=== design 1 ===
### Clock wiring as the flow saved it, design 1

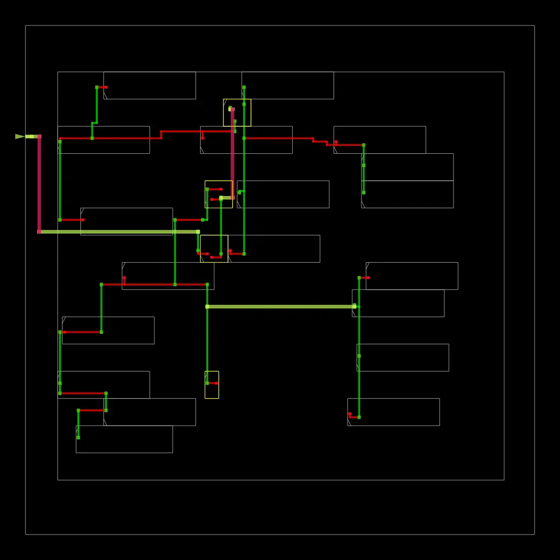

$ cat config.mk
export PLATFORM = sky130hd
export DESIGN_NAME = time_entry_receiver
export DESIGN_NICKNAME = d
export VERILOG_FILES = /design/src/rtl/time_entry_receiver.sv
export SDC_FILE = /design/constraint.sdc
export NUM_CORES = 1
export LEC_CHECK = 0
export CORE_MARGIN = 3
export CORE_UTILIZATION = 50
export DETAILED_ROUTE_END_ITERATION = 16
export PLACE_DENSITY = 0.88
export SLEW_MARGIN = 20
export SYNTH_ARGS = -nofsm -noshare
export SYNTH_HDL_FRONTEND = slang
export SYNTH_SLANG_ARGS = --single-unit
$ cat constraint.sdc
create_clock -name clock -period 2.35 [get_ports clock]
set_clock_uncertainty 0.1 [all_clocks]
set_input_delay 0.235 -clock clock [delete_from_list [all_inputs] [get_ports clock]]
set_output_delay 0.235 -clock clock [all_outputs]
set_load 0.01 [all_outputs]
$ cat src/rtl/time_entry_receiver.sv
// Keypad time-entry receiver for the microwave controller.
// Shifts BCD digits into a min:sec_tens:sec_ones register as keys are
// pressed, validates the entry on commit and hands it to the timer with
// a valid/ready handshake. Digit strobes are edge-detected so a long key
// press counts once.
module time_entry_receiver (
  input  logic       clock,
  input  logic       clearn,
  input  logic [3:0] D,
  input  logic       loadn,
  input  logic       busy,
  input  logic       commit,
  input  logic       cancel,
  input  logic       xfer_ready,
  output logic [3:0] min,
  output logic [3:0] sec_tens,
  output logic [3:0] sec_ones,
  output logic [1:0] digit_count,
  output logic       xfer_valid,
  output logic       err
);

  typedef enum logic [1:0] {
    IDLE  = 2'd0,
    ENTRY = 2'd1,
    FULL  = 2'd2,
    XFER  = 2'd3
  } state_t;

  state_t     state_reg, state_next;
  logic [3:0] min_reg, min_next;
  logic [3:0] sec_tens_reg, sec_tens_next;
  logic [3:0] sec_ones_reg, sec_ones_next;
  logic [1:0] count_reg, count_next;
  logic       err_reg, err_next;
  logic       loadn_q_reg;
  // armed_reg stays low after reset until loadn has been seen high, so a
  // key already held down while reset was released is not taken as a press.
  logic       armed_reg;
  logic       digit_event;

  assign digit_event = ~loadn & loadn_q_reg & armed_reg;

  // Strobe history: registered loadn plus the post-reset arming flag.
  always_ff @(posedge clock or negedge clearn) begin
    if (!clearn) begin
      loadn_q_reg <= 1'b1;
      armed_reg   <= 1'b0;
    end else begin
      loadn_q_reg <= loadn;
      armed_reg   <= armed_reg | loadn;
    end
  end

  // State and datapath registers.
  always_ff @(posedge clock or negedge clearn) begin
    if (!clearn) begin
      state_reg    <= IDLE;
      min_reg      <= 4'd0;
      sec_tens_reg <= 4'd0;
      sec_ones_reg <= 4'd0;
      count_reg    <= 2'd0;
      err_reg      <= 1'b0;
    end else begin
      state_reg    <= state_next;
      min_reg      <= min_next;
      sec_tens_reg <= sec_tens_next;
      sec_ones_reg <= sec_ones_next;
      count_reg    <= count_next;
      err_reg      <= err_next;
    end
  end

  // Next-state logic: cancel wins over everything, then the handshake in
  // XFER, then a digit event, and only then a commit (a commit arriving
  // with a digit is dropped). busy silences digits and commits only.
  always_comb begin
    state_next    = state_reg;
    min_next      = min_reg;
    sec_tens_next = sec_tens_reg;
    sec_ones_next = sec_ones_reg;
    count_next    = count_reg;
    err_next      = 1'b0;

    if (cancel) begin
      state_next    = IDLE;
      min_next      = 4'd0;
      sec_tens_next = 4'd0;
      sec_ones_next = 4'd0;
      count_next    = 2'd0;
    end else if (state_reg == XFER) begin
      if (xfer_ready) begin
        state_next    = IDLE;
        min_next      = 4'd0;
        sec_tens_next = 4'd0;
        sec_ones_next = 4'd0;
        count_next    = 2'd0;
      end
    end else if (!busy) begin
      if (digit_event) begin
        if (D > 4'd9 || state_reg == FULL) begin
          // Non-BCD key or no room left: flag it, keep the entry as is.
          err_next = 1'b1;
        end else begin
          sec_ones_next = D;
          sec_tens_next = sec_ones_reg;
          min_next      = sec_tens_reg;
          count_next    = count_reg + 2'd1;
          state_next    = (count_reg == 2'd2) ? FULL : ENTRY;
        end
      end else if (commit && state_reg != IDLE) begin
        if (sec_tens_reg > 4'd5) begin
          err_next = 1'b1;
        end else begin
          state_next = XFER;
        end
      end
    end
  end

  assign min         = min_reg;
  assign sec_tens    = sec_tens_reg;
  assign sec_ones    = sec_ones_reg;
  assign digit_count = count_reg;
  assign xfer_valid  = (state_reg == XFER);
  assign err         = err_reg;

endmodule

=== design 2 ===
File: src/rtl/gray_pkg.sv
// Shared definitions for the grayscale write path.
//   state_t      - controller FSM states
//   GRAY_W*      - default Q0.8 luma weights (sum to 256)
//   GRAY_ROUND   - half-LSB added before the >>8 so the result rounds to nearest
//   PH_R/G/B     - byte-phase encodings of the packed RGB camera stream
package gray_pkg;

    typedef enum logic [1:0] {
        IDLE    = 2'd0,
        CAPTURE = 2'd1,
        DRAIN   = 2'd2,
        DONE    = 2'd3
    } state_t;

    localparam int GRAY_WR = 77;
    localparam int GRAY_WG = 150;
    localparam int GRAY_WB = 29;

    localparam logic [15:0] GRAY_ROUND = 16'd128;

    localparam logic [1:0] PH_R = 2'd0;
    localparam logic [1:0] PH_G = 2'd1;
    localparam logic [1:0] PH_B = 2'd2;

endpackage

File: src/rtl/gs_fifo2.sv
// Two-entry, 8-bit FIFO that buffers gray bytes between the luma datapath
// and the frame-memory write port.
//   clk, rst_n : clock, asynchronous active-low reset
//   push, din  : write request and data; taken when not full, or when full
//                and a pop happens on the same edge
//   pop        : read request; ignored when empty
//   full/empty : occupancy flags
//   dout       : head entry, stable until it is popped
module gs_fifo2 (
    input  logic       clk,
    input  logic       rst_n,
    input  logic       push,
    input  logic       pop,
    input  logic [7:0] din,
    output logic       full,
    output logic       empty,
    output logic [7:0] dout
);

    logic [7:0] mem [0:1];
    logic       wr_ptr;
    logic       rd_ptr;
    logic [1:0] count;
    logic       do_pop;
    logic       do_push;

    assign full    = (count == 2'd2);
    assign empty   = (count == 2'd0);
    assign do_pop  = pop && !empty;
    // A full FIFO still accepts a write when the head leaves on the same edge.
    assign do_push = push && (!full || do_pop);
    assign dout    = mem[rd_ptr];

    always_ff @(posedge clk or negedge rst_n) begin
        if (!rst_n) begin
            mem[0] <= 8'd0;
            mem[1] <= 8'd0;
            wr_ptr <= 1'b0;
            rd_ptr <= 1'b0;
            count  <= 2'd0;
        end else begin
            if (do_push) begin
                mem[wr_ptr] <= din;
                wr_ptr      <= ~wr_ptr;
            end
            if (do_pop) begin
                rd_ptr <= ~rd_ptr;
            end
            case ({do_push, do_pop})
                2'b10:   count <= count + 2'd1;
                2'b01:   count <= count - 2'd1;
                default: count <= count;
            endcase
        end
    end

endmodule

File: src/rtl/rgb_gray_tx.sv
// Converts the camera's packed R,G,B byte stream into 8-bit luma bytes and
// hands them to the frame-memory write port through a 2-entry FIFO.
// Handshake: a byte transfers on every edge where gs_valid && sink_ready;
// gs_data is held while gs_valid && !sink_ready. The camera side has no
// back-pressure, so a byte arriving at a full, non-popping FIFO is dropped
// and flagged through the sticky overflow bit.
//   start      : one-cycle pulse, begins a frame of N*M pixels (IDLE only)
//   cam_valid  : cam_data carries a colour byte (order R, G, B)
//   sink_ready : frame memory accepts gs_data this cycle
//   gs_valid   : FIFO non-empty; gs_data is the head byte
//   busy       : frame in progress (CAPTURE or DRAIN)
//   done       : one-cycle pulse after the last gray byte is popped
//   overflow   : a gray byte was dropped in the current frame
//   state_dbg  : current FSM state
module rgb_gray_tx
    import gray_pkg::*;
#(
    parameter int N  = 2,
    parameter int M  = 2,
    parameter int WR = GRAY_WR,
    parameter int WG = GRAY_WG,
    parameter int WB = GRAY_WB
) (
    input  logic       clk,
    input  logic       rst_n,
    input  logic       start,
    input  logic       cam_valid,
    input  logic [7:0] cam_data,
    input  logic       sink_ready,
    output logic       gs_valid,
    output logic [7:0] gs_data,
    output logic       busy,
    output logic       done,
    output logic       overflow,
    output state_t     state_dbg
);

    localparam int PIXELS = N * M;
    localparam int PIX_W  = (PIXELS > 1) ? $clog2(PIXELS) : 1;
    localparam logic [PIX_W-1:0] LAST_PIX = PIX_W'(PIXELS - 1);

    state_t           state;
    state_t           next_state;
    logic [1:0]       phase;
    logic [PIX_W-1:0] pix_cnt;
    logic [7:0]       r_reg;
    logic [7:0]       g_reg;
    logic             overflow_r;

    logic             cam_take;
    logic             push;
    logic             pop;
    logic             fifo_full;
    logic             fifo_empty;
    logic [15:0]      acc;
    logic [7:0]       gray;

    assign cam_take = (state == CAPTURE) && cam_valid;
    assign push     = cam_take && (phase == PH_B);
    assign pop      = gs_valid && sink_ready;

    // The B byte is used straight from cam_data so the pixel's gray value is
    // pushed on the same edge that samples B. Max is 255*256+128 = 65408.
    assign acc  = 16'(WR) * {8'd0, r_reg}
                + 16'(WG) * {8'd0, g_reg}
                + 16'(WB) * {8'd0, cam_data}
                + GRAY_ROUND;
    assign gray = acc[15:8];

    gs_fifo2 u_fifo (
        .clk   (clk),
        .rst_n (rst_n),
        .push  (push),
        .pop   (pop),
        .din   (gray),
        .full  (fifo_full),
        .empty (fifo_empty),
        .dout  (gs_data)
    );

    assign gs_valid  = !fifo_empty;
    assign overflow  = overflow_r;
    assign state_dbg = state;

    always_ff @(posedge clk or negedge rst_n) begin
        if (!rst_n) begin
            state <= IDLE;
        end else begin
            state <= next_state;
        end
    end

    always_comb begin
        next_state = state;
        busy       = 1'b0;
        done       = 1'b0;
        case (state)
            IDLE: begin
                if (start) next_state = CAPTURE;
            end
            CAPTURE: begin
                busy = 1'b1;
                if (push && (pix_cnt == LAST_PIX)) next_state = DRAIN;
            end
            DRAIN: begin
                busy = 1'b1;
                // No pushes happen here, so a pop from a non-full FIFO
                // removes the final entry.
                if (fifo_empty || (pop && !fifo_full)) next_state = DONE;
            end
            DONE: begin
                done       = 1'b1;
                next_state = IDLE;
            end
            default: next_state = IDLE;
        endcase
    end

    always_ff @(posedge clk or negedge rst_n) begin
        if (!rst_n) begin
            phase      <= PH_R;
            pix_cnt    <= '0;
            r_reg      <= 8'd0;
            g_reg      <= 8'd0;
            overflow_r <= 1'b0;
        end else if ((state == IDLE) && start) begin
            phase      <= PH_R;
            pix_cnt    <= '0;
            overflow_r <= 1'b0;
        end else if (cam_take) begin
            case (phase)
                PH_R: begin
                    r_reg <= cam_data;
                    phase <= PH_G;
                end
                PH_G: begin
                    g_reg <= cam_data;
                    phase <= PH_B;
                end
                default: begin
                    phase   <= PH_R;
                    // A dropped pixel still counts toward the frame length.
                    pix_cnt <= pix_cnt + PIX_W'(1);
                    if (fifo_full && !pop) overflow_r <= 1'b1;
                end
            endcase
        end
    end

endmodule

File: config.mk
export PLATFORM = sky130hd
export DESIGN_NAME = rgb_gray_tx
export DESIGN_NICKNAME = d
export VERILOG_FILES = /design/src/rtl/gray_pkg.sv /design/src/rtl/gs_fifo2.sv /design/src/rtl/rgb_gray_tx.sv
export SDC_FILE = /design/constraint.sdc
export NUM_CORES = 1
export LEC_CHECK = 0
export ABC_CLOCK_PERIOD_IN_PS = 9800
export CAP_MARGIN = 20
export CORE_MARGIN = 2
export CORE_UTILIZATION = 48
export DETAILED_ROUTE_END_ITERATION = 10
export GPL_TIMING_DRIVEN = 0
export HOLD_SLACK_MARGIN = 0.12
export PLACE_DENSITY = 0.65
export RECOVER_POWER = 50
export SLEW_MARGIN = 5
export SYNTH_ARGS = -nofsm -noshare
export SYNTH_HDL_FRONTEND = slang
export SYNTH_SLANG_ARGS = --single-unit
File: constraint.sdc
create_clock -name clk -period 9.8 [get_ports clk]
set_input_delay 2.45 -clock clk [delete_from_list [all_inputs] [get_ports clk]]
set_output_delay 2.45 -clock clk [all_outputs]
set_load 0.005 [all_outputs]
=== design 3 ===
[config.mk]
export PLATFORM = sky130hd
export DESIGN_NAME = ddr5_burst_assembler_flat
export DESIGN_NICKNAME = d
export VERILOG_FILES = /design/src/rtl/ddr5_pkg.sv /design/src/rtl/ddr5_burst_assembler_if.sv /design/src/rtl/ddr5_sync_fifo.sv /design/src/rtl/ddr5_burst_assembler.sv /design/src/flat_wrapper.sv
export SDC_FILE = /design/constraint.sdc
export NUM_CORES = 2
export LEC_CHECK = 0
export ABC_AREA = 1
export CAP_MARGIN = 10
export CORE_AREA = 2 2 457 459
export DETAILED_ROUTE_END_ITERATION = 10
export DIE_AREA = 0 0 459 461
export HOLD_SLACK_MARGIN = 0.12
export PLACE_DENSITY = 0.66
export SLEW_MARGIN = 10
export SYNTH_ARGS = -nofsm -noshare
export SYNTH_HDL_FRONTEND = slang
export SYNTH_HIERARCHICAL = 1
export SYNTH_SLANG_ARGS = --single-unit
[constraint.sdc]
create_clock -name clk -period 7.11 [get_ports clk]
set_clock_uncertainty 0.1 [all_clocks]
set_input_delay 0.711 -clock clk [delete_from_list [all_inputs] [get_ports clk]]
set_output_delay 0.711 -clock clk [all_outputs]
set_load 0.02 [all_outputs]
[src/rtl/ddr5_pkg.sv]
// ddr5_pkg: shared data width, default burst length and burst FSM state type.
package ddr5_pkg;
    localparam int DDR5_DATA_W = 64;
    localparam int DDR5_BURST_LEN = 8;
    typedef enum logic {IDLE, BURST} burst_state_e;
endpackage

[src/rtl/ddr5_burst_assembler_if.sv]
// ddr5_burst_assembler_if: word input, burst beat output and status bundle of the assembler.
interface ddr5_burst_assembler_if import ddr5_pkg::*; #(
    parameter int DEPTH = 32
);
    logic [DDR5_DATA_W-1:0] in_data;
    logic                   in_valid;
    logic [DDR5_DATA_W-1:0] out_data;
    logic                   out_valid;
    logic                   out_ready;
    logic                   out_last;
    logic [$clog2(DEPTH):0] level;
    logic                   overflow;
    logic [15:0]            burst_cnt;

    modport slave (
        input  in_data, in_valid, out_ready,
        output out_data, out_valid, out_last, level, overflow, burst_cnt
    );
    modport master (
        output in_data, in_valid, out_ready,
        input  out_data, out_valid, out_last, level, overflow, burst_cnt
    );
endinterface

[src/rtl/ddr5_sync_fifo.sv]
// ddr5_sync_fifo: show-ahead FIFO with occupancy output; the caller decides whether a write is legal.
module ddr5_sync_fifo #(
    parameter int DEPTH = 32,
    parameter int W = 64
) (
    input  logic                   clk,
    input  logic                   rst,
    input  logic                   wr_en_i,
    input  logic [W-1:0]           wr_data_i,
    input  logic                   rd_en_i,
    output logic [W-1:0]           rd_data_o,
    output logic [$clog2(DEPTH):0] level_o
);
    localparam int AW = $clog2(DEPTH);

    logic [W-1:0]  mem_q [DEPTH];
    logic [AW-1:0] wr_ptr_q, wr_ptr_d, rd_ptr_q, rd_ptr_d;
    logic [AW:0]   level_q, level_d;

    // Pointers wrap for free because DEPTH is a power of two.
    always_comb begin
        wr_ptr_d = wr_ptr_q + AW'(wr_en_i);
        rd_ptr_d = rd_ptr_q + AW'(rd_en_i);
        level_d = level_q + (AW+1)'(wr_en_i) - (AW+1)'(rd_en_i);
    end

    always_ff @(posedge clk) begin
        if (rst) begin
            wr_ptr_q <= '0;
            rd_ptr_q <= '0;
            level_q <= '0;
        end else begin
            wr_ptr_q <= wr_ptr_d;
            rd_ptr_q <= rd_ptr_d;
            level_q <= level_d;
        end
    end

    always_ff @(posedge clk) begin
        if (wr_en_i) mem_q[wr_ptr_q] <= wr_data_i;
    end

    assign rd_data_o = mem_q[rd_ptr_q];
    assign level_o = level_q;
endmodule

[src/rtl/ddr5_burst_assembler.sv]
// ddr5_burst_assembler: buffers DDR words and emits them only as complete BURST_LEN-beat bursts.
module ddr5_burst_assembler import ddr5_pkg::*; #(
    parameter int BURST_LEN = DDR5_BURST_LEN,
    parameter int DEPTH = 32
) (
    input logic clk,
    input logic rst,
    ddr5_burst_assembler_if.slave bus
);
    localparam int LW = $clog2(DEPTH) + 1;
    localparam int BW = $clog2(BURST_LEN);

    burst_state_e  state_q, state_d;
    logic [BW-1:0] beat_q, beat_d;
    logic [15:0]   burst_cnt_q, burst_cnt_d;
    logic          overflow_q, overflow_d;
    logic [LW-1:0] level, level_post;
    logic          xfer, wr_ok, last;

    assign bus.out_valid = state_q == BURST;
    assign last = bus.out_valid && beat_q == BW'(BURST_LEN - 1);
    assign xfer = bus.out_valid && bus.out_ready;
    // A full buffer still takes a word when the head leaves in the same cycle.
    assign wr_ok = bus.in_valid && (level < LW'(DEPTH) || xfer);
    assign level_post = level + LW'(wr_ok) - LW'(xfer);

    ddr5_sync_fifo #(.DEPTH(DEPTH), .W(DDR5_DATA_W)) u_fifo (
        .clk(clk),
        .rst(rst),
        .wr_en_i(wr_ok),
        .wr_data_i(bus.in_data),
        .rd_en_i(xfer),
        .rd_data_o(bus.out_data),
        .level_o(level)
    );

    always_comb begin
        state_d = state_q;
        beat_d = beat_q;
        burst_cnt_d = burst_cnt_q;
        overflow_d = overflow_q | (bus.in_valid & ~wr_ok);
        if (state_q == IDLE) begin
            state_d = level >= LW'(BURST_LEN) ? BURST : IDLE;
            beat_d = '0;
        end else if (xfer) begin
            beat_d = beat_q + 1'b1;
            if (last) begin
                burst_cnt_d = burst_cnt_q + 16'd1;
                state_d = level_post >= LW'(BURST_LEN) ? BURST : IDLE;
            end
        end
    end

    always_ff @(posedge clk) begin
        if (rst) begin
            state_q <= IDLE;
            beat_q <= '0;
            burst_cnt_q <= '0;
            overflow_q <= 1'b0;
        end else begin
            state_q <= state_d;
            beat_q <= beat_d;
            burst_cnt_q <= burst_cnt_d;
            overflow_q <= overflow_d;
        end
    end

    assign bus.out_last = last;
    assign bus.level = level;
    assign bus.overflow = overflow_q;
    assign bus.burst_cnt = burst_cnt_q;
endmodule

[src/flat_wrapper.sv]
// flat-port wrapper written by rule: the top's interface ports become plain ports
module ddr5_burst_assembler_flat import ddr5_pkg::*;
#(
    parameter int BURST_LEN = DDR5_BURST_LEN,
    parameter int DEPTH = 32
)
  (clk, rst, bus_in_data, bus_in_valid, bus_out_ready, bus_out_data, bus_out_valid, bus_out_last, bus_level, bus_overflow, bus_burst_cnt);
  ddr5_burst_assembler_if #(.DEPTH(DEPTH)) bus_i ();
  input logic clk;
  input logic rst;
  input wire logic [$bits(bus_i.in_data)-1:0] bus_in_data;
  input wire logic [$bits(bus_i.in_valid)-1:0] bus_in_valid;
  input wire logic [$bits(bus_i.out_ready)-1:0] bus_out_ready;
  output wire logic [$bits(bus_i.out_data)-1:0] bus_out_data;
  output wire logic [$bits(bus_i.out_valid)-1:0] bus_out_valid;
  output wire logic [$bits(bus_i.out_last)-1:0] bus_out_last;
  output wire logic [$bits(bus_i.level)-1:0] bus_level;
  output wire logic [$bits(bus_i.overflow)-1:0] bus_overflow;
  output wire logic [$bits(bus_i.burst_cnt)-1:0] bus_burst_cnt;
  assign bus_i.in_data = bus_in_data;
  assign bus_i.in_valid = bus_in_valid;
  assign bus_i.out_ready = bus_out_ready;
  assign bus_out_data = bus_i.out_data;
  assign bus_out_valid = bus_i.out_valid;
  assign bus_out_last = bus_i.out_last;
  assign bus_level = bus_i.level;
  assign bus_overflow = bus_i.overflow;
  assign bus_burst_cnt = bus_i.burst_cnt;
  ddr5_burst_assembler #(.BURST_LEN(BURST_LEN), .DEPTH(DEPTH)) u_core (.clk(clk), .rst(rst), .bus(bus_i));
endmodule
=== design 4 ===
`config.mk`:
```
export PLATFORM = sky130hd
export DESIGN_NAME = fpu_dispatcher
export DESIGN_NICKNAME = d
export VERILOG_FILES = /design/src/rtl/fpu_pkg.sv /design/src/rtl/fpu_cmd_fifo.sv /design/src/rtl/fpu_dispatcher.sv
export SDC_FILE = /design/constraint.sdc
export NUM_CORES = 1
export LEC_CHECK = 0
export CAP_MARGIN = 20
export CORE_MARGIN = 2
export CORE_UTILIZATION = 40
export DETAILED_ROUTE_END_ITERATION = 8
export DONT_BUFFER_PORTS = 1
export GPL_TIMING_DRIVEN = 0
export SKIP_CTS_REPAIR_TIMING = 1
export SLEW_MARGIN = 20
export SYNTH_ARGS = -nofsm -noshare
export SYNTH_HDL_FRONTEND = slang
export SYNTH_SLANG_ARGS = --single-unit
```
`constraint.sdc`:
```
create_clock -name clk -period 4 [get_ports clk]
set_input_delay 0.8 -clock clk [delete_from_list [all_inputs] [get_ports clk]]
set_output_delay 0.8 -clock clk [all_outputs]
set_load 0.03 [all_outputs]
```
`src/rtl/fpu_pkg.sv`:
```
`default_nettype none
// +--------------------------------------------------------------------+
// | fpu_pkg : shared op codes, qNaN constant and dispatcher FSM states |
// | rev 1.0                                                            |
// +--------------------------------------------------------------------+
package fpu_pkg;

  localparam logic [1:0]  OP_ADD   = 2'b00;
  localparam logic [1:0]  OP_MUL   = 2'b10;
  localparam logic [31:0] FPU_QNAN = 32'h7FC0_0000;

  // {A, B, op} as stored in the command FIFO
  localparam int CMD_W = 66;

  typedef enum logic [1:0] {
    ST_IDLE  = 2'd0,
    ST_ISSUE = 2'd1,
    ST_WAIT  = 2'd2,
    ST_HOLD  = 2'd3
  } state_t;

endpackage
`default_nettype wire

```
`src/rtl/fpu_cmd_fifo.sv`:
```
`default_nettype none
// +--------------------------------------------------------------------+
// | fpu_cmd_fifo : synchronous command FIFO with full/empty flags      |
// | rev 1.0                                                            |
// +--------------------------------------------------------------------+
module fpu_cmd_fifo #(
  parameter int WIDTH = 66,
  parameter int DEPTH = 4
) (
  input  logic             clk,
  input  logic             reset,
  input  logic             push,
  input  logic [WIDTH-1:0] wdata,
  input  logic             pop,
  output logic [WIDTH-1:0] rdata,
  output logic             full,
  output logic             empty
);

  localparam int AW = $clog2(DEPTH);

  logic [WIDTH-1:0] r_mem [DEPTH];
  logic [AW:0]      r_wptr;
  logic [AW:0]      r_rptr;

  // Extra pointer MSB tells full from empty when the indices match
  always_ff @(posedge clk or negedge reset) begin
    if (!reset) begin
      r_wptr <= '0;
      r_rptr <= '0;
    end else begin
      if (push && !full)
        r_wptr <= r_wptr + (AW+1)'(1);
      if (pop && !empty)
        r_rptr <= r_rptr + (AW+1)'(1);
    end
  end

  always_ff @(posedge clk) begin
    if (push && !full)
      r_mem[r_wptr[AW-1:0]] <= wdata;
  end

  assign rdata = r_mem[r_rptr[AW-1:0]];
  assign empty = (r_wptr == r_rptr);
  assign full  = (r_wptr[AW] != r_rptr[AW]) && (r_wptr[AW-1:0] == r_rptr[AW-1:0]);

endmodule
`default_nettype wire

```
`src/rtl/fpu_dispatcher.sv`:
```
`default_nettype none
// +--------------------------------------------------------------------+
// | fpu_dispatcher : queues {A,B,op} commands, issues them to the fpu  |
// | one at a time, returns {R,op}. FPU_TIMEOUT_EN adds a WAIT timeout. |
// | rev 1.0                                                            |
// +--------------------------------------------------------------------+
module fpu_dispatcher
  import fpu_pkg::*;
#(
  parameter int DEPTH          = 4,
  parameter int TIMEOUT_CYCLES = 2000
) (
  input  logic        clk,
  input  logic        reset,
  input  logic        cmd_valid,
  output logic        cmd_ready,
  input  logic [31:0] cmd_a,
  input  logic [31:0] cmd_b,
  input  logic [1:0]  cmd_op,
  output logic        rsp_valid,
  input  logic        rsp_ready,
  output logic [31:0] rsp_r,
  output logic [1:0]  rsp_op,
  output logic        rsp_timeout,
  output logic        busy,
  output logic [31:0] fpu_a,
  output logic [31:0] fpu_b,
  output logic [1:0]  fpu_op,
  output logic        fpu_start,
  input  logic [31:0] fpu_r,
  input  logic        fpu_done
);

  state_t           r_state;
  logic [31:0]      r_fpu_a;
  logic [31:0]      r_fpu_b;
  logic [1:0]       r_fpu_op;
  logic             r_fpu_start;
  logic [31:0]      r_rsp_r;
  logic [1:0]       r_rsp_op;
  logic             r_rsp_valid;
  logic             w_full;
  logic             w_empty;
  logic             w_push;
  logic             w_pop;
  logic             w_expire;
  logic [CMD_W-1:0] w_head;

  assign w_push = cmd_valid && !w_full;
  assign w_pop  = (r_state == ST_IDLE) && !w_empty;

  fpu_cmd_fifo #(
    .WIDTH (CMD_W),
    .DEPTH (DEPTH)
  ) u_fifo (
    .clk   (clk),
    .reset (reset),
    .push  (w_push),
    .wdata ({cmd_a, cmd_b, cmd_op}),
    .pop   (w_pop),
    .rdata (w_head),
    .full  (w_full),
    .empty (w_empty)
  );

`ifdef FPU_TIMEOUT_EN
  localparam int CW = $clog2(TIMEOUT_CYCLES + 1);

  logic [CW-1:0] r_wait_cnt;
  logic          r_rsp_timeout;

  assign w_expire = (r_state == ST_WAIT) && (r_wait_cnt == CW'(TIMEOUT_CYCLES - 1));

  // ISSUE always precedes WAIT, so clearing there restarts every wait at zero
  always_ff @(posedge clk or negedge reset) begin
    if (!reset) begin
      r_wait_cnt    <= '0;
      r_rsp_timeout <= 1'b0;
    end else begin
      if (r_state == ST_ISSUE)
        r_wait_cnt <= '0;
      else if (r_state == ST_WAIT)
        r_wait_cnt <= r_wait_cnt + CW'(1);
      if (r_state == ST_WAIT) begin
        if (fpu_done)
          r_rsp_timeout <= 1'b0;
        else if (w_expire)
          r_rsp_timeout <= 1'b1;
      end
    end
  end

  assign rsp_timeout = r_rsp_timeout;
`else
  logic w_unused_cfg;
  assign w_unused_cfg = (TIMEOUT_CYCLES != 0);
  assign w_expire     = 1'b0;
  assign rsp_timeout  = 1'b0;
`endif

  always_ff @(posedge clk or negedge reset) begin
    if (!reset) begin
      r_state     <= ST_IDLE;
      r_fpu_a     <= '0;
      r_fpu_b     <= '0;
      r_fpu_op    <= '0;
      r_fpu_start <= 1'b0;
      r_rsp_r     <= '0;
      r_rsp_op    <= '0;
      r_rsp_valid <= 1'b0;
    end else begin
      r_fpu_start <= 1'b0;
      case (r_state)
        ST_IDLE: begin
          if (!w_empty) begin
            r_fpu_a     <= w_head[65:34];
            r_fpu_b     <= w_head[33:2];
            r_fpu_op    <= w_head[1:0];
            r_fpu_start <= 1'b1;
            r_state     <= ST_ISSUE;
          end
        end
        // done may still be high from the previous op; it is not looked at here
        ST_ISSUE: r_state <= ST_WAIT;
        ST_WAIT: begin
          if (fpu_done) begin
            r_rsp_r     <= fpu_r;
            r_rsp_op    <= r_fpu_op;
            r_rsp_valid <= 1'b1;
            r_state     <= ST_HOLD;
          end else if (w_expire) begin
            r_rsp_r     <= FPU_QNAN;
            r_rsp_op    <= r_fpu_op;
            r_rsp_valid <= 1'b1;
            r_state     <= ST_HOLD;
          end
        end
        ST_HOLD: begin
          if (rsp_ready) begin
            r_rsp_valid <= 1'b0;
            r_state     <= ST_IDLE;
          end
        end
        default: r_state <= ST_IDLE;
      endcase
    end
  end

  assign cmd_ready = !w_full;
  assign busy      = (r_state != ST_IDLE) || !w_empty;
  assign rsp_valid = r_rsp_valid;
  assign rsp_r     = r_rsp_r;
  assign rsp_op    = r_rsp_op;
  assign fpu_a     = r_fpu_a;
  assign fpu_b     = r_fpu_b;
  assign fpu_op    = r_fpu_op;
  assign fpu_start = r_fpu_start;

endmodule
`default_nettype wire
```

==> gallery <==
Cells by drive strength.
image #1
Scale bar: 20 um.
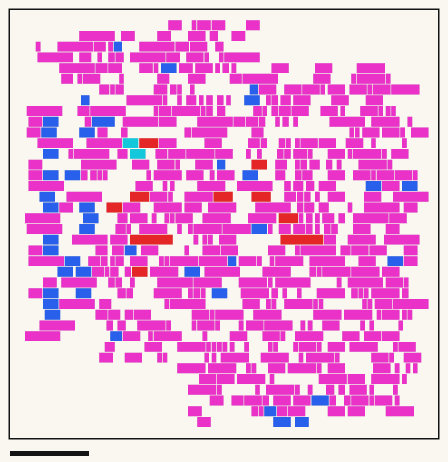
image #2
Scale bar: 50 um.
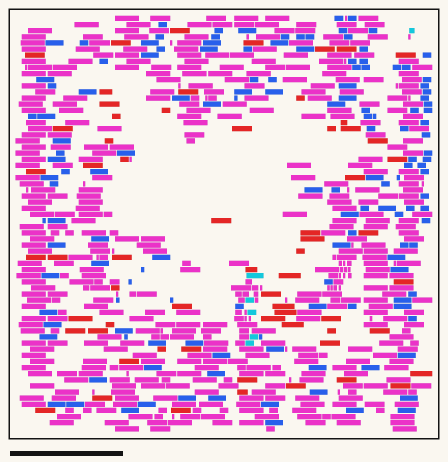
image #3
Scale bar: 20 um.
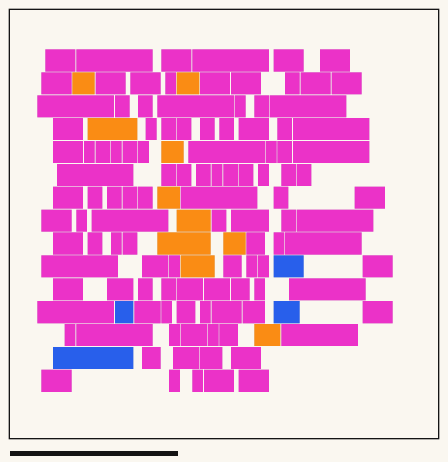
Image #1 comes from design 2.
Image #2 comes from design 4.
Image #3 comes from design 1.

Key to image #2:
Key: x2 = blue [cells 141]; x6 and larger = red [cells 63]; x1 and smaller = magenta [cells 477]; x3 and x4 = cyan [cells 6]

### Where the registers sit, design 3

Other sequential cells in the stronger grey, the rest of the logic in the fainter grey.
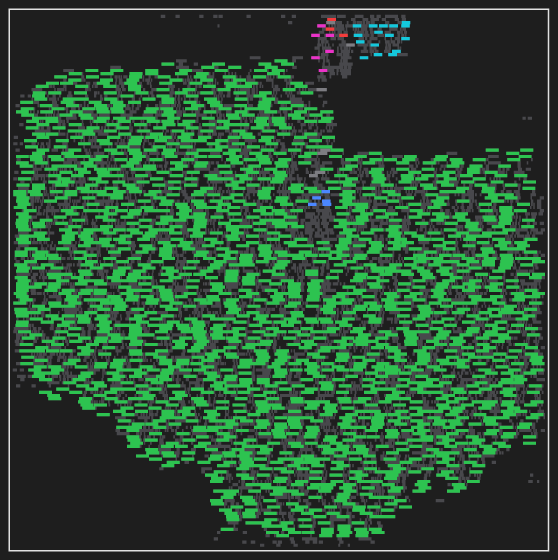
Key: u_core/u_fifo/mem_q = green [flops 2048]; u_core/beat_q = red [flops 3]; u_core/u_fifo/level_o = magenta [flops 6, where top middle]; u_core/bus.burst_cnt = cyan [flops 16]; u_core/u_fifo/wr_ptr_q = blue [flops 5]
Another 7 sequential cells are not coloured.

==> deck_impl_summary.md, design 3 <==
Key Metrics from the Run

Outcome
  • Result of the run: complete, no violations

Final layout
  • Proportion of cell area occupied by multi-input gates: 20.3%
  • Final instance area: 101000 um^2
  • Cell type taking the most area: flip-flops and latches

Logic synthesis
  • Cells taking the most area after synthesis: sky130_fd_sc_hd__edfxtp_1 (68%), sky130_fd_sc_hd__nand2_1 (13%), sky130_fd_sc_hd__inv_1 (6.4%)
  • Most common reg cell: sky130_fd_sc_hd__edfxtp_1
  • Yosys xor share: 0.0582%
  • Compound Share, Synth: 0.612%
  • Cells after synthesis: 8941
  • Summed standard-cell area reported by yosys: 90300 um^2
  • Area fraction in mux cells: 0%
  • Tally of yosys warning messages: 6
  • Most frequent cell after synthesis: sky130_fd_sc_hd__nand2_1
  • Synthesized Nets: 9032

STA
  • Max frequency: 175 MHz
  • Post-layout min period: 5.71 ns

Setup path
  • Element type at the critical path end: output port
  • Worst r2r dst: u_core/u_fifo/mem_q[13][47]
  • CP Cell Sequence: buf_4 -> buf_4 -> nand3_1 -> nand3_1 -> nand2_1 -> nor2_1 -> nor2_1 -> nor2_1 -> clkdlybuf4s50_1
  • Count of cells along the worst register-to-register path: 7
  • Slowest stage cell, crit path: sky130_fd_sc_hd__dfxtp_4
  • Bufs and invs on worst path: 3

Clock tree
  • Clock-pin slew reported for the worst setup and hold paths after clock tree synthesis: 0.06 ns

Floorplan
  • Number of tap cells added at floorplan: 2704

Route
  • Post-DR vias/cell: 5.17
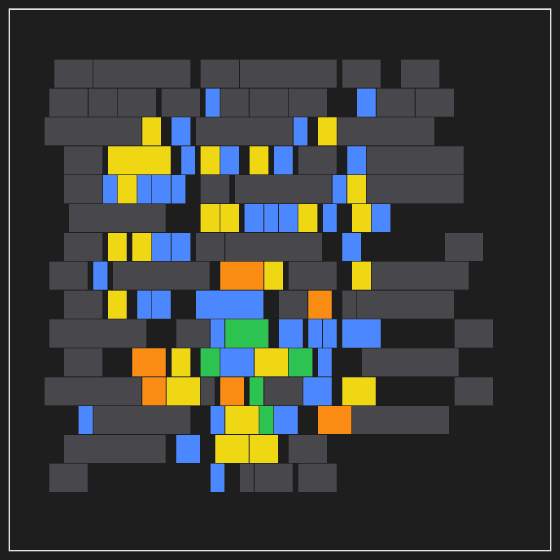
*Selected gate families, design 1*
Key: nor cells = green [cells 5]; nand cells = blue [cells 38]; aoi and oai cells = yellow [cells 23]; and/or cells = orange [cells 6]

About 'Clock wiring as the flow saved it' of design 1:
number of sequential cells in the layout: 19
total of clock buffers placed in the layout: 4
number of clock sinks seen by CTS: 19
total CTS buffers: 3

==> deck_impl_summary.md, design 1 <==
Key Metrics from the Run

Placed design
  • Pre-CTS setup slack: 0.364 ns

Logic synthesis
  • Top logic cell family in the synthesized netlist: simple AND/OR/NAND/NOR gates
  • Most common library cells after synthesis: sky130_fd_sc_hd__dfrtp_1 (18), sky130_fd_sc_hd__nand2_1 (18), sky130_fd_sc_hd__a21oi_1 (15)
  • Synth Seq Share: 47.3%
  • Mean instance size in the synthesized netlist: 9.87 um^2
  • Area fraction in mux cells: 0%
  • Summed instance area of the synthesized netlist: 1010 um^2
  • Most common reg cell: sky130_fd_sc_hd__dfrtp_1

Final layout
  • Tally of filler cells in the layout: 149
  • MI comb area: 442 um^2
  • Proportion of cell area occupied by multi-input gates: 35.1%
  • Non-filler instance count after layout: 152

STA
  • Final hold slack: 0.154 ns
  • Max frequency: 507 MHz

Setup path
  • Data required time at the worst endpoint: 2.02 ns
  • CP max stage delay: 0.57 ns

Route
  • Post-DR vias/cell: 5.76

Clock tree
  • Number of hold buffers added after cts: 0
  • CTS tree: done
  • Clock-pin slew reported for the worst setup and hold paths after clock tree synthesis: 0.11 ns

Outcome
  • Result of the run: complete, no violations
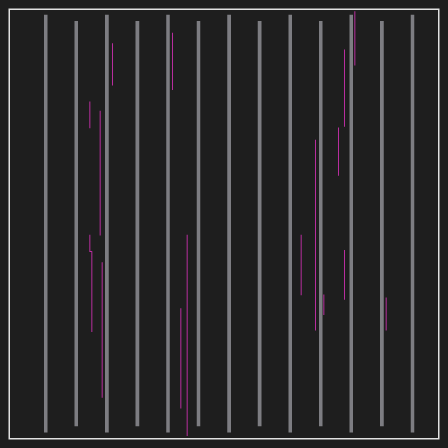
*Signal wires on met4, design 4*
Supply wires on this layer in grey.
The layer carries 582 um of wire. 8 nets have wire on it. The wires run mostly vertical.

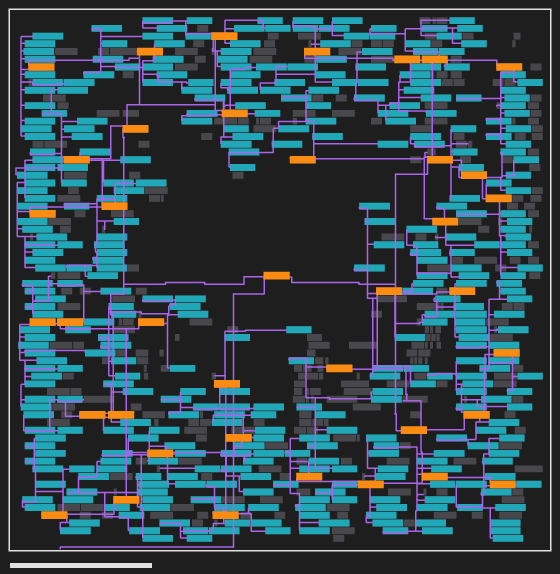
*Clock wires, drivers and flops, design 4*
Scale bar: 50 um.
Key: clock-net drivers = orange [count 39]; clock wires = purple [length 4410 um]; flip-flops = cyan [count 374]
There are 40 routed clock nets. Position of the flops: spread over the die.

==> deck_impl_summary.md, design 4 <==
Key Metrics from the Run

Logic synthesis
  • Mean instance size in the synthesized netlist: 22.6 um^2
  • Cells taking the most area after synthesis: sky130_fd_sc_hd__edfxtp_1 (57%), sky130_fd_sc_hd__dfrtp_1 (20%), sky130_fd_sc_hd__mux4_2 (11%)
  • Yosys xor share: 0.506%

Setup path
  • Data required time at the worst endpoint: 3.20 ns
  • Worst setup path start: u_fifo.r_rptr[1]
  • CP max stage delay: 0.54 ns
  • Element type at the critical path end: output port

STA
  • Unrepaired setup endpoints after global routing: no
  • Final hold slack: 0.227 ns

GRT
  • GRT Max-Usage Layer: met2
  • Initial antenna violation count: 0
  • Met2 capacity usage during global routing: 25.9%
  • Pin count of the biggest net entering global routing: 111

Route
  • Remaining design rule violation count: 0
  • Total routed wire length on the met1 layer: 10.1 mm
  • Number of design-rule violations left by the first detailed-router iteration: 236

Final layout
  • Flip-flop count of the largest register after layout: 264
  • Tally of filler cells in the layout: 2829
  • Total of clock buffers placed in the layout: 54

Run
  • Tool warnings: 33

Outcome
  • Result of the run: complete, no violations
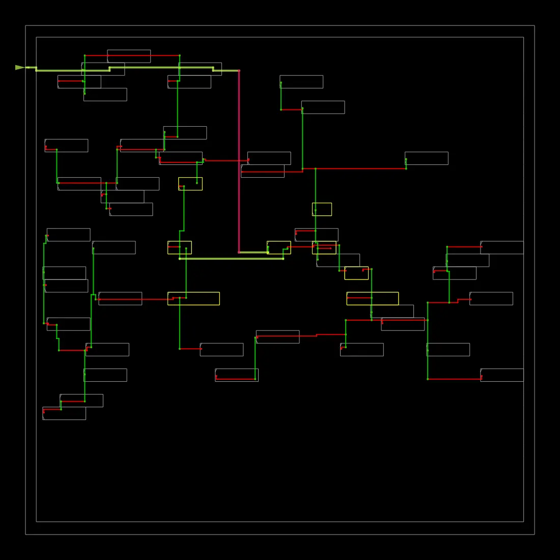
*Clock wiring as the flow saved it, design 2*
total CTS buffers: 5
clk ins delay skew pair: 0.30 ns

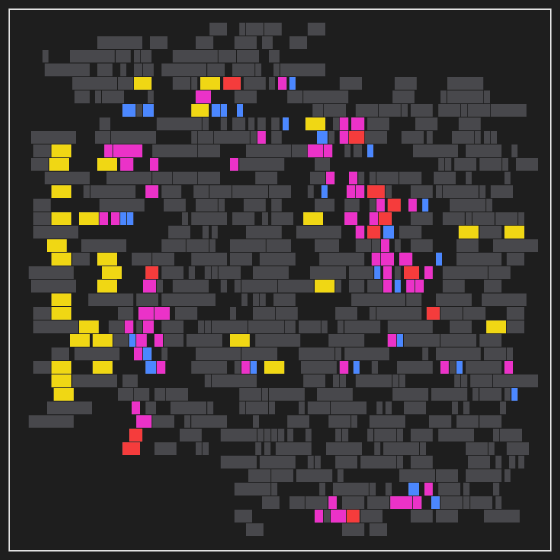
*Selected gate families, design 2*
Key: non-inverting ao/oa cells = red [cells 12]; aoi and oai cells = magenta [cells 56]; nand cells = blue [cells 27]; mux cells = yellow [cells 31]

==> deck_impl_summary.md, design 2 <==
Key Metrics from the Run

Outcome
  • Result of the run: finished with violations
  • Violations in the final reports: max-capacitance violations

Logic synthesis
  • Synth Seq Share: 20.5%
  • Flop and latch count out of synthesis: 43
  • Most common library cells after synthesis: sky130_fd_sc_hd__inv_1 (112), sky130_fd_sc_hd__ha_1 (104), sky130_fd_sc_hd__fa_1 (55)
  • Tally of yosys warning messages: 0

Worst hold path
  • End point of the worst hold path: u_fifo.mem[1]
  • Min-delay worst type: reg -> reg

Clock tree
  • Clk Tree Root Cell: sky130_fd_sc_hd__clkbuf_8
  • Number of clock sinks seen by CTS: 43

Final layout
  • Cell type taking the most area: combinational gates
  • Share of the core filled with cells in the final layout: 54.2%
  • Layout cells sized above 1: 9.81%
  • Area growth from synthesis to layout: 10.9%

Run
  • Max-cap check violation count: 1

Route
  • Number of design-rule violations left by the first detailed-router iteration: 115
  • Met3 wire length: 201 um

Setup path
  • Worst setup path start: cam_data[2]
  • Arrival time at the worst endpoint: 8.22 ns
  • CP Class: in -> reg

Floorplan
  • Die Span Y: 109 um
  • Number of tap cells added at floorplan: 140

=== design 5 ===
### Selected gate families, design 5

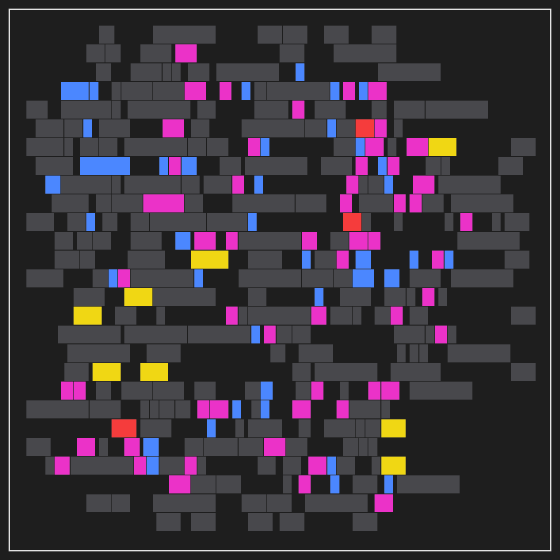

<file path="src/rtl/mac_seq_ctrl.sv">
// mac_seq_ctrl: job sequencer for the tile's multiply-accumulate datapath.
// A job of `len` unsigned operand pairs is pulled over a valid/ready input
// handshake. Each pair is multiplied into a one-stage product register, and the
// products are summed into an accumulator. The sum is presented over a
// valid/ready output handshake.
//
// Build option:
//   MAC_SAT_EN  defined   -> an overflowing add clamps the accumulator to all-ones
//               undefined -> an overflowing add wraps modulo 2^ACC_W
//   In both builds the sticky ovf flag is set on overflow.
module mac_seq_ctrl #(
  parameter int DATA_W = 4,
  parameter int ACC_W  = 10,
  parameter int CNT_W  = 4
) (
  input  logic              clk,
  input  logic              rst_n,
  input  logic              ena,
  input  logic              start,
  input  logic [CNT_W-1:0]  len,
  input  logic              clr,
  input  logic              in_valid,
  output logic              in_ready,
  input  logic [DATA_W-1:0] a,
  input  logic [DATA_W-1:0] b,
  output logic              out_valid,
  input  logic              out_ready,
  output logic [ACC_W-1:0]  acc_out,
  output logic              ovf,
  output logic              busy
);

  typedef enum logic [1:0] {
    IDLE  = 2'd0,
    RUN   = 2'd1,
    DRAIN = 2'd2,
    DONE  = 2'd3
  } state_t;

  state_t                state_reg;
  logic [ACC_W-1:0]      acc_reg;
  logic                  ovf_reg;
  logic [2*DATA_W-1:0]   p_reg;
  logic                  p_vld_reg;
  logic [CNT_W-1:0]      rem_reg;
  logic                  in_ready_reg;
  logic                  out_valid_reg;
  logic                  busy_reg;

  // The add is one bit wider than the accumulator so the carry out is visible.
  logic [ACC_W:0]        sum_next;
  logic                  carry_next;
  logic [ACC_W-1:0]      acc_add_next;
  logic [2*DATA_W-1:0]   prod_next;

  // Product at full 2*DATA_W width, so no bits are lost before registering.
  always_comb begin
    prod_next = {{DATA_W{1'b0}}, a} * {{DATA_W{1'b0}}, b};
  end

  // Accumulator adder with the overflow policy chosen at build time.
  always_comb begin
    sum_next   = {1'b0, acc_reg} + {{(ACC_W + 1 - 2*DATA_W){1'b0}}, p_reg};
    carry_next = sum_next[ACC_W];
`ifdef MAC_SAT_EN
    // Once clamped, any further non-zero add carries again and re-clamps.
    acc_add_next = carry_next ? {ACC_W{1'b1}} : sum_next[ACC_W-1:0];
`else
    acc_add_next = sum_next[ACC_W-1:0];
`endif
  end

  // Sequencer FSM plus datapath registers. When ena is low, everything holds.
  always_ff @(posedge clk or negedge rst_n) begin
    if (!rst_n) begin
      state_reg     <= IDLE;
      acc_reg       <= '0;
      ovf_reg       <= 1'b0;
      p_reg         <= '0;
      p_vld_reg     <= 1'b0;
      rem_reg       <= '0;
      in_ready_reg  <= 1'b0;
      out_valid_reg <= 1'b0;
      busy_reg      <= 1'b0;
    end else if (ena) begin
      if (clr) begin
        // Abort wins over start and both handshakes.
        state_reg     <= IDLE;
        acc_reg       <= '0;
        ovf_reg       <= 1'b0;
        p_vld_reg     <= 1'b0;
        rem_reg       <= '0;
        in_ready_reg  <= 1'b0;
        out_valid_reg <= 1'b0;
        busy_reg      <= 1'b0;
      end else begin
        // A pending product is folded in on every enabled edge, whatever the state.
        if (p_vld_reg) begin
          acc_reg <= acc_add_next;
          if (carry_next) begin
            ovf_reg <= 1'b1;
          end
        end
        // The product is valid for exactly one edge unless RUN accepts a new pair.
        p_vld_reg <= 1'b0;

        case (state_reg)
          IDLE: begin
            if (start) begin
              acc_reg  <= '0;
              ovf_reg  <= 1'b0;
              rem_reg  <= len;
              busy_reg <= 1'b1;
              if (len == '0) begin
                state_reg     <= DONE;
                out_valid_reg <= 1'b1;
              end else begin
                state_reg    <= RUN;
                in_ready_reg <= 1'b1;
              end
            end
          end
          RUN: begin
            if (in_valid) begin
              p_reg     <= prod_next;
              p_vld_reg <= 1'b1;
              rem_reg   <= rem_reg - CNT_W'(1);
              if (rem_reg == CNT_W'(1)) begin
                state_reg    <= DRAIN;
                in_ready_reg <= 1'b0;
              end
            end
          end
          DRAIN: begin
            // The final product is added on this edge, so the result is ready next.
            state_reg     <= DONE;
            out_valid_reg <= 1'b1;
          end
          DONE: begin
            if (out_ready) begin
              state_reg     <= IDLE;
              out_valid_reg <= 1'b0;
              busy_reg      <= 1'b0;
            end
          end
          default: begin
            state_reg     <= IDLE;
            in_ready_reg  <= 1'b0;
            out_valid_reg <= 1'b0;
            busy_reg      <= 1'b0;
          end
        endcase
      end
    end
  end

  assign in_ready  = in_ready_reg;
  assign out_valid = out_valid_reg;
  assign busy      = busy_reg;
  assign acc_out   = acc_reg;
  assign ovf       = ovf_reg;

endmodule

</file>
<file path="config.mk">
export PLATFORM = sky130hd
export DESIGN_NAME = mac_seq_ctrl
export DESIGN_NICKNAME = d
export VERILOG_FILES = /design/src/rtl/mac_seq_ctrl.sv
export SDC_FILE = /design/constraint.sdc
export NUM_CORES = 1
export LEC_CHECK = 0
export CAP_MARGIN = 20
export CORE_MARGIN = 2
export CORE_UTILIZATION = 40
export CTS_CLUSTER_DIAMETER = 150
export DETAILED_ROUTE_END_ITERATION = 16
export GPL_TIMING_DRIVEN = 1
export PLACE_DENSITY = 0.61
export SYNTH_ARGS = -nofsm -noshare
export SYNTH_HDL_FRONTEND = slang
export SYNTH_SLANG_ARGS = --single-unit
</file>
<file path="constraint.sdc">
create_clock -name clk -period 2.1 [get_ports clk]
set_input_delay 0.42 -clock clk [delete_from_list [all_inputs] [get_ports clk]]
set_output_delay 0.42 -clock clk [all_outputs]
set_load 0.005 [all_outputs]
</file>
=== design 6 ===
File: config.mk
export PLATFORM = sky130hd
export DESIGN_NAME = alu_seq_ctrl
export DESIGN_NICKNAME = d
export VERILOG_FILES = /design/src/rtl/alu_seq_pkg.sv /design/src/rtl/alu_seq_ctrl_simple_alu.sv /design/src/rtl/alu_seq_ctrl.sv
export SDC_FILE = /design/constraint.sdc
export NUM_CORES = 1
export LEC_CHECK = 0
export CAP_MARGIN = 20
export CELL_PAD_IN_SITES_DETAIL_PLACEMENT = 2
export CELL_PAD_IN_SITES_GLOBAL_PLACEMENT = 2
export CORE_MARGIN = 2
export CORE_UTILIZATION = 37
export CTS_BUF_LIST = sky130_fd_sc_hd__clkbuf_4 sky130_fd_sc_hd__clkbuf_8 sky130_fd_sc_hd__clkbuf_16
export DETAILED_ROUTE_END_ITERATION = 10
export PLACE_DENSITY = 0.95
export SYNTH_ARGS = -nofsm -noshare
export SYNTH_HDL_FRONTEND = slang
export SYNTH_SLANG_ARGS = --single-unit
File: constraint.sdc
create_clock -name clk -period 10.7 [get_ports clk]
set_clock_uncertainty 0.15 [all_clocks]
set_input_delay 1.07 -clock clk [delete_from_list [all_inputs] [get_ports clk]]
set_output_delay 1.07 -clock clk [all_outputs]
set_load 0.01 [all_outputs]
File: src/rtl/alu_seq_pkg.sv
// Shared definitions for the nibble-serial ALU sequencer: slice function
// encodings, the sequencer state type and the slice width.
package alu_seq_pkg;

    // Width of the shared ALU slice; one nibble is processed per cycle.
    localparam int NIB_W = 4;

    // Arithmetic-mode function select (m = 0).
    localparam logic [1:0] OP_ADD  = 2'b00;
    localparam logic [1:0] OP_INC  = 2'b01;
    localparam logic [1:0] OP_SUB  = 2'b10;
    localparam logic [1:0] OP_DEC  = 2'b11;

    // Logic-mode function select (m = 1).
    localparam logic [1:0] OP_XOR  = 2'b00;
    localparam logic [1:0] OP_NOTA = 2'b01;
    localparam logic [1:0] OP_AND  = 2'b10;
    localparam logic [1:0] OP_OR   = 2'b11;

    // Sequencer states.
    typedef enum logic [1:0] {
        IDLE = 2'b00,
        RUN  = 2'b01,
        DONE = 2'b10
    } state_t;

endpackage

File: src/rtl/alu_seq_ctrl_simple_alu.sv
// simpleALU: the existing combinational 4-bit ALU slice.
// Arithmetic functions report co inverted (borrow polarity) when s[1]=1;
// logic functions drive co=0.
module simpleALU
    import alu_seq_pkg::*;
(
    input  logic [1:0]       s,
    input  logic             m,
    input  logic             ci,
    input  logic [NIB_W-1:0] a,
    input  logic [NIB_W-1:0] b,
    output logic [NIB_W-1:0] f,
    output logic             co
);

    logic [NIB_W:0] sum;

    // Slice function: 5-bit arithmetic sum or bitwise logic result.
    always_comb begin
        // NOTE: every combinational output gets a default first so no path leaves it unassigned (no latch).
        sum = '0;
        f   = '0;
        co  = 1'b0;
        if (m) begin
            unique case (s)
                OP_XOR:  f = a ^ b;
                OP_NOTA: f = ~a;
                OP_AND:  f = a & b;
                default: f = a | b;
            endcase
        end else begin
            unique case (s)
                OP_ADD:  sum = {1'b0, a} + {1'b0, b}       + {{NIB_W{1'b0}}, ci};
                OP_INC:  sum = {1'b0, a} + (NIB_W+1)'(1)   + {{NIB_W{1'b0}}, ci};
                OP_SUB:  sum = {1'b0, a} + {1'b0, ~b}      + {{NIB_W{1'b0}}, ci};
                default: sum = {1'b0, a} + {1'b0, {NIB_W{1'b1}}} + {{NIB_W{1'b0}}, ci};
            endcase
            f  = sum[NIB_W-1:0];
            co = s[1] ? ~sum[NIB_W] : sum[NIB_W];
        end
    end

endmodule

File: src/rtl/alu_seq_ctrl.sv
// alu_seq_ctrl: runs a WIDTH-bit ALU operation through one shared 4-bit
// slice, LSB nibble first, chaining the carry between passes.
// Optional build macro ALU_SEQ_OVF_EN adds a registered signed-overflow flag.
module alu_seq_ctrl
    import alu_seq_pkg::*;
#(
    // Must be a multiple of 4 and at least 8.
    parameter int WIDTH = 16
) (
    input  logic             clk,
    input  logic             rst_n,
    input  logic             start,
    input  logic [1:0]       op,
    input  logic             m,
    input  logic             cin,
    input  logic [WIDTH-1:0] a,
    input  logic [WIDTH-1:0] b,
    output logic             busy,
    output logic             done,
    output logic [WIDTH-1:0] result,
    output logic             cout,
    output logic             zero
`ifdef ALU_SEQ_OVF_EN
    ,
    output logic             ovf
`endif
);

    localparam int NIB   = WIDTH / NIB_W;
    localparam int IDX_W = $clog2(NIB);

    state_t             state;
    logic [WIDTH-1:0]   a_reg;
    logic [WIDTH-1:0]   b_reg;
    logic [1:0]         op_reg;
    logic               m_reg;
    logic               cin_reg;
    logic               carry;
    logic [IDX_W-1:0]   idx;

    logic [1:0]         s_drv;
    logic               ci_drv;
    logic [NIB_W-1:0]   a_nib;
    logic [NIB_W-1:0]   b_nib;
    logic [NIB_W-1:0]   f_nib;
    logic               co_nib;
    logic               last_nib;
    logic [WIDTH-1:0]   next_result;

    assign last_nib = (idx == IDX_W'(NIB - 1));

    // Slice drive for the current nibble; INC adds its +1 on nibble 0 only.
    always_comb begin
        s_drv  = op_reg;
        a_nib  = a_reg[idx*NIB_W +: NIB_W];
        b_nib  = b_reg[idx*NIB_W +: NIB_W];
        ci_drv = (idx == '0) ? cin_reg : carry;
        if (!m_reg && (op_reg == OP_INC) && (idx != '0)) begin
            s_drv = OP_ADD;
            b_nib = '0;
        end
    end

    simpleALU u_slice (
        .s  (s_drv),
        .m  (m_reg),
        .ci (ci_drv),
        .a  (a_nib),
        .b  (b_nib),
        .f  (f_nib),
        .co (co_nib)
    );

    // Result word as it will look after the current nibble is stored.
    always_comb begin
        next_result = result;
        next_result[idx*NIB_W +: NIB_W] = f_nib;
    end

`ifdef ALU_SEQ_OVF_EN
    logic [WIDTH-1:0] b_eff;
    logic             ovf_next;

    // Effective second addend, so overflow is judged on the real addition.
    always_comb begin
        unique case (op_reg)
            OP_ADD:  b_eff = b_reg;
            OP_SUB:  b_eff = ~b_reg;
            OP_INC:  b_eff = '0;
            default: b_eff = '1;
        endcase
        ovf_next = !m_reg
                && (a_reg[WIDTH-1] == b_eff[WIDTH-1])
                && (next_result[WIDTH-1] != a_reg[WIDTH-1]);
    end
`endif

    // Sequencer FSM with registered handshake, result and status outputs.
    always_ff @(posedge clk or negedge rst_n) begin
        // NOTE: operand and control registers are reset too, so an aborted operation leaves nothing stale behind.
        if (!rst_n) begin
            state   <= IDLE;
            busy    <= 1'b0;
            done    <= 1'b0;
            result  <= '0;
            cout    <= 1'b0;
            zero    <= 1'b0;
            a_reg   <= '0;
            b_reg   <= '0;
            op_reg  <= '0;
            m_reg   <= 1'b0;
            cin_reg <= 1'b0;
            carry   <= 1'b0;
            idx     <= '0;
`ifdef ALU_SEQ_OVF_EN
            ovf     <= 1'b0;
`endif
        end else begin
            // NOTE: non-blocking assignments so every register samples pre-edge values.
            unique case (state)
                IDLE, DONE: begin
                    done <= 1'b0;
                    busy <= 1'b0;
                    if (start) begin
                        a_reg   <= a;
                        b_reg   <= b;
                        op_reg  <= op;
                        m_reg   <= m;
                        cin_reg <= cin;
                        carry   <= 1'b0;
                        idx     <= '0;
                        busy    <= 1'b1;
                        state   <= RUN;
                    end else begin
                        state   <= IDLE;
                    end
                end
                RUN: begin
                    result <= next_result;
                    // Slice reports an inverted carry for the subtract-like ops.
                    carry  <= op_reg[1] ? ~co_nib : co_nib;
                    idx    <= idx + 1'b1;
                    if (last_nib) begin
                        idx   <= '0;
                        busy  <= 1'b0;
                        done  <= 1'b1;
                        cout  <= co_nib;
                        zero  <= (next_result == '0);
`ifdef ALU_SEQ_OVF_EN
                        ovf   <= ovf_next;
`endif
                        state <= DONE;
                    end
                end
                default: begin
                    busy  <= 1'b0;
                    done  <= 1'b0;
                    state <= IDLE;
                end
            endcase
        end
    end

endmodule

=== design 7 ===
## src/rtl/wb_arbiter.sv

```systemverilog
// Round-robin arbiter sharing one Wishbone B4 pipelined slave between NUM_MASTERS masters.
// A grant is held for the whole bus cycle; routing is combinational from the registered grant.
module wb_arbiter #(
  parameter int NUM_MASTERS = 2
) (
  input  logic                      wb_clk_i,
  input  logic                      wb_rst_ni,
  input  logic [NUM_MASTERS-1:0]    m_cyc_i,
  input  logic [NUM_MASTERS-1:0]    m_stb_i,
  input  logic [NUM_MASTERS-1:0]    m_we_i,
  input  logic [4*NUM_MASTERS-1:0]  m_sel_i,
  input  logic [16*NUM_MASTERS-1:0] m_adr_i,
  input  logic [32*NUM_MASTERS-1:0] m_dat_i,
  output logic [NUM_MASTERS-1:0]    m_stall_o,
  output logic [NUM_MASTERS-1:0]    m_ack_o,
  output logic [31:0]               m_dat_o,
  output logic                      wb_cyc_o,
  output logic                      wb_stb_o,
  output logic                      wb_we_o,
  output logic [3:0]                wb_sel_o,
  output logic [15:0]               wb_adr_o,
  output logic [31:0]               wb_dat_o,
  input  logic [31:0]               wb_dat_i,
  input  logic                      wb_stall_i,
  input  logic                      wb_ack_i,
  output logic [NUM_MASTERS-1:0]    grant_o
);

  localparam int IW = (NUM_MASTERS > 1) ? $clog2(NUM_MASTERS) : 1;
  localparam logic [IW-1:0] LAST_INIT = IW'(NUM_MASTERS - 1);
  localparam logic [0:0] ST_IDLE    = 1'b0;
  localparam logic [0:0] ST_GRANTED = 1'b1;

  logic [0:0]    state_q, state_d;
  logic [IW-1:0] grant_q, grant_d;
  logic [IW-1:0] last_q, last_d;

  logic          found_s;
  logic [IW-1:0] pick_s;
  logic [IW-1:0] cand_s;
  int            sum_s;

  logic [3:0]  sel_a [NUM_MASTERS];
  logic [15:0] adr_a [NUM_MASTERS];
  logic [31:0] dat_a [NUM_MASTERS];

  for (genvar gi = 0; gi < NUM_MASTERS; gi++) begin : g_slice
    assign sel_a[gi] = m_sel_i[gi*4 +: 4];
    assign adr_a[gi] = m_adr_i[gi*16 +: 16];
    assign dat_a[gi] = m_dat_i[gi*32 +: 32];
  end

  // Scan last+1, last+2, ... ; on handover the current holder (offset N) is excluded.
  always_comb begin
    found_s = 1'b0;
    pick_s  = last_q;
    cand_s  = last_q;
    sum_s   = 0;
    for (int k = 1; k <= NUM_MASTERS; k++) begin
      sum_s = int'(last_q) + k;
      if (sum_s >= NUM_MASTERS) begin
        sum_s = sum_s - NUM_MASTERS;
      end else begin
        sum_s = sum_s;
      end
      cand_s = IW'(sum_s);
      if (!found_s && m_cyc_i[cand_s] && ((state_q == ST_IDLE) || (k < NUM_MASTERS))) begin
        found_s = 1'b1;
        pick_s  = cand_s;
      end else begin
        found_s = found_s;
      end
    end
  end

  always_comb begin
    state_d = state_q;
    grant_d = grant_q;
    last_d  = last_q;
    case (state_q)
      ST_IDLE: begin
        if (found_s) begin
          state_d = ST_GRANTED;
          grant_d = pick_s;
          last_d  = pick_s;
        end else begin
          state_d = ST_IDLE;
        end
      end
      ST_GRANTED: begin
        if (m_cyc_i[grant_q]) begin
          state_d = ST_GRANTED;
        end else if (found_s) begin
          grant_d = pick_s;
          last_d  = pick_s;
        end else begin
          state_d = ST_IDLE;
        end
      end
      default: begin
        state_d = ST_IDLE;
      end
    endcase
  end

  always_ff @(posedge wb_clk_i) begin
    if (!wb_rst_ni) begin
      state_q <= ST_IDLE;
      grant_q <= {IW{1'b0}};
      last_q  <= LAST_INIT;
    end else begin
      state_q <= state_d;
      grant_q <= grant_d;
      last_q  <= last_d;
    end
  end

  // Idle drives a quiet slave bus and stalls every master; acks are dropped.
  always_comb begin
    wb_cyc_o  = 1'b0;
    wb_stb_o  = 1'b0;
    wb_we_o   = 1'b0;
    wb_sel_o  = 4'h0;
    wb_adr_o  = 16'h0000;
    wb_dat_o  = 32'h0000_0000;
    m_stall_o = {NUM_MASTERS{1'b1}};
    m_ack_o   = {NUM_MASTERS{1'b0}};
    grant_o   = {NUM_MASTERS{1'b0}};
    if (state_q == ST_GRANTED) begin
      wb_cyc_o           = m_cyc_i[grant_q];
      wb_stb_o           = m_stb_i[grant_q];
      wb_we_o            = m_we_i[grant_q];
      wb_sel_o           = sel_a[grant_q];
      wb_adr_o           = adr_a[grant_q];
      wb_dat_o           = dat_a[grant_q];
      m_stall_o[grant_q] = wb_stall_i;
      m_ack_o[grant_q]   = wb_ack_i;
      grant_o[grant_q]   = 1'b1;
    end else begin
      grant_o = {NUM_MASTERS{1'b0}};
    end
  end

  assign m_dat_o = wb_dat_i;

endmodule

```

## config.mk

```make
export PLATFORM = sky130hd
export DESIGN_NAME = wb_arbiter
export DESIGN_NICKNAME = d
export VERILOG_FILES = /design/src/rtl/wb_arbiter.sv
export SDC_FILE = /design/constraint.sdc
export NUM_CORES = 1
export LEC_CHECK = 0
export CAP_MARGIN = 20
export CORE_ASPECT_RATIO = 0.75
export CORE_MARGIN = 2
export CORE_UTILIZATION = 20
export CTS_BUF_LIST = sky130_fd_sc_hd__clkbuf_2
export CTS_CLUSTER_DIAMETER = 120
export DETAILED_ROUTE_END_ITERATION = 8
export GPL_TIMING_DRIVEN = 0
export PLACE_DENSITY = 0.78
export SYNTH_ARGS = -nofsm -noshare
export SYNTH_HDL_FRONTEND = slang
export SYNTH_SLANG_ARGS = --single-unit
```

## constraint.sdc

```tcl
create_clock -name wb_clk_i -period 1 [get_ports wb_clk_i]
set_input_delay 0.15 -clock wb_clk_i [delete_from_list [all_inputs] [get_ports wb_clk_i]]
set_output_delay 0.15 -clock wb_clk_i [all_outputs]
set_load 0.02 [all_outputs]
```


## Gallery

Clock wiring as the flow saved it.
picture 1
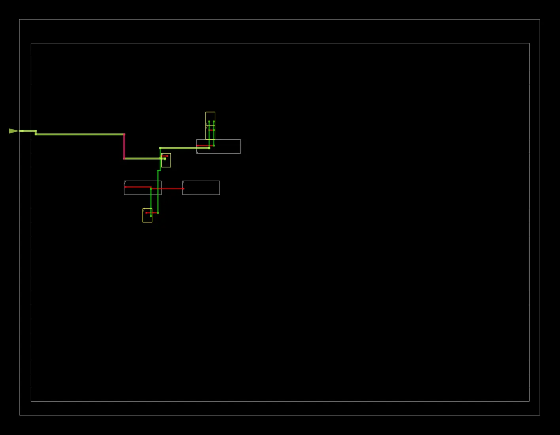
picture 2
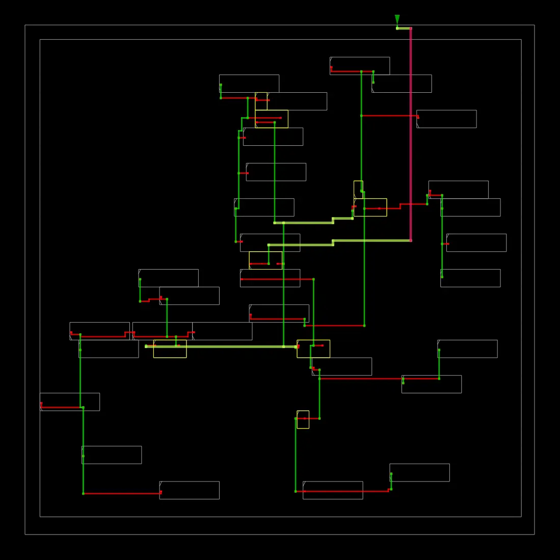
picture 3
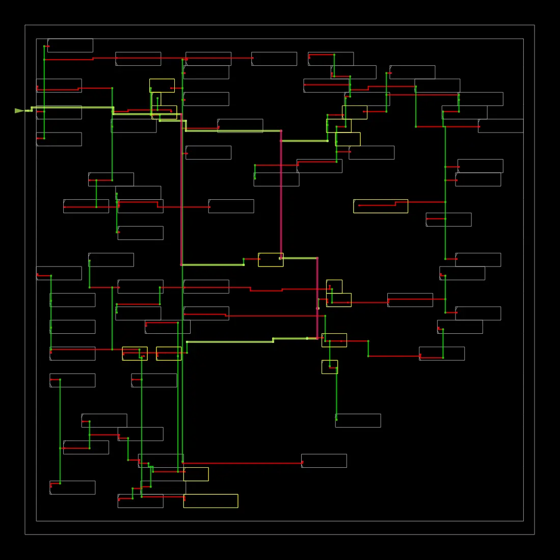
design 6: picture 3
design 7: picture 1
design 5: picture 2
The one with the most clock buffers is picture 3.
The one with the fewest sequential cells is picture 1.

### Where the registers sit, design 5

Other sequential cells in the stronger grey, the rest of the logic in the fainter grey.
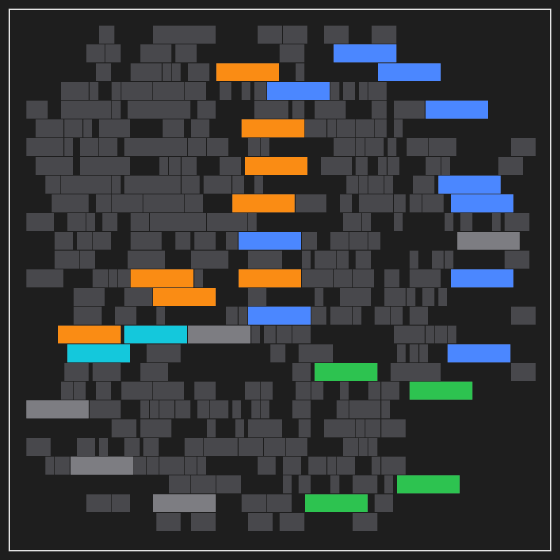
Key: acc_out = blue [flops 10]; state_reg = cyan [flops 2]; p_reg = orange [flops 8]; rem_reg = green [flops 4]
Another 5 sequential cells are not coloured.

About 'Selected gate families' of design 5:
Key: mux cells = yellow [cells 8]; nand cells = blue [cells 39]; non-inverting ao/oa cells = red [cells 3]; aoi and oai cells = magenta [cells 55]

==> deck_impl_summary.md, design 5 <==
Key Metrics from the Run

Outcome
  • Result of the run: finished with violations
  • Violations in the final reports: negative setup slack

Logic synthesis
  • Summed instance area of the synthesized netlist: 2210 um^2
  • Summed standard-cell area reported by yosys: 2210 um^2
  • Synth Seq Share: 32.8%
  • Tally of yosys warning messages: 0
  • Cells taking the most area after synthesis: sky130_fd_sc_hd__dfrtp_1 (33%), sky130_fd_sc_hd__ha_1 (15%), sky130_fd_sc_hd__nand2_1 (5.6%)
  • And+or+nand+nor area frac: 19.5%
  • EDFF count, synth: 0
  • Async set or reset register ratio after synthesis: 100%

GRT
  • Global-route congestion overflow total: 0
  • Number of global-route vias before repair: 1791
  • Initial antenna violation count: 0
  • M3 GR Usage: 3.45%

Route
  • Amount of wire on met2 after detailed routing: 2.35 mm
  • Remaining design rule violation count: 0
  • Routed WL: 4.74 mm
  • Met3 wire length: 152 um
  • Highest metal used: met4

Clock tree
  • Number of clock sinks seen by CTS: 29

Final layout
  • Leading cell types in the layout, fill and taps excluded: sky130_fd_sc_hd__dfrtp_1 (29), sky130_fd_sc_hd__nand2_1 (28), sky130_fd_sc_hd__clkdlybuf4s50_1 (25)
  • Multi-input combinational cell count: 191
  • Buffering overhead: 17.8%

Floorplan
  • Die Span Y: 78.4 um
  • Area inside the core boundary: 5440 um^2

STA
  • Total setup violations reported at the end of the flow: 5
  • Fin worst setup slack: -0.236 ns
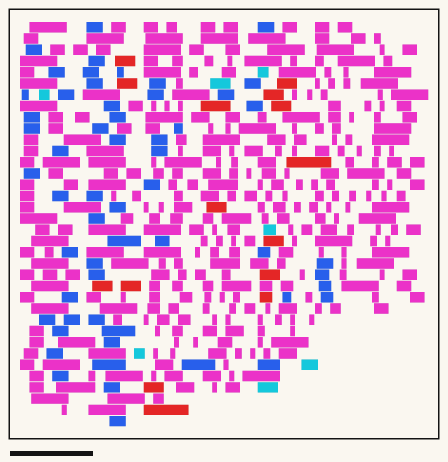
*Cells by drive strength, design 6*
Scale bar: 20 um.
Key: x1 and smaller = magenta [cells 328]; x6 and larger = red [cells 15]; x2 = blue [cells 56]; x3 and x4 = cyan [cells 7]

==> deck_impl_summary.md, design 6 <==
Key Metrics from the Run

Route
  • Amount of wire on met2 after detailed routing: 6.78 mm
  • Antenna Violating Nets Remaining: 0
  • Total number of vias: 2985
  • Post-DR vias/cell: 5.54
  • Count of TritonRoute iterations in the first routing pass: 4

Setup path
  • Count of cells along the worst register-to-register path: 15
  • CP max FO: 19
  • Crit start category: register

Final layout
  • Proportion of cell area occupied by multi-input gates: 43.4%
  • Count of inverters not on the clock network in the layout: 21
  • MI comb area: 2000 um^2

Run
  • Tool warnings: 39

STA
  • Fin worst setup slack: 5.78 ns
  • Max frequency: 203 MHz
  • Post-layout min period: 4.92 ns

Logic synthesis
  • Cell count listed in synth_stat.txt: 347
  • Flop and latch count out of synthesis: 60

Outcome
  • Result of the run: complete, no violations
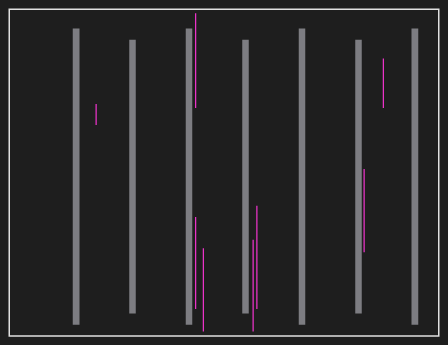
*Signal wires on met4, design 7*
Supply wires on this layer in grey.
The longest straight run is 24.5 um. The wires run mostly vertical. The layer holds 1.9% of the routed length. 8 nets have wire on it.

==> deck_impl_summary.md, design 7 <==
Key Metrics from the Run

Outcome
  • Result of the run: finished with violations
  • Violations in the final reports: negative setup slack

Logic synthesis
  • Compound Share, Synth: 4.10%
  • Top logic cell family in the synthesized netlist: multiplexers
  • Count of unique library cells instantiated by Yosys: 23
  • Summed standard-cell area reported by yosys: 1470 um^2

Final layout
  • Area growth from synthesis to layout: 212%
  • Largest registers: grant_q x1, last_q x1, state_q x1
  • Leading cell types in the layout, fill and taps excluded: sky130_fd_sc_hd__clkdlybuf4s50_1 (142), sky130_fd_sc_hd__buf_6 (68), sky130_fd_sc_hd__nor2b_2 (55)
  • Non-filler instance count after layout: 508
  • Number of sequential cells in the layout: 3
  • Share of the core filled with cells in the final layout: 65.6%
  • MI comb area: 1510 um^2

Setup path
  • Critical path destination: wb_adr_o[1]
  • Slowest stage cell, crit path: sky130_fd_sc_hd__dfxtp_4
  • Worst reg2reg path startpoint: grant_q
  • Element type at the critical path end: output port

Route
  • Routed WL: 7.53 mm
  • Highest metal used: met4

Clock tree
  • H-tree level count: 1

Worst hold path
  • End point of the worst hold path: grant_q

Floorplan
  • Chip area: 8030 um^2

STA
  • Total setup violations reported at the end of the flow: 63
  • Fin worst setup slack: -0.518 ns

=== design 8 ===
### Where the registers sit, design 8

Other sequential cells in the stronger grey, the rest of the logic in the fainter grey.
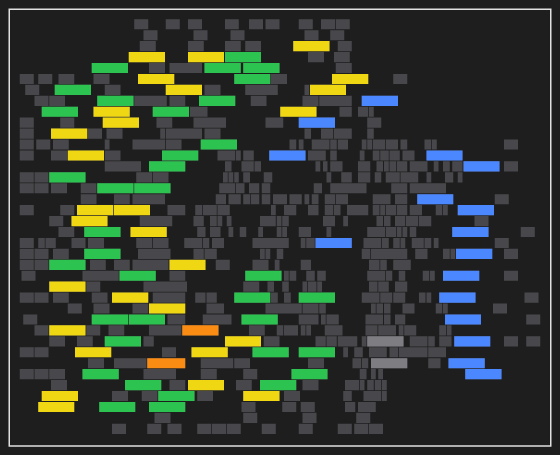

### config.mk
export PLATFORM = sky130hd
export DESIGN_NAME = unsigned_mul_8x8_ha_array_accumulate
export DESIGN_NICKNAME = d
export VERILOG_FILES = /design/src/rtl/unsigned_mul_8x8_ha_array_accumulate.sv
export SDC_FILE = /design/constraint.sdc
export NUM_CORES = 1
export LEC_CHECK = 0
export CORE_ASPECT_RATIO = 0.8
export CORE_MARGIN = 2
export CORE_UTILIZATION = 35
export CTS_CLUSTER_SIZE = 16
export DETAILED_ROUTE_END_ITERATION = 16
export PLACE_DENSITY = 0.57
export REMOVE_ABC_BUFFERS = 1
export SYNTH_ARGS = -nofsm -noshare
export SYNTH_HDL_FRONTEND = slang
export SYNTH_SLANG_ARGS = --single-unit
### constraint.sdc
create_clock -name clk -period 6.8 [get_ports clk]
set_input_delay 0.68 -clock clk [delete_from_list [all_inputs] [get_ports clk]]
set_output_delay 0.68 -clock clk [all_outputs]
set_load 0.05 [all_outputs]
### src/rtl/unsigned_mul_8x8_ha_array_accumulate.sv
// ---------------------------------------------------------------------------
// unsigned_mul_8x8_ha_array_accumulate
//
// Accumulates four half-adder-array rows into a 16-bit product, one row per
// clock. Row k has a 9-bit top vector t and a 7-bit bottom vector b. Its value
// is r_k = t + 4*b, and it is weighted by 4^k. The sum wraps modulo 2^16.
//
// Ports
//   clk                    rising-edge clock
//   rst                    asynchronous active-high reset
//   in_valid / in_ready    input handshake for one set of four rows
//   ha_array_k_t [8:0]     top vector of row k (k = 0..3)
//   ha_array_k_b [6:0]     bottom vector of row k (k = 0..3)
//   out_valid / out_ready  output handshake for the product
//   product [OUT_W-1:0]    accumulated product
//   busy                   high while accumulating or holding a result
//
// Handshake: a transfer happens on a rising edge where valid and ready are
// both high. in_ready is high only in IDLE, so only one row set is in flight
// at a time. out_valid stays high and product stays stable until out_ready is
// sampled high. out_ready is ignored while out_valid is low.
//
// Timing: a row set is accepted at edge E0. Rows 0..3 are added at E1..E4.
// out_valid is high from E4 until the edge where out_ready is seen. The
// earliest next accept is E6.
// ---------------------------------------------------------------------------
module unsigned_mul_8x8_ha_array_accumulate #(
    parameter int OUT_W = 16
) (
    input  logic             clk,
    input  logic             rst,
    input  logic             in_valid,
    output logic             in_ready,
    input  logic [6:0]       ha_array_0_b,
    input  logic [6:0]       ha_array_1_b,
    input  logic [6:0]       ha_array_2_b,
    input  logic [6:0]       ha_array_3_b,
    input  logic [8:0]       ha_array_0_t,
    input  logic [8:0]       ha_array_1_t,
    input  logic [8:0]       ha_array_2_t,
    input  logic [8:0]       ha_array_3_t,
    output logic             out_valid,
    input  logic             out_ready,
    output logic [OUT_W-1:0] product,
    output logic             busy
);

    typedef enum logic [1:0] {
        IDLE = 2'd0,
        ACC  = 2'd1,
        DONE = 2'd2
    } state_t;

    state_t           state_q;
    logic [3:0][8:0]  t_q;
    logic [3:0][6:0]  b_q;
    logic [15:0]      acc_q;
    logic [1:0]       cnt_q;

    logic [15:0]      row_val_d;
    logic [15:0]      addend_d;
    logic [15:0]      acc_d;

    // Value of the row selected by cnt_q. The maximum is 511 + 4*127 = 1019.
    // The value is shifted into place by 2*cnt_q. Bits above 15 drop off,
    // which gives the wrap modulo 2^16.
    always_comb begin
        row_val_d = {7'd0, t_q[cnt_q]} + {7'd0, b_q[cnt_q], 2'b00};
        addend_d  = row_val_d << {cnt_q, 1'b0};
        acc_d     = acc_q + addend_d;
    end

    always_ff @(posedge clk or posedge rst) begin
        if (rst) begin
            state_q <= IDLE;
            t_q     <= '0;
            b_q     <= '0;
            acc_q   <= '0;
            cnt_q   <= '0;
        end else begin
            case (state_q)
                IDLE: begin
                    if (in_valid) begin
                        t_q     <= {ha_array_3_t, ha_array_2_t, ha_array_1_t, ha_array_0_t};
                        b_q     <= {ha_array_3_b, ha_array_2_b, ha_array_1_b, ha_array_0_b};
                        acc_q   <= '0;
                        cnt_q   <= '0;
                        state_q <= ACC;
                    end
                end
                ACC: begin
                    acc_q <= acc_d;
                    // cnt_q wraps from 3 back to 0, so it is already
                    // cleared for the next row set.
                    cnt_q <= cnt_q + 2'd1;
                    if (cnt_q == 2'd3) begin
                        state_q <= DONE;
                    end
                end
                DONE: begin
                    if (out_ready) begin
                        state_q <= IDLE;
                    end
                end
                default: begin
                    state_q <= IDLE;
                end
            endcase
        end
    end

    // The outputs are decoded directly from registered state. They settle to
    // their reset values as soon as rst rises.
    assign in_ready  = (state_q == IDLE);
    assign out_valid = (state_q == DONE);
    assign busy      = (state_q == ACC) || (state_q == DONE);
    assign product   = acc_q;

endmodule

=== design 9 ===
**src/rtl/adc_rx_pkg.sv**
```systemverilog
// Shared types and constants for the ADC serial receiver.
package adc_rx_pkg;

    localparam int DATA_W_DEF = 24;

    localparam logic signed [DATA_W_DEF-1:0] SAT_MAX = {1'b0, {(DATA_W_DEF-1){1'b1}}};
    localparam logic signed [DATA_W_DEF-1:0] SAT_MIN = {1'b1, {(DATA_W_DEF-1){1'b0}}};

    typedef enum logic [1:0] {
        ST_IDLE  = 2'd0,
        ST_SHIFT = 2'd1,
        ST_DONE  = 2'd2
    } rx_state_t;

endpackage

```
**src/rtl/sync_2ff.sv**
```systemverilog
// Two-flop synchronizer for a single asynchronous bit, with a selectable reset value.
module sync_2ff #(
    parameter logic RST_VAL = 1'b0
) (
    input  logic clk,
    input  logic rst_n,
    input  logic d,
    output logic q
);

    logic meta_q;
    logic sync_q;

    always_ff @(posedge clk) begin
        if (!rst_n) begin
            meta_q <= RST_VAL;
            sync_q <= RST_VAL;
        end else begin
            meta_q <= d;
            sync_q <= meta_q;
        end
    end

    assign q = sync_q;

endmodule

```
**src/rtl/adc_serial_rx.sv**
```systemverilog
// Serial receiver for a 24-bit delta-sigma ADC: SCLK generation, DRDY edge start, MSB-first capture.
// Optional ADC_RX_OFFSET_EN adds offset_in and a saturating subtract stage (one extra clk of latency).
//
// state | meaning
// IDLE  | waiting for a DRDY falling edge while en is high
// SHIFT | toggling adc_sclk, capturing one bit per SCLK fall
// DONE  | publishing the assembled word, then back to IDLE
module adc_serial_rx
    import adc_rx_pkg::*;
#(
    parameter int DATA_W   = DATA_W_DEF,
    parameter int SCLK_DIV = 4
) (
    input  logic              clk,
    input  logic              rst_n,
    input  logic              en,
    input  logic              adc_drdy_n,
    input  logic              adc_dout,
`ifdef ADC_RX_OFFSET_EN
    input  logic [DATA_W-1:0] offset_in,
`endif
    output logic              adc_sclk,
    output logic [DATA_W-1:0] sample_out,
    output logic              sample_valid,
    output logic              frame_err,
    output logic              busy
);

    localparam int DIV_W = $clog2(SCLK_DIV);
    localparam int CNT_W = $clog2(DATA_W + 1);
    localparam logic [DIV_W-1:0] DIV_LAST = DIV_W'(SCLK_DIV - 1);
    localparam logic [CNT_W-1:0] CNT_LAST = CNT_W'(DATA_W - 1);

    if (SCLK_DIV < 3) begin : g_div_chk
        $error("adc_serial_rx: SCLK_DIV must be at least 3");
    end

    logic              drdy_s;
    logic              dout_s;
    logic              drdy_fall;

    rx_state_t         state_q, state_d;
    logic [DIV_W-1:0]  div_q, div_d;
    logic [CNT_W-1:0]  bit_cnt_q, bit_cnt_d;
    logic              sclk_q, sclk_d;
    logic [DATA_W-1:0] shift_q, shift_d;
    logic [DATA_W-1:0] raw_sample_q, raw_sample_d;
    logic              raw_valid_q, raw_valid_d;
    logic              frame_err_q, frame_err_d;
    logic              busy_q, busy_d;
    logic              drdy_prev_q, drdy_prev_d;
    logic [1:0]        warm_q, warm_d;

    sync_2ff #(.RST_VAL(1'b1)) u_sync_drdy (
        .clk   (clk),
        .rst_n (rst_n),
        .d     (adc_drdy_n),
        .q     (drdy_s)
    );

    sync_2ff #(.RST_VAL(1'b0)) u_sync_dout (
        .clk   (clk),
        .rst_n (rst_n),
        .d     (adc_dout),
        .q     (dout_s)
    );

    // A pin already low at reset release must not look like an edge: mask until the sync chain holds real data.
    assign drdy_fall = (warm_q == 2'd0) && drdy_prev_q && !drdy_s;

    always_comb begin
        state_d      = state_q;
        div_d        = div_q;
        bit_cnt_d    = bit_cnt_q;
        sclk_d       = sclk_q;
        shift_d      = shift_q;
        raw_sample_d = raw_sample_q;
        raw_valid_d  = 1'b0;
        frame_err_d  = 1'b0;
        drdy_prev_d  = drdy_s;
        warm_d       = (warm_q != 2'd0) ? warm_q - 2'd1 : warm_q;

        case (state_q)
            ST_IDLE: begin
                if (drdy_fall && en) begin
                    state_d   = ST_SHIFT;
                    div_d     = '0;
                    bit_cnt_d = '0;
                    sclk_d    = 1'b0;
                end
            end
            ST_SHIFT: begin
                if (drdy_fall) begin
                    frame_err_d = 1'b1;
                    div_d       = '0;
                    bit_cnt_d   = '0;
                    sclk_d      = 1'b0;
                end else if (div_q == DIV_LAST) begin
                    div_d  = '0;
                    sclk_d = !sclk_q;
                    if (sclk_q) begin
                        shift_d   = {shift_q[DATA_W-2:0], dout_s};
                        bit_cnt_d = bit_cnt_q + 1'b1;
                        if (bit_cnt_q == CNT_LAST) begin
                            state_d = ST_DONE;
                        end
                    end
                end else begin
                    div_d = div_q + 1'b1;
                end
            end
            ST_DONE: begin
                raw_sample_d = shift_q;
                raw_valid_d  = 1'b1;
                state_d      = ST_IDLE;
            end
            default: state_d = ST_IDLE;
        endcase

        busy_d = (state_d == ST_SHIFT);
    end

`ifdef ADC_RX_OFFSET_EN
    localparam logic [DATA_W-1:0] SAT_HI = {1'b0, {(DATA_W-1){1'b1}}};
    localparam logic [DATA_W-1:0] SAT_LO = {1'b1, {(DATA_W-1){1'b0}}};

    logic [DATA_W:0]   diff_w;
    logic [DATA_W-1:0] out_q, out_d;
    logic              out_valid_q, out_valid_d;

    assign diff_w = {raw_sample_q[DATA_W-1], raw_sample_q} - {offset_in[DATA_W-1], offset_in};

    always_comb begin
        out_d       = out_q;
        out_valid_d = raw_valid_q;
        if (raw_valid_q) begin
            if (diff_w[DATA_W] != diff_w[DATA_W-1]) begin
                out_d = diff_w[DATA_W] ? SAT_LO : SAT_HI;
            end else begin
                out_d = diff_w[DATA_W-1:0];
            end
        end
    end
`endif

    always_ff @(posedge clk) begin
        if (!rst_n) begin
            state_q      <= ST_IDLE;
            div_q        <= '0;
            bit_cnt_q    <= '0;
            sclk_q       <= 1'b0;
            shift_q      <= '0;
            raw_sample_q <= '0;
            raw_valid_q  <= 1'b0;
            frame_err_q  <= 1'b0;
            busy_q       <= 1'b0;
            drdy_prev_q  <= 1'b1;
            warm_q       <= 2'd3;
`ifdef ADC_RX_OFFSET_EN
            out_q        <= '0;
            out_valid_q  <= 1'b0;
`endif
        end else begin
            state_q      <= state_d;
            div_q        <= div_d;
            bit_cnt_q    <= bit_cnt_d;
            sclk_q       <= sclk_d;
            shift_q      <= shift_d;
            raw_sample_q <= raw_sample_d;
            raw_valid_q  <= raw_valid_d;
            frame_err_q  <= frame_err_d;
            busy_q       <= busy_d;
            drdy_prev_q  <= drdy_prev_d;
            warm_q       <= warm_d;
`ifdef ADC_RX_OFFSET_EN
            out_q        <= out_d;
            out_valid_q  <= out_valid_d;
`endif
        end
    end

    assign adc_sclk  = sclk_q;
    assign frame_err = frame_err_q;
    assign busy      = busy_q;

`ifdef ADC_RX_OFFSET_EN
    assign sample_out   = out_q;
    assign sample_valid = out_valid_q;
`else
    assign sample_out   = raw_sample_q;
    assign sample_valid = raw_valid_q;
`endif

endmodule

```
**config.mk**
```make
export PLATFORM = sky130hd
export DESIGN_NAME = adc_serial_rx
export DESIGN_NICKNAME = d
export VERILOG_FILES = /design/src/rtl/adc_rx_pkg.sv /design/src/rtl/sync_2ff.sv /design/src/rtl/adc_serial_rx.sv
export SDC_FILE = /design/constraint.sdc
export NUM_CORES = 1
export LEC_CHECK = 0
export CAP_MARGIN = 30
export CORE_MARGIN = 3
export CORE_UTILIZATION = 45
export CTS_BUF_LIST = sky130_fd_sc_hd__clkbuf_8
export DETAILED_ROUTE_END_ITERATION = 10
export GPL_ROUTABILITY_DRIVEN = 0
export PLACE_DENSITY = 0.76
export SETUP_SLACK_MARGIN = 0.2
export SLEW_MARGIN = 30
export SYNTH_ARGS = -nofsm -noshare
export SYNTH_HDL_FRONTEND = slang
export SYNTH_HIERARCHICAL = 1
export SYNTH_SLANG_ARGS = --single-unit
```
**constraint.sdc**
```tcl
create_clock -name clk -period 4.35 [get_ports clk]
set_input_delay 1.0875 -clock clk [delete_from_list [all_inputs] [get_ports clk]]
set_output_delay 1.0875 -clock clk [all_outputs]
set_load 0.01 [all_outputs]
```
=== design 10 ===
<file path="config.mk">
export PLATFORM = sky130hd
export DESIGN_NAME = m_mux4way16_arbiter
export DESIGN_NICKNAME = d
export VERILOG_FILES = /design/src/rtl/m_mux4way16_arb_pkg.sv /design/src/rtl/m_mux4way16_arbiter_pick.sv /design/src/rtl/m_mux4way16_arbiter.sv
export SDC_FILE = /design/constraint.sdc
export NUM_CORES = 1
export LEC_CHECK = 0
export CAP_MARGIN = 5
export CORE_ASPECT_RATIO = 1.2
export CORE_MARGIN = 3
export CORE_UTILIZATION = 38
export DETAILED_ROUTE_END_ITERATION = 6
export PLACE_DENSITY = 0.86
export SLEW_MARGIN = 10
export SYNTH_ARGS = -nofsm -noshare
export SYNTH_HDL_FRONTEND = slang
export SYNTH_HIERARCHICAL = 1
export SYNTH_SLANG_ARGS = --single-unit
</file>
<file path="constraint.sdc">
create_clock -name i_clk -period 3.9 [get_ports i_clk]
set_input_delay 0.975 -clock i_clk [delete_from_list [all_inputs] [get_ports i_clk]]
set_output_delay 0.975 -clock i_clk [all_outputs]
set_load 0.05 [all_outputs]
</file>
<file path="src/rtl/m_mux4way16_arb_pkg.sv">
// Shared types and select encodings for the 4-way 16-bit mux arbiter.
// Used by m_mux4way16_arbiter (optional hold timeout: M_MUX4WAY16_ARB_TIMEOUT_EN).
package m_mux4way16_arb_pkg;

    typedef enum logic {
        ST_IDLE = 1'b0,
        ST_BUSY = 1'b1
    } arb_state_e;

    localparam logic [1:0] SEL_A = 2'b00;
    localparam logic [1:0] SEL_B = 2'b01;
    localparam logic [1:0] SEL_C = 2'b10;
    localparam logic [1:0] SEL_D = 2'b11;

    // Input is expected to be one-hot; lowest set bit wins otherwise.
    function automatic logic [1:0] onehot_to_sel(input logic [3:0] oh);
        logic [1:0] sel;
        sel = SEL_A;
        if (oh[3]) sel = SEL_D;
        if (oh[2]) sel = SEL_C;
        if (oh[1]) sel = SEL_B;
        if (oh[0]) sel = SEL_A;
        return sel;
    endfunction

endpackage

</file>
<file path="src/rtl/m_mux4way16_arbiter_pick.sv">
// Combinational round-robin picker: searches from ptr_i+1 upward, wrapping 3 -> 0,
// skipping any requester set in excl_i.
module m_rr_pick4
    import m_mux4way16_arb_pkg::*;
(
    input  logic [3:0] req_i,
    input  logic [1:0] ptr_i,
    input  logic [3:0] excl_i,
    output logic [3:0] winner_o,
    output logic       found_o
);

    logic [3:0] cand;
    logic [1:0] idx;

    assign cand = req_i & ~excl_i;

    always_comb begin
        winner_o = '0;
        found_o  = 1'b0;
        idx      = '0;
        for (int i = 1; i <= 4; i++) begin
            idx = ptr_i + 2'(i);
            if (!found_o && cand[idx]) begin
                winner_o[idx] = 1'b1;
                found_o       = 1'b1;
            end
        end
    end

endmodule

</file>
<file path="src/rtl/m_mux4way16_arbiter.sv">
// Round-robin arbiter and select sequencer for the shared 16-bit 4-way mux.
// Define M_MUX4WAY16_ARB_TIMEOUT_EN to force rotation after MAX_HOLD cycles.
//
// state   | meaning
// --------+------------------------------------------------------------
// ST_IDLE | no grant; o_valid low, selects hold their last value
// ST_BUSY | grant held on one requester; o_valid high
module m_mux4way16_arbiter
    import m_mux4way16_arb_pkg::*;
#(
    parameter int MAX_HOLD = 8
) (
    input  logic        i_clk,
    input  logic        i_rst,
    input  logic [3:0]  i_req,
    input  logic [15:0] i_a,
    input  logic [15:0] i_b,
    input  logic [15:0] i_c,
    input  logic [15:0] i_d,
    output logic [3:0]  o_grant,
    output logic        o_sel1,
    output logic        o_sel2,
    output logic [15:0] o_out,
    output logic        o_valid
);

    localparam int               CNT_W   = $clog2(MAX_HOLD) + 1;
    localparam logic [CNT_W-1:0] CNT_MAX = CNT_W'(MAX_HOLD - 1);

    arb_state_e       state_q, state_d;
    logic [3:0]       grant_q, grant_d;
    logic [1:0]       sel_q,   sel_d;
    logic [1:0]       ptr_q,   ptr_d;
    logic [CNT_W-1:0] cnt_q,   cnt_d;

    logic [3:0] pick_excl;
    logic [3:0] pick_winner;
    logic       pick_found;
    logic       holder_req;
    logic       others_req;
    logic       hold_expired;

    assign holder_req = |(i_req & grant_q);
    assign others_req = |(i_req & ~grant_q);
    assign pick_excl  = (state_q == ST_BUSY) ? grant_q : 4'b0000;

    m_rr_pick4 u_pick (
        .req_i    (i_req),
        .ptr_i    (ptr_q),
        .excl_i   (pick_excl),
        .winner_o (pick_winner),
        .found_o  (pick_found)
    );

`ifdef M_MUX4WAY16_ARB_TIMEOUT_EN
    assign hold_expired = (cnt_q == CNT_MAX) && others_req;
`else
    logic unused_hold;
    assign unused_hold  = ^{cnt_q, others_req};
    assign hold_expired = 1'b0;
`endif

    always_comb begin
        state_d = state_q;
        grant_d = grant_q;
        sel_d   = sel_q;
        ptr_d   = ptr_q;
        cnt_d   = cnt_q;
        case (state_q)
            ST_IDLE: begin
                cnt_d = '0;
                if (pick_found) begin
                    state_d = ST_BUSY;
                    grant_d = pick_winner;
                    sel_d   = onehot_to_sel(pick_winner);
                    ptr_d   = onehot_to_sel(pick_winner);
                end
            end
            ST_BUSY: begin
                if (holder_req && !hold_expired) begin
                    if (cnt_q != CNT_MAX) begin
                        cnt_d = cnt_q + CNT_W'(1);
                    end
                end else if (pick_found) begin
                    // Release or timeout with a waiter: hand over on this edge.
                    grant_d = pick_winner;
                    sel_d   = onehot_to_sel(pick_winner);
                    ptr_d   = onehot_to_sel(pick_winner);
                    cnt_d   = '0;
                end else begin
                    state_d = ST_IDLE;
                    grant_d = 4'b0000;
                    cnt_d   = '0;
                end
            end
            default: begin
                state_d = ST_IDLE;
                grant_d = 4'b0000;
                cnt_d   = '0;
            end
        endcase
    end

    always_ff @(posedge i_clk) begin
        if (i_rst) begin
            state_q <= ST_IDLE;
            grant_q <= 4'b0000;
            sel_q   <= SEL_A;
            ptr_q   <= SEL_D;
            cnt_q   <= '0;
        end else begin
            state_q <= state_d;
            grant_q <= grant_d;
            sel_q   <= sel_d;
            ptr_q   <= ptr_d;
            cnt_q   <= cnt_d;
        end
    end

    assign o_grant = grant_q;
    assign o_sel1  = sel_q[1];
    assign o_sel2  = sel_q[0];
    assign o_valid = (state_q == ST_BUSY);

    always_comb begin
        o_out = 16'h0000;
        if (o_valid) begin
            case (sel_q)
                SEL_A:   o_out = i_a;
                SEL_B:   o_out = i_b;
                SEL_C:   o_out = i_c;
                default: o_out = i_d;
            endcase
        end
    end

endmodule

</file>
=== design 11 ===
**config.mk**
```make
export PLATFORM = sky130hd
export DESIGN_NAME = debouncer_multi
export DESIGN_NICKNAME = d
export VERILOG_FILES = /design/src/rtl/debouncer_multi.sv
export SDC_FILE = /design/constraint.sdc
export NUM_CORES = 1
export LEC_CHECK = 0
export CELL_PAD_IN_SITES_DETAIL_PLACEMENT = 1
export CELL_PAD_IN_SITES_GLOBAL_PLACEMENT = 2
export CORE_ASPECT_RATIO = 0.75
export CORE_MARGIN = 2
export CORE_UTILIZATION = 44
export CTS_CLUSTER_DIAMETER = 60
export DETAILED_ROUTE_END_ITERATION = 10
export GPL_ROUTABILITY_DRIVEN = 0
export HOLD_SLACK_MARGIN = 0.15
export MAX_ROUTING_LAYER = met4
export PLACE_DENSITY = 0.95
export SYNTH_ARGS = -nofsm -noshare
export SYNTH_HDL_FRONTEND = slang
export SYNTH_SLANG_ARGS = --single-unit
```
**constraint.sdc**
```tcl
create_clock -name clk_i -period 3.95 [get_ports clk_i]
set_clock_uncertainty 0.2 [all_clocks]
set_input_delay 0.5925 -clock clk_i [delete_from_list [all_inputs] [get_ports clk_i]]
set_output_delay 0.5925 -clock clk_i [all_outputs]
set_load 0.1 [all_outputs]
```
**src/rtl/debouncer_multi.sv**
```systemverilog
// Multi-channel key debouncer: per-key synchroniser, glitch filter and
// press / release / long-press (with optional auto-repeat) event strobes.
module debouncer_multi #(
  parameter int CHANNELS       = 4,
  parameter int CLK_FREQ_MHZ   = 150,
  parameter int GLITCH_TIME_NS = 100,
  parameter int KEY_ACTIVE_LOW = 0,
  parameter int HOLD_TIME_US   = 500000,
  parameter int REPEAT_EN      = 1,
  parameter int REPEAT_TIME_US = 100000
) (
  input  logic                clk_i,
  input  logic                rst_n_i,
  input  logic [CHANNELS-1:0] key_i,
  output logic [CHANNELS-1:0] level_o,
  output logic [CHANNELS-1:0] press_stb_o,
  output logic [CHANNELS-1:0] release_stb_o,
  output logic [CHANNELS-1:0] hold_stb_o
);

  localparam int G_RAW      = GLITCH_TIME_NS * CLK_FREQ_MHZ / 1000;
  localparam int H_RAW      = HOLD_TIME_US * CLK_FREQ_MHZ;
  localparam int R_RAW      = REPEAT_TIME_US * CLK_FREQ_MHZ;
  localparam int GLITCH_CYC = (G_RAW < 1) ? 1 : G_RAW;
  localparam int HOLD_CYC   = (H_RAW < 1) ? 1 : H_RAW;
  localparam int REPEAT_CYC = (R_RAW < 1) ? 1 : R_RAW;
  localparam int GCNT_W     = $clog2(GLITCH_CYC + 1);
  localparam int HOLD_W     = $clog2(HOLD_CYC + 1);
  localparam int REP_W      = $clog2(REPEAT_CYC + 1);
  // One hold counter serves both the first-hold and the repeat phase.
  localparam int HCNT_W     = (HOLD_W > REP_W) ? HOLD_W : REP_W;

  localparam logic [GCNT_W-1:0] G_LAST = GCNT_W'(GLITCH_CYC - 1);
  localparam logic [HCNT_W-1:0] H_LAST = HCNT_W'(HOLD_CYC - 1);
  localparam logic [HCNT_W-1:0] R_LAST = HCNT_W'(REPEAT_CYC - 1);

  typedef enum logic [1:0] {
    S_IDLE      = 2'd0,
    S_WAIT_HOLD = 2'd1,
    S_REPEAT    = 2'd2,
    S_DONE      = 2'd3
  } hold_state_t;

  for (genvar ch = 0; ch < CHANNELS; ch++) begin : g_ch
    logic              w_raw;
    logic              r_sync1;
    logic              r_sync2;
    logic              r_level;
    logic [GCNT_W-1:0] r_gcnt;
    logic              r_press;
    logic              r_release;
    logic              r_hold;
    logic [HCNT_W-1:0] r_hcnt;
    logic [HCNT_W-1:0] w_hcnt_nxt;
    logic              w_differ;
    logic              w_toggle;
    logic              w_rise;
    logic              w_fall;
    logic              w_hold_fire;
    hold_state_t       r_state;
    hold_state_t       w_state_nxt;

    // Polarity is normalised before the synchroniser so reset means "released".
    assign w_raw    = (KEY_ACTIVE_LOW != 0) ? ~key_i[ch] : key_i[ch];
    assign w_differ = (r_sync2 != r_level);
    assign w_toggle = w_differ && (r_gcnt == G_LAST);
    assign w_rise   = w_toggle && !r_level;
    assign w_fall   = w_toggle && r_level;

    // Two-flop synchroniser for the asynchronous key.
    always_ff @(posedge clk_i or negedge rst_n_i) begin
      if (!rst_n_i) begin
        r_sync1 <= 1'b0;
        r_sync2 <= 1'b0;
      end else begin
        r_sync1 <= w_raw;
        r_sync2 <= r_sync1;
      end
    end

    // Glitch filter: level flips only after GLITCH_CYC consecutive differing samples.
    always_ff @(posedge clk_i or negedge rst_n_i) begin
      if (!rst_n_i) begin
        r_level   <= 1'b0;
        r_gcnt    <= '0;
        r_press   <= 1'b0;
        r_release <= 1'b0;
      end else begin
        r_press   <= w_rise;
        r_release <= w_fall;
        if (w_toggle) begin
          r_level <= ~r_level;
          r_gcnt  <= '0;
        end else if (w_differ) begin
          r_gcnt <= r_gcnt + GCNT_W'(1);
        end else begin
          r_gcnt <= '0;
        end
      end
    end

    // Hold FSM state register.
    always_ff @(posedge clk_i or negedge rst_n_i) begin
      if (!rst_n_i) begin
        r_state <= S_IDLE;
      end else begin
        r_state <= w_state_nxt;
      end
    end

    // Hold FSM next-state logic; a falling level always wins.
    always_comb begin
      w_state_nxt = r_state;
      case (r_state)
        S_IDLE:      if (w_rise) w_state_nxt = S_WAIT_HOLD;
        S_WAIT_HOLD: begin
          if (w_fall)                w_state_nxt = S_IDLE;
          else if (r_hcnt == H_LAST) w_state_nxt = (REPEAT_EN != 0) ? S_REPEAT : S_DONE;
        end
        S_REPEAT:    if (w_fall) w_state_nxt = S_IDLE;
        S_DONE:      if (w_fall) w_state_nxt = S_IDLE;
        default:     w_state_nxt = S_IDLE;
      endcase
    end

    // Hold FSM outputs: strobe decision and next hold-counter value.
    always_comb begin
      w_hold_fire = 1'b0;
      w_hcnt_nxt  = r_hcnt;
      case (r_state)
        S_WAIT_HOLD: begin
          if (r_hcnt == H_LAST) begin
            w_hold_fire = !w_fall;
            // Without repeat the counter parks at its terminal value.
            w_hcnt_nxt  = (REPEAT_EN != 0) ? '0 : r_hcnt;
          end else begin
            w_hcnt_nxt = r_hcnt + HCNT_W'(1);
          end
        end
        S_REPEAT: begin
          if (r_hcnt == R_LAST) begin
            w_hold_fire = !w_fall;
            w_hcnt_nxt  = '0;
          end else begin
            w_hcnt_nxt = r_hcnt + HCNT_W'(1);
          end
        end
        S_DONE:  w_hcnt_nxt = r_hcnt;
        default: w_hcnt_nxt = '0;
      endcase
      if (!r_level || w_fall) w_hcnt_nxt = '0;
    end

    // Hold counter and registered hold strobe.
    always_ff @(posedge clk_i or negedge rst_n_i) begin
      if (!rst_n_i) begin
        r_hcnt <= '0;
        r_hold <= 1'b0;
      end else begin
        r_hcnt <= w_hcnt_nxt;
        r_hold <= w_hold_fire;
      end
    end

    assign level_o[ch]       = r_level;
    assign press_stb_o[ch]   = r_press;
    assign release_stb_o[ch] = r_release;
    assign hold_stb_o[ch]    = r_hold;
  end

endmodule

```
### Cells by drive strength, design 11

Scale bar: 50 um.
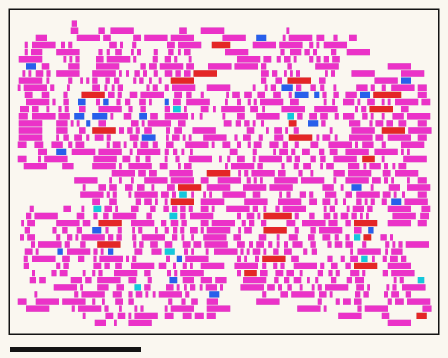
Key: x2 = blue [cells 26]; x3 and x4 = cyan [cells 10]; x6 and larger = red [cells 25]; x1 and smaller = magenta [cells 823]

==> deck_impl_summary.md, design 11 <==
Key Metrics from the Run

STA
  • Total setup violations reported at the end of the flow: 0
  • Final count of pins violating max slew: 0

Outcome
  • Result of the run: complete, no violations

Setup path
  • Critical path destination: level_o[2]
  • Slowest stage cell, crit path: sky130_fd_sc_hd__clkdlybuf4s50_1
  • Count of cell instances traversed by the critical path: 1
  • CP Cell Sequence: clkdlybuf4s50_1
  • Worst r2r dst: g_ch[2].r_hcnt[14]
  • CP max FO: 10

GRT
  • Initial antenna violation count: 0
  • Number of global-route vias before repair: 6699
  • Global-route wire length before repair: 34.1 mm
  • Pin count of the biggest net entering global routing: 78

Route
  • Met3 wire length: 326 um
  • Number of design-rule violations left by the first detailed-router iteration: 337
  • Remaining design rule violation count: 0
  • Amount of wire on met2 after detailed routing: 9.17 mm

Logic synthesis
  • Yosys xor share: 7.84%
  • Summed standard-cell area reported by yosys: 8380 um^2
  • Synthesized Nets: 896
  • Adder-cell share of the synthesized area: 4.78%
  • Area fraction in mux cells: 1.70%

Final layout
  • Sequential share of cell area: 41.7%
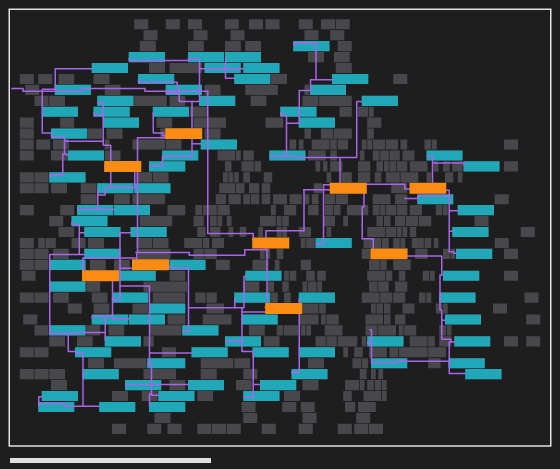
*Clock wires, drivers and flops, design 8*
Scale bar: 50 um.
Key: flip-flops = cyan [count 84]; clock wires = purple [length 1110 um]; clock-net drivers = orange [count 9]
There are 10 routed clock nets.

## Picture notes: 'Where the registers sit' of design 8
Key: t_q = green [flops 36]; b_q = yellow [flops 28]; product = blue [flops 16]; cnt_q = orange [flops 2]
Another 2 sequential cells are not coloured.

==> deck_impl_summary.md, design 8 <==
Key Metrics from the Run

Logic synthesis
  • And+or+nand+nor area frac: 7.76%

STA
  • Unrepaired setup endpoints after global routing: no
  • Count of endpoints failing hold in the final timing report: 0
  • Portion of the clock cycle consumed by the worst path in the final layout: 76.9%

GRT
  • Global-route wire length before repair: 17.3 mm
  • Global-route congestion overflow total: 0

Setup path
  • Slowest stage cell, crit path: sky130_fd_sc_hd__mux4_2
  • Kind of cell adding the most delay to the critical path: AND-OR/OR-AND gates
  • CP max FO: 40

Placed design
  • GP Congestion: 0.833

Route
  • Total number of vias: 3425

Final layout
  • Area taken by flip-flops and latches: 2100 um^2
  • Layout cells sized above 1: 21.2%
  • Net count of the finished layout: 587

Outcome
  • Result of the run: complete, no violations

Clock tree
  • Clock-pin slew reported for the worst setup and hold paths after clock tree synthesis: 0.06 ns
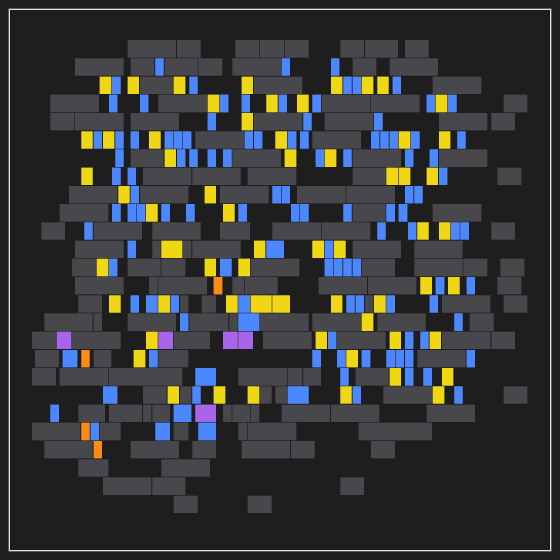
*Selected gate families, design 9*
Key: inv cells = orange [cells 4]; and/or cells = purple [cells 5]; nand cells = blue [cells 115]; aoi and oai cells = yellow [cells 61]

==> deck_impl_summary.md, design 9 <==
Key Metrics from the Run

Setup path
  • Worst r2r dst: shift_q[20]

Final layout
  • Multi-input combinational cell count: 208
  • Proportion of cell area occupied by multi-input gates: 32.9%
  • Layout cells sized above 1: 6.65%
  • Number of sequential cells in the layout: 68
  • Cell type taking the most area: flip-flops and latches
  • Area growth from synthesis to layout: 22.1%

Floorplan
  • Chip area: 6490 um^2

Logic synthesis
  • Most common reg cell: sky130_fd_sc_hd__dfxtp_1
  • Synth Seq Share: 54.4%
  • Most common library cells after synthesis: sky130_fd_sc_hd__nand2_1 (103), sky130_fd_sc_hd__dfxtp_1 (68), sky130_fd_sc_hd__a21oi_1 (55)
  • Most frequent cell after synthesis: sky130_fd_sc_hd__nand2_1

Route
  • Total routed wire length on the met1 layer: 2.21 mm
  • Post-DR vias/cell: 4.97
  • Count of TritonRoute iterations in the first routing pass: 4

STA
  • Total setup violations reported at the end of the flow: 0
  • Final count of pins violating max slew: 0

GRT
  • GRT Total Usage: 15.9%
  • GRT Max-Usage Layer: met2

Outcome
  • Result of the run: complete, no violations
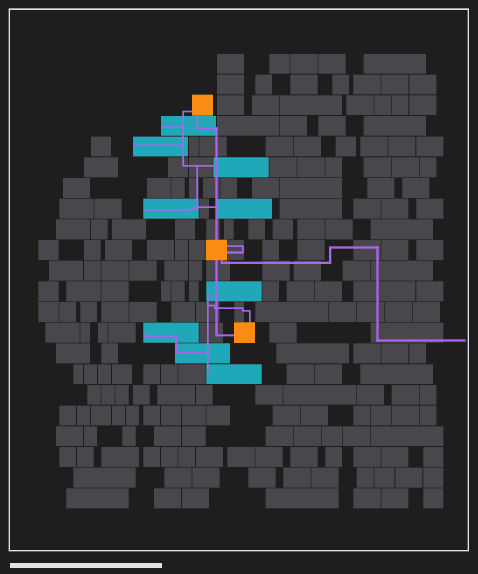
*Clock wires, drivers and flops, design 10*
Scale bar: 20 um.
Key: clock-net drivers = orange [count 3]; clock wires = purple [length 160 um]; flip-flops = cyan [count 9]
There are 4 routed clock nets.

==> deck_impl_summary.md, design 10 <==
Key Metrics from the Run

Setup path
  • Critical path destination: o_out[14]
  • CP max FO: 1
  • Data required time at the worst endpoint: 2.92 ns
  • Bufs and invs on worst path: 2

Final layout
  • Total of clock buffers placed in the layout: 4
  • MI comb area: 1090 um^2
  • Fraction of area in clock buffers and inverters: 1.16%
  • Tally of filler cells in the layout: 254
  • Antenna diode count: 0
  • Cell type taking the most area: combinational gates

Outcome
  • Result of the run: complete, no violations

GRT
  • Pin count of the biggest net entering global routing: 24

Logic synthesis
  • Synth Seq Share: 13.5%
  • Tally of yosys warning messages: 6

Clock tree
  • Clock buffer depth: 2

Route
  • Total number of vias: 1542

Worst hold path
  • Worst hold path startpoint: o_grant[2]

Run
  • Tool warnings: 33


## Gallery

Where the registers sit.
Other sequential cells in the stronger grey, the rest of the logic in the fainter grey.
Plate I
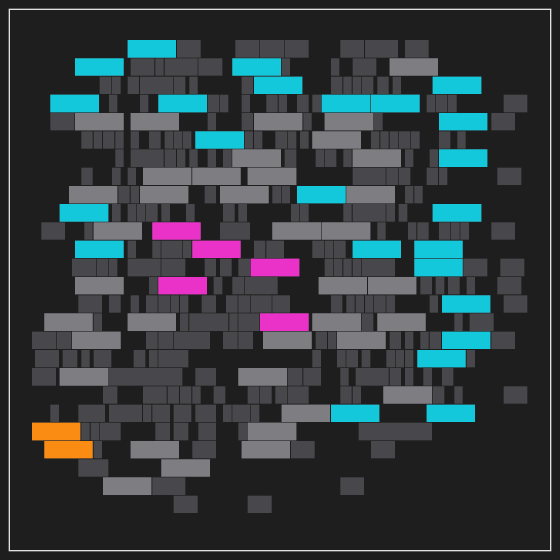
Plate II
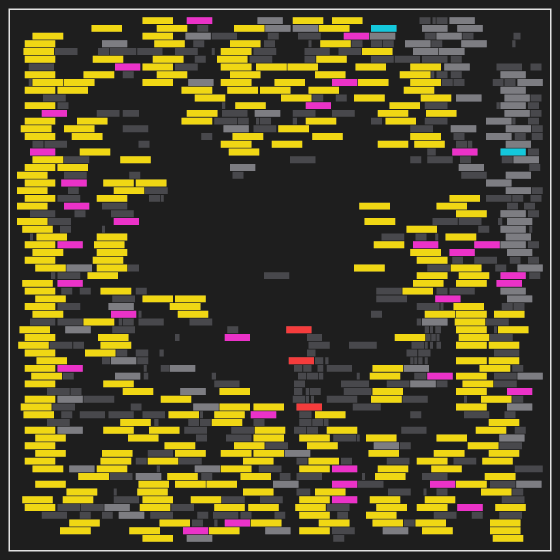
Plate III
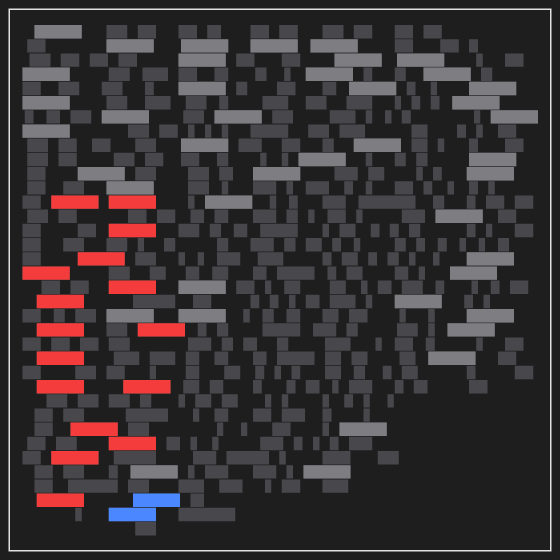
Plate IV
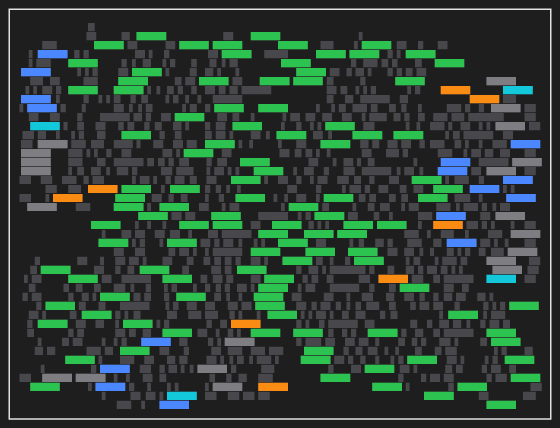
Plate V
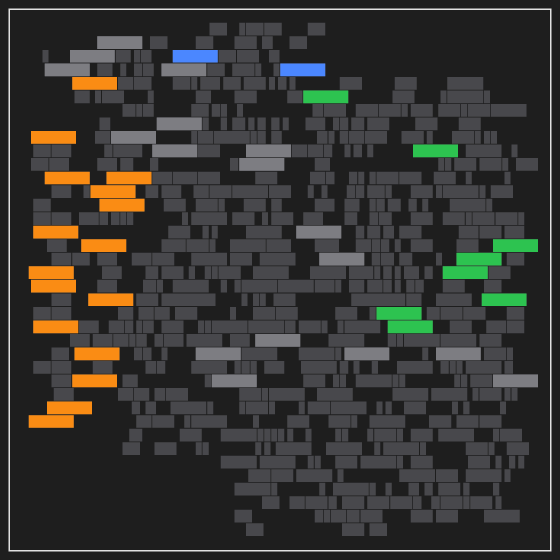
Plate VI
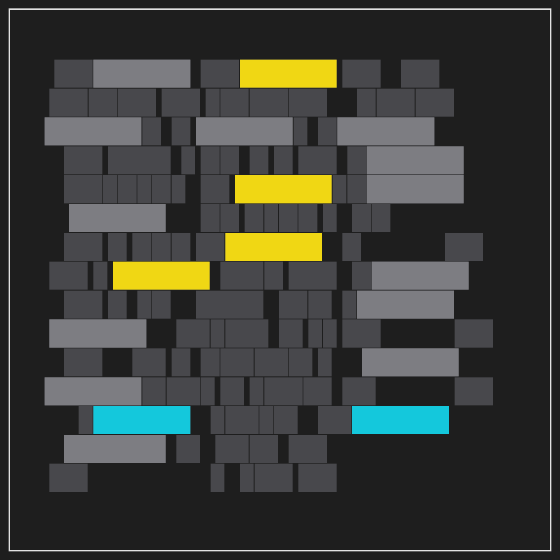
design 2 -> Plate V
design 9 -> Plate I
design 4 -> Plate II
design 11 -> Plate IV
design 6 -> Plate III
design 1 -> Plate VI

Key to Plate I:
Key: sample_out = cyan [flops 24]; warm_q = orange [flops 2]; bit_cnt_q = magenta [flops 5]


==> notes/layouts.md <==
Pictures saved along the way, in no particular order.

Clock wires, drivers and flops.
shot_01.png
Scale bar: 20 um.
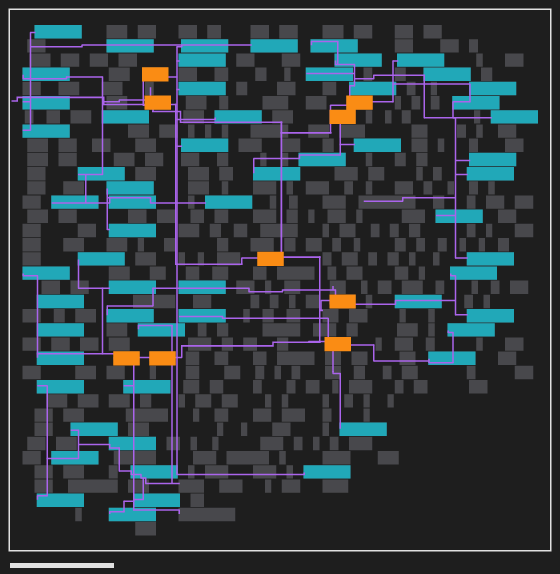
shot_02.png
Scale bar: 20 um.
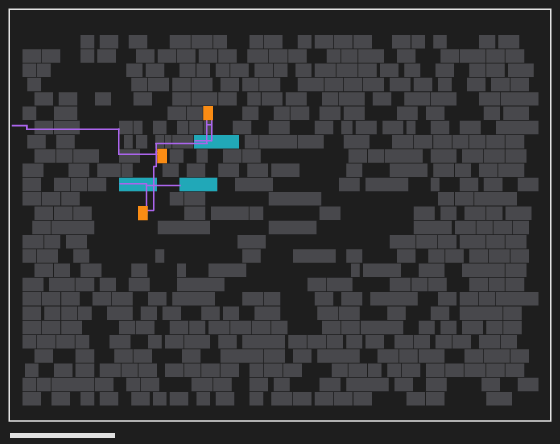
shot_03.png
Scale bar: 20 um.
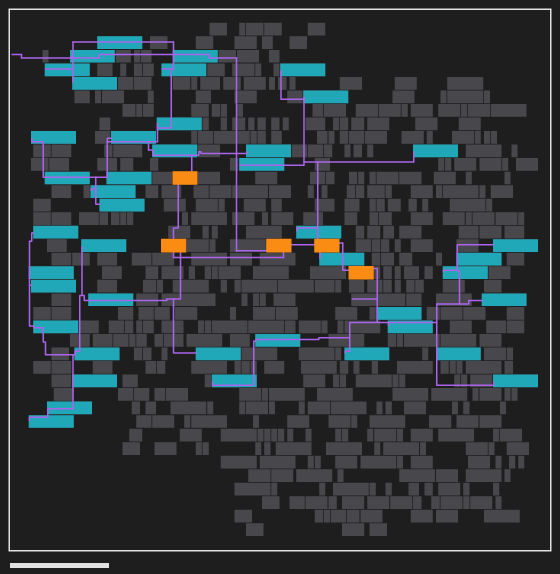
shot_04.png
Scale bar: 20 um.
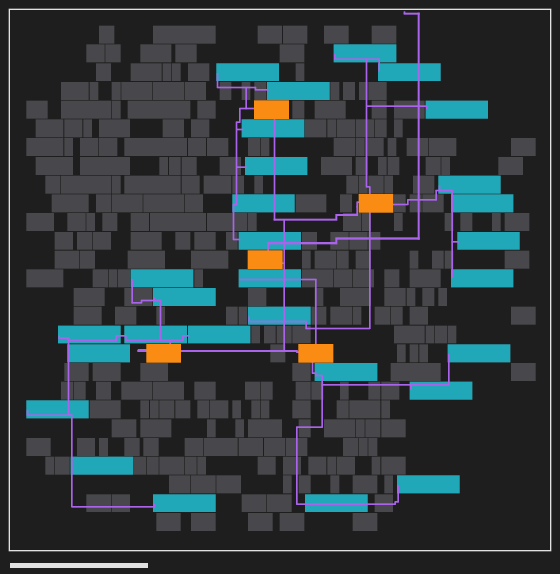
shot_05.png
Scale bar: 50 um.
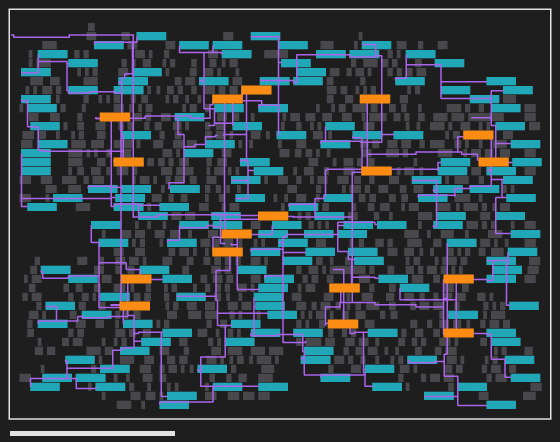
shot_06.png
Scale bar: 100 um.
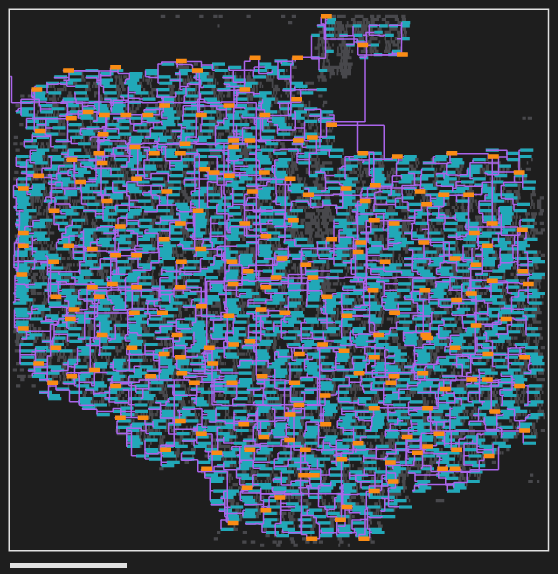
shot_01.png is design 6.
shot_05.png is design 11.
shot_06.png is design 3.
shot_03.png is design 2.
shot_04.png is design 5.
shot_02.png is design 7.

Key to shot_01.png:
Key: clock-net drivers = orange [count 9]; flip-flops = cyan [count 60]; clock wires = purple [length 1110 um]
Position of the flops: spread over the die. There are 10 routed clock nets.

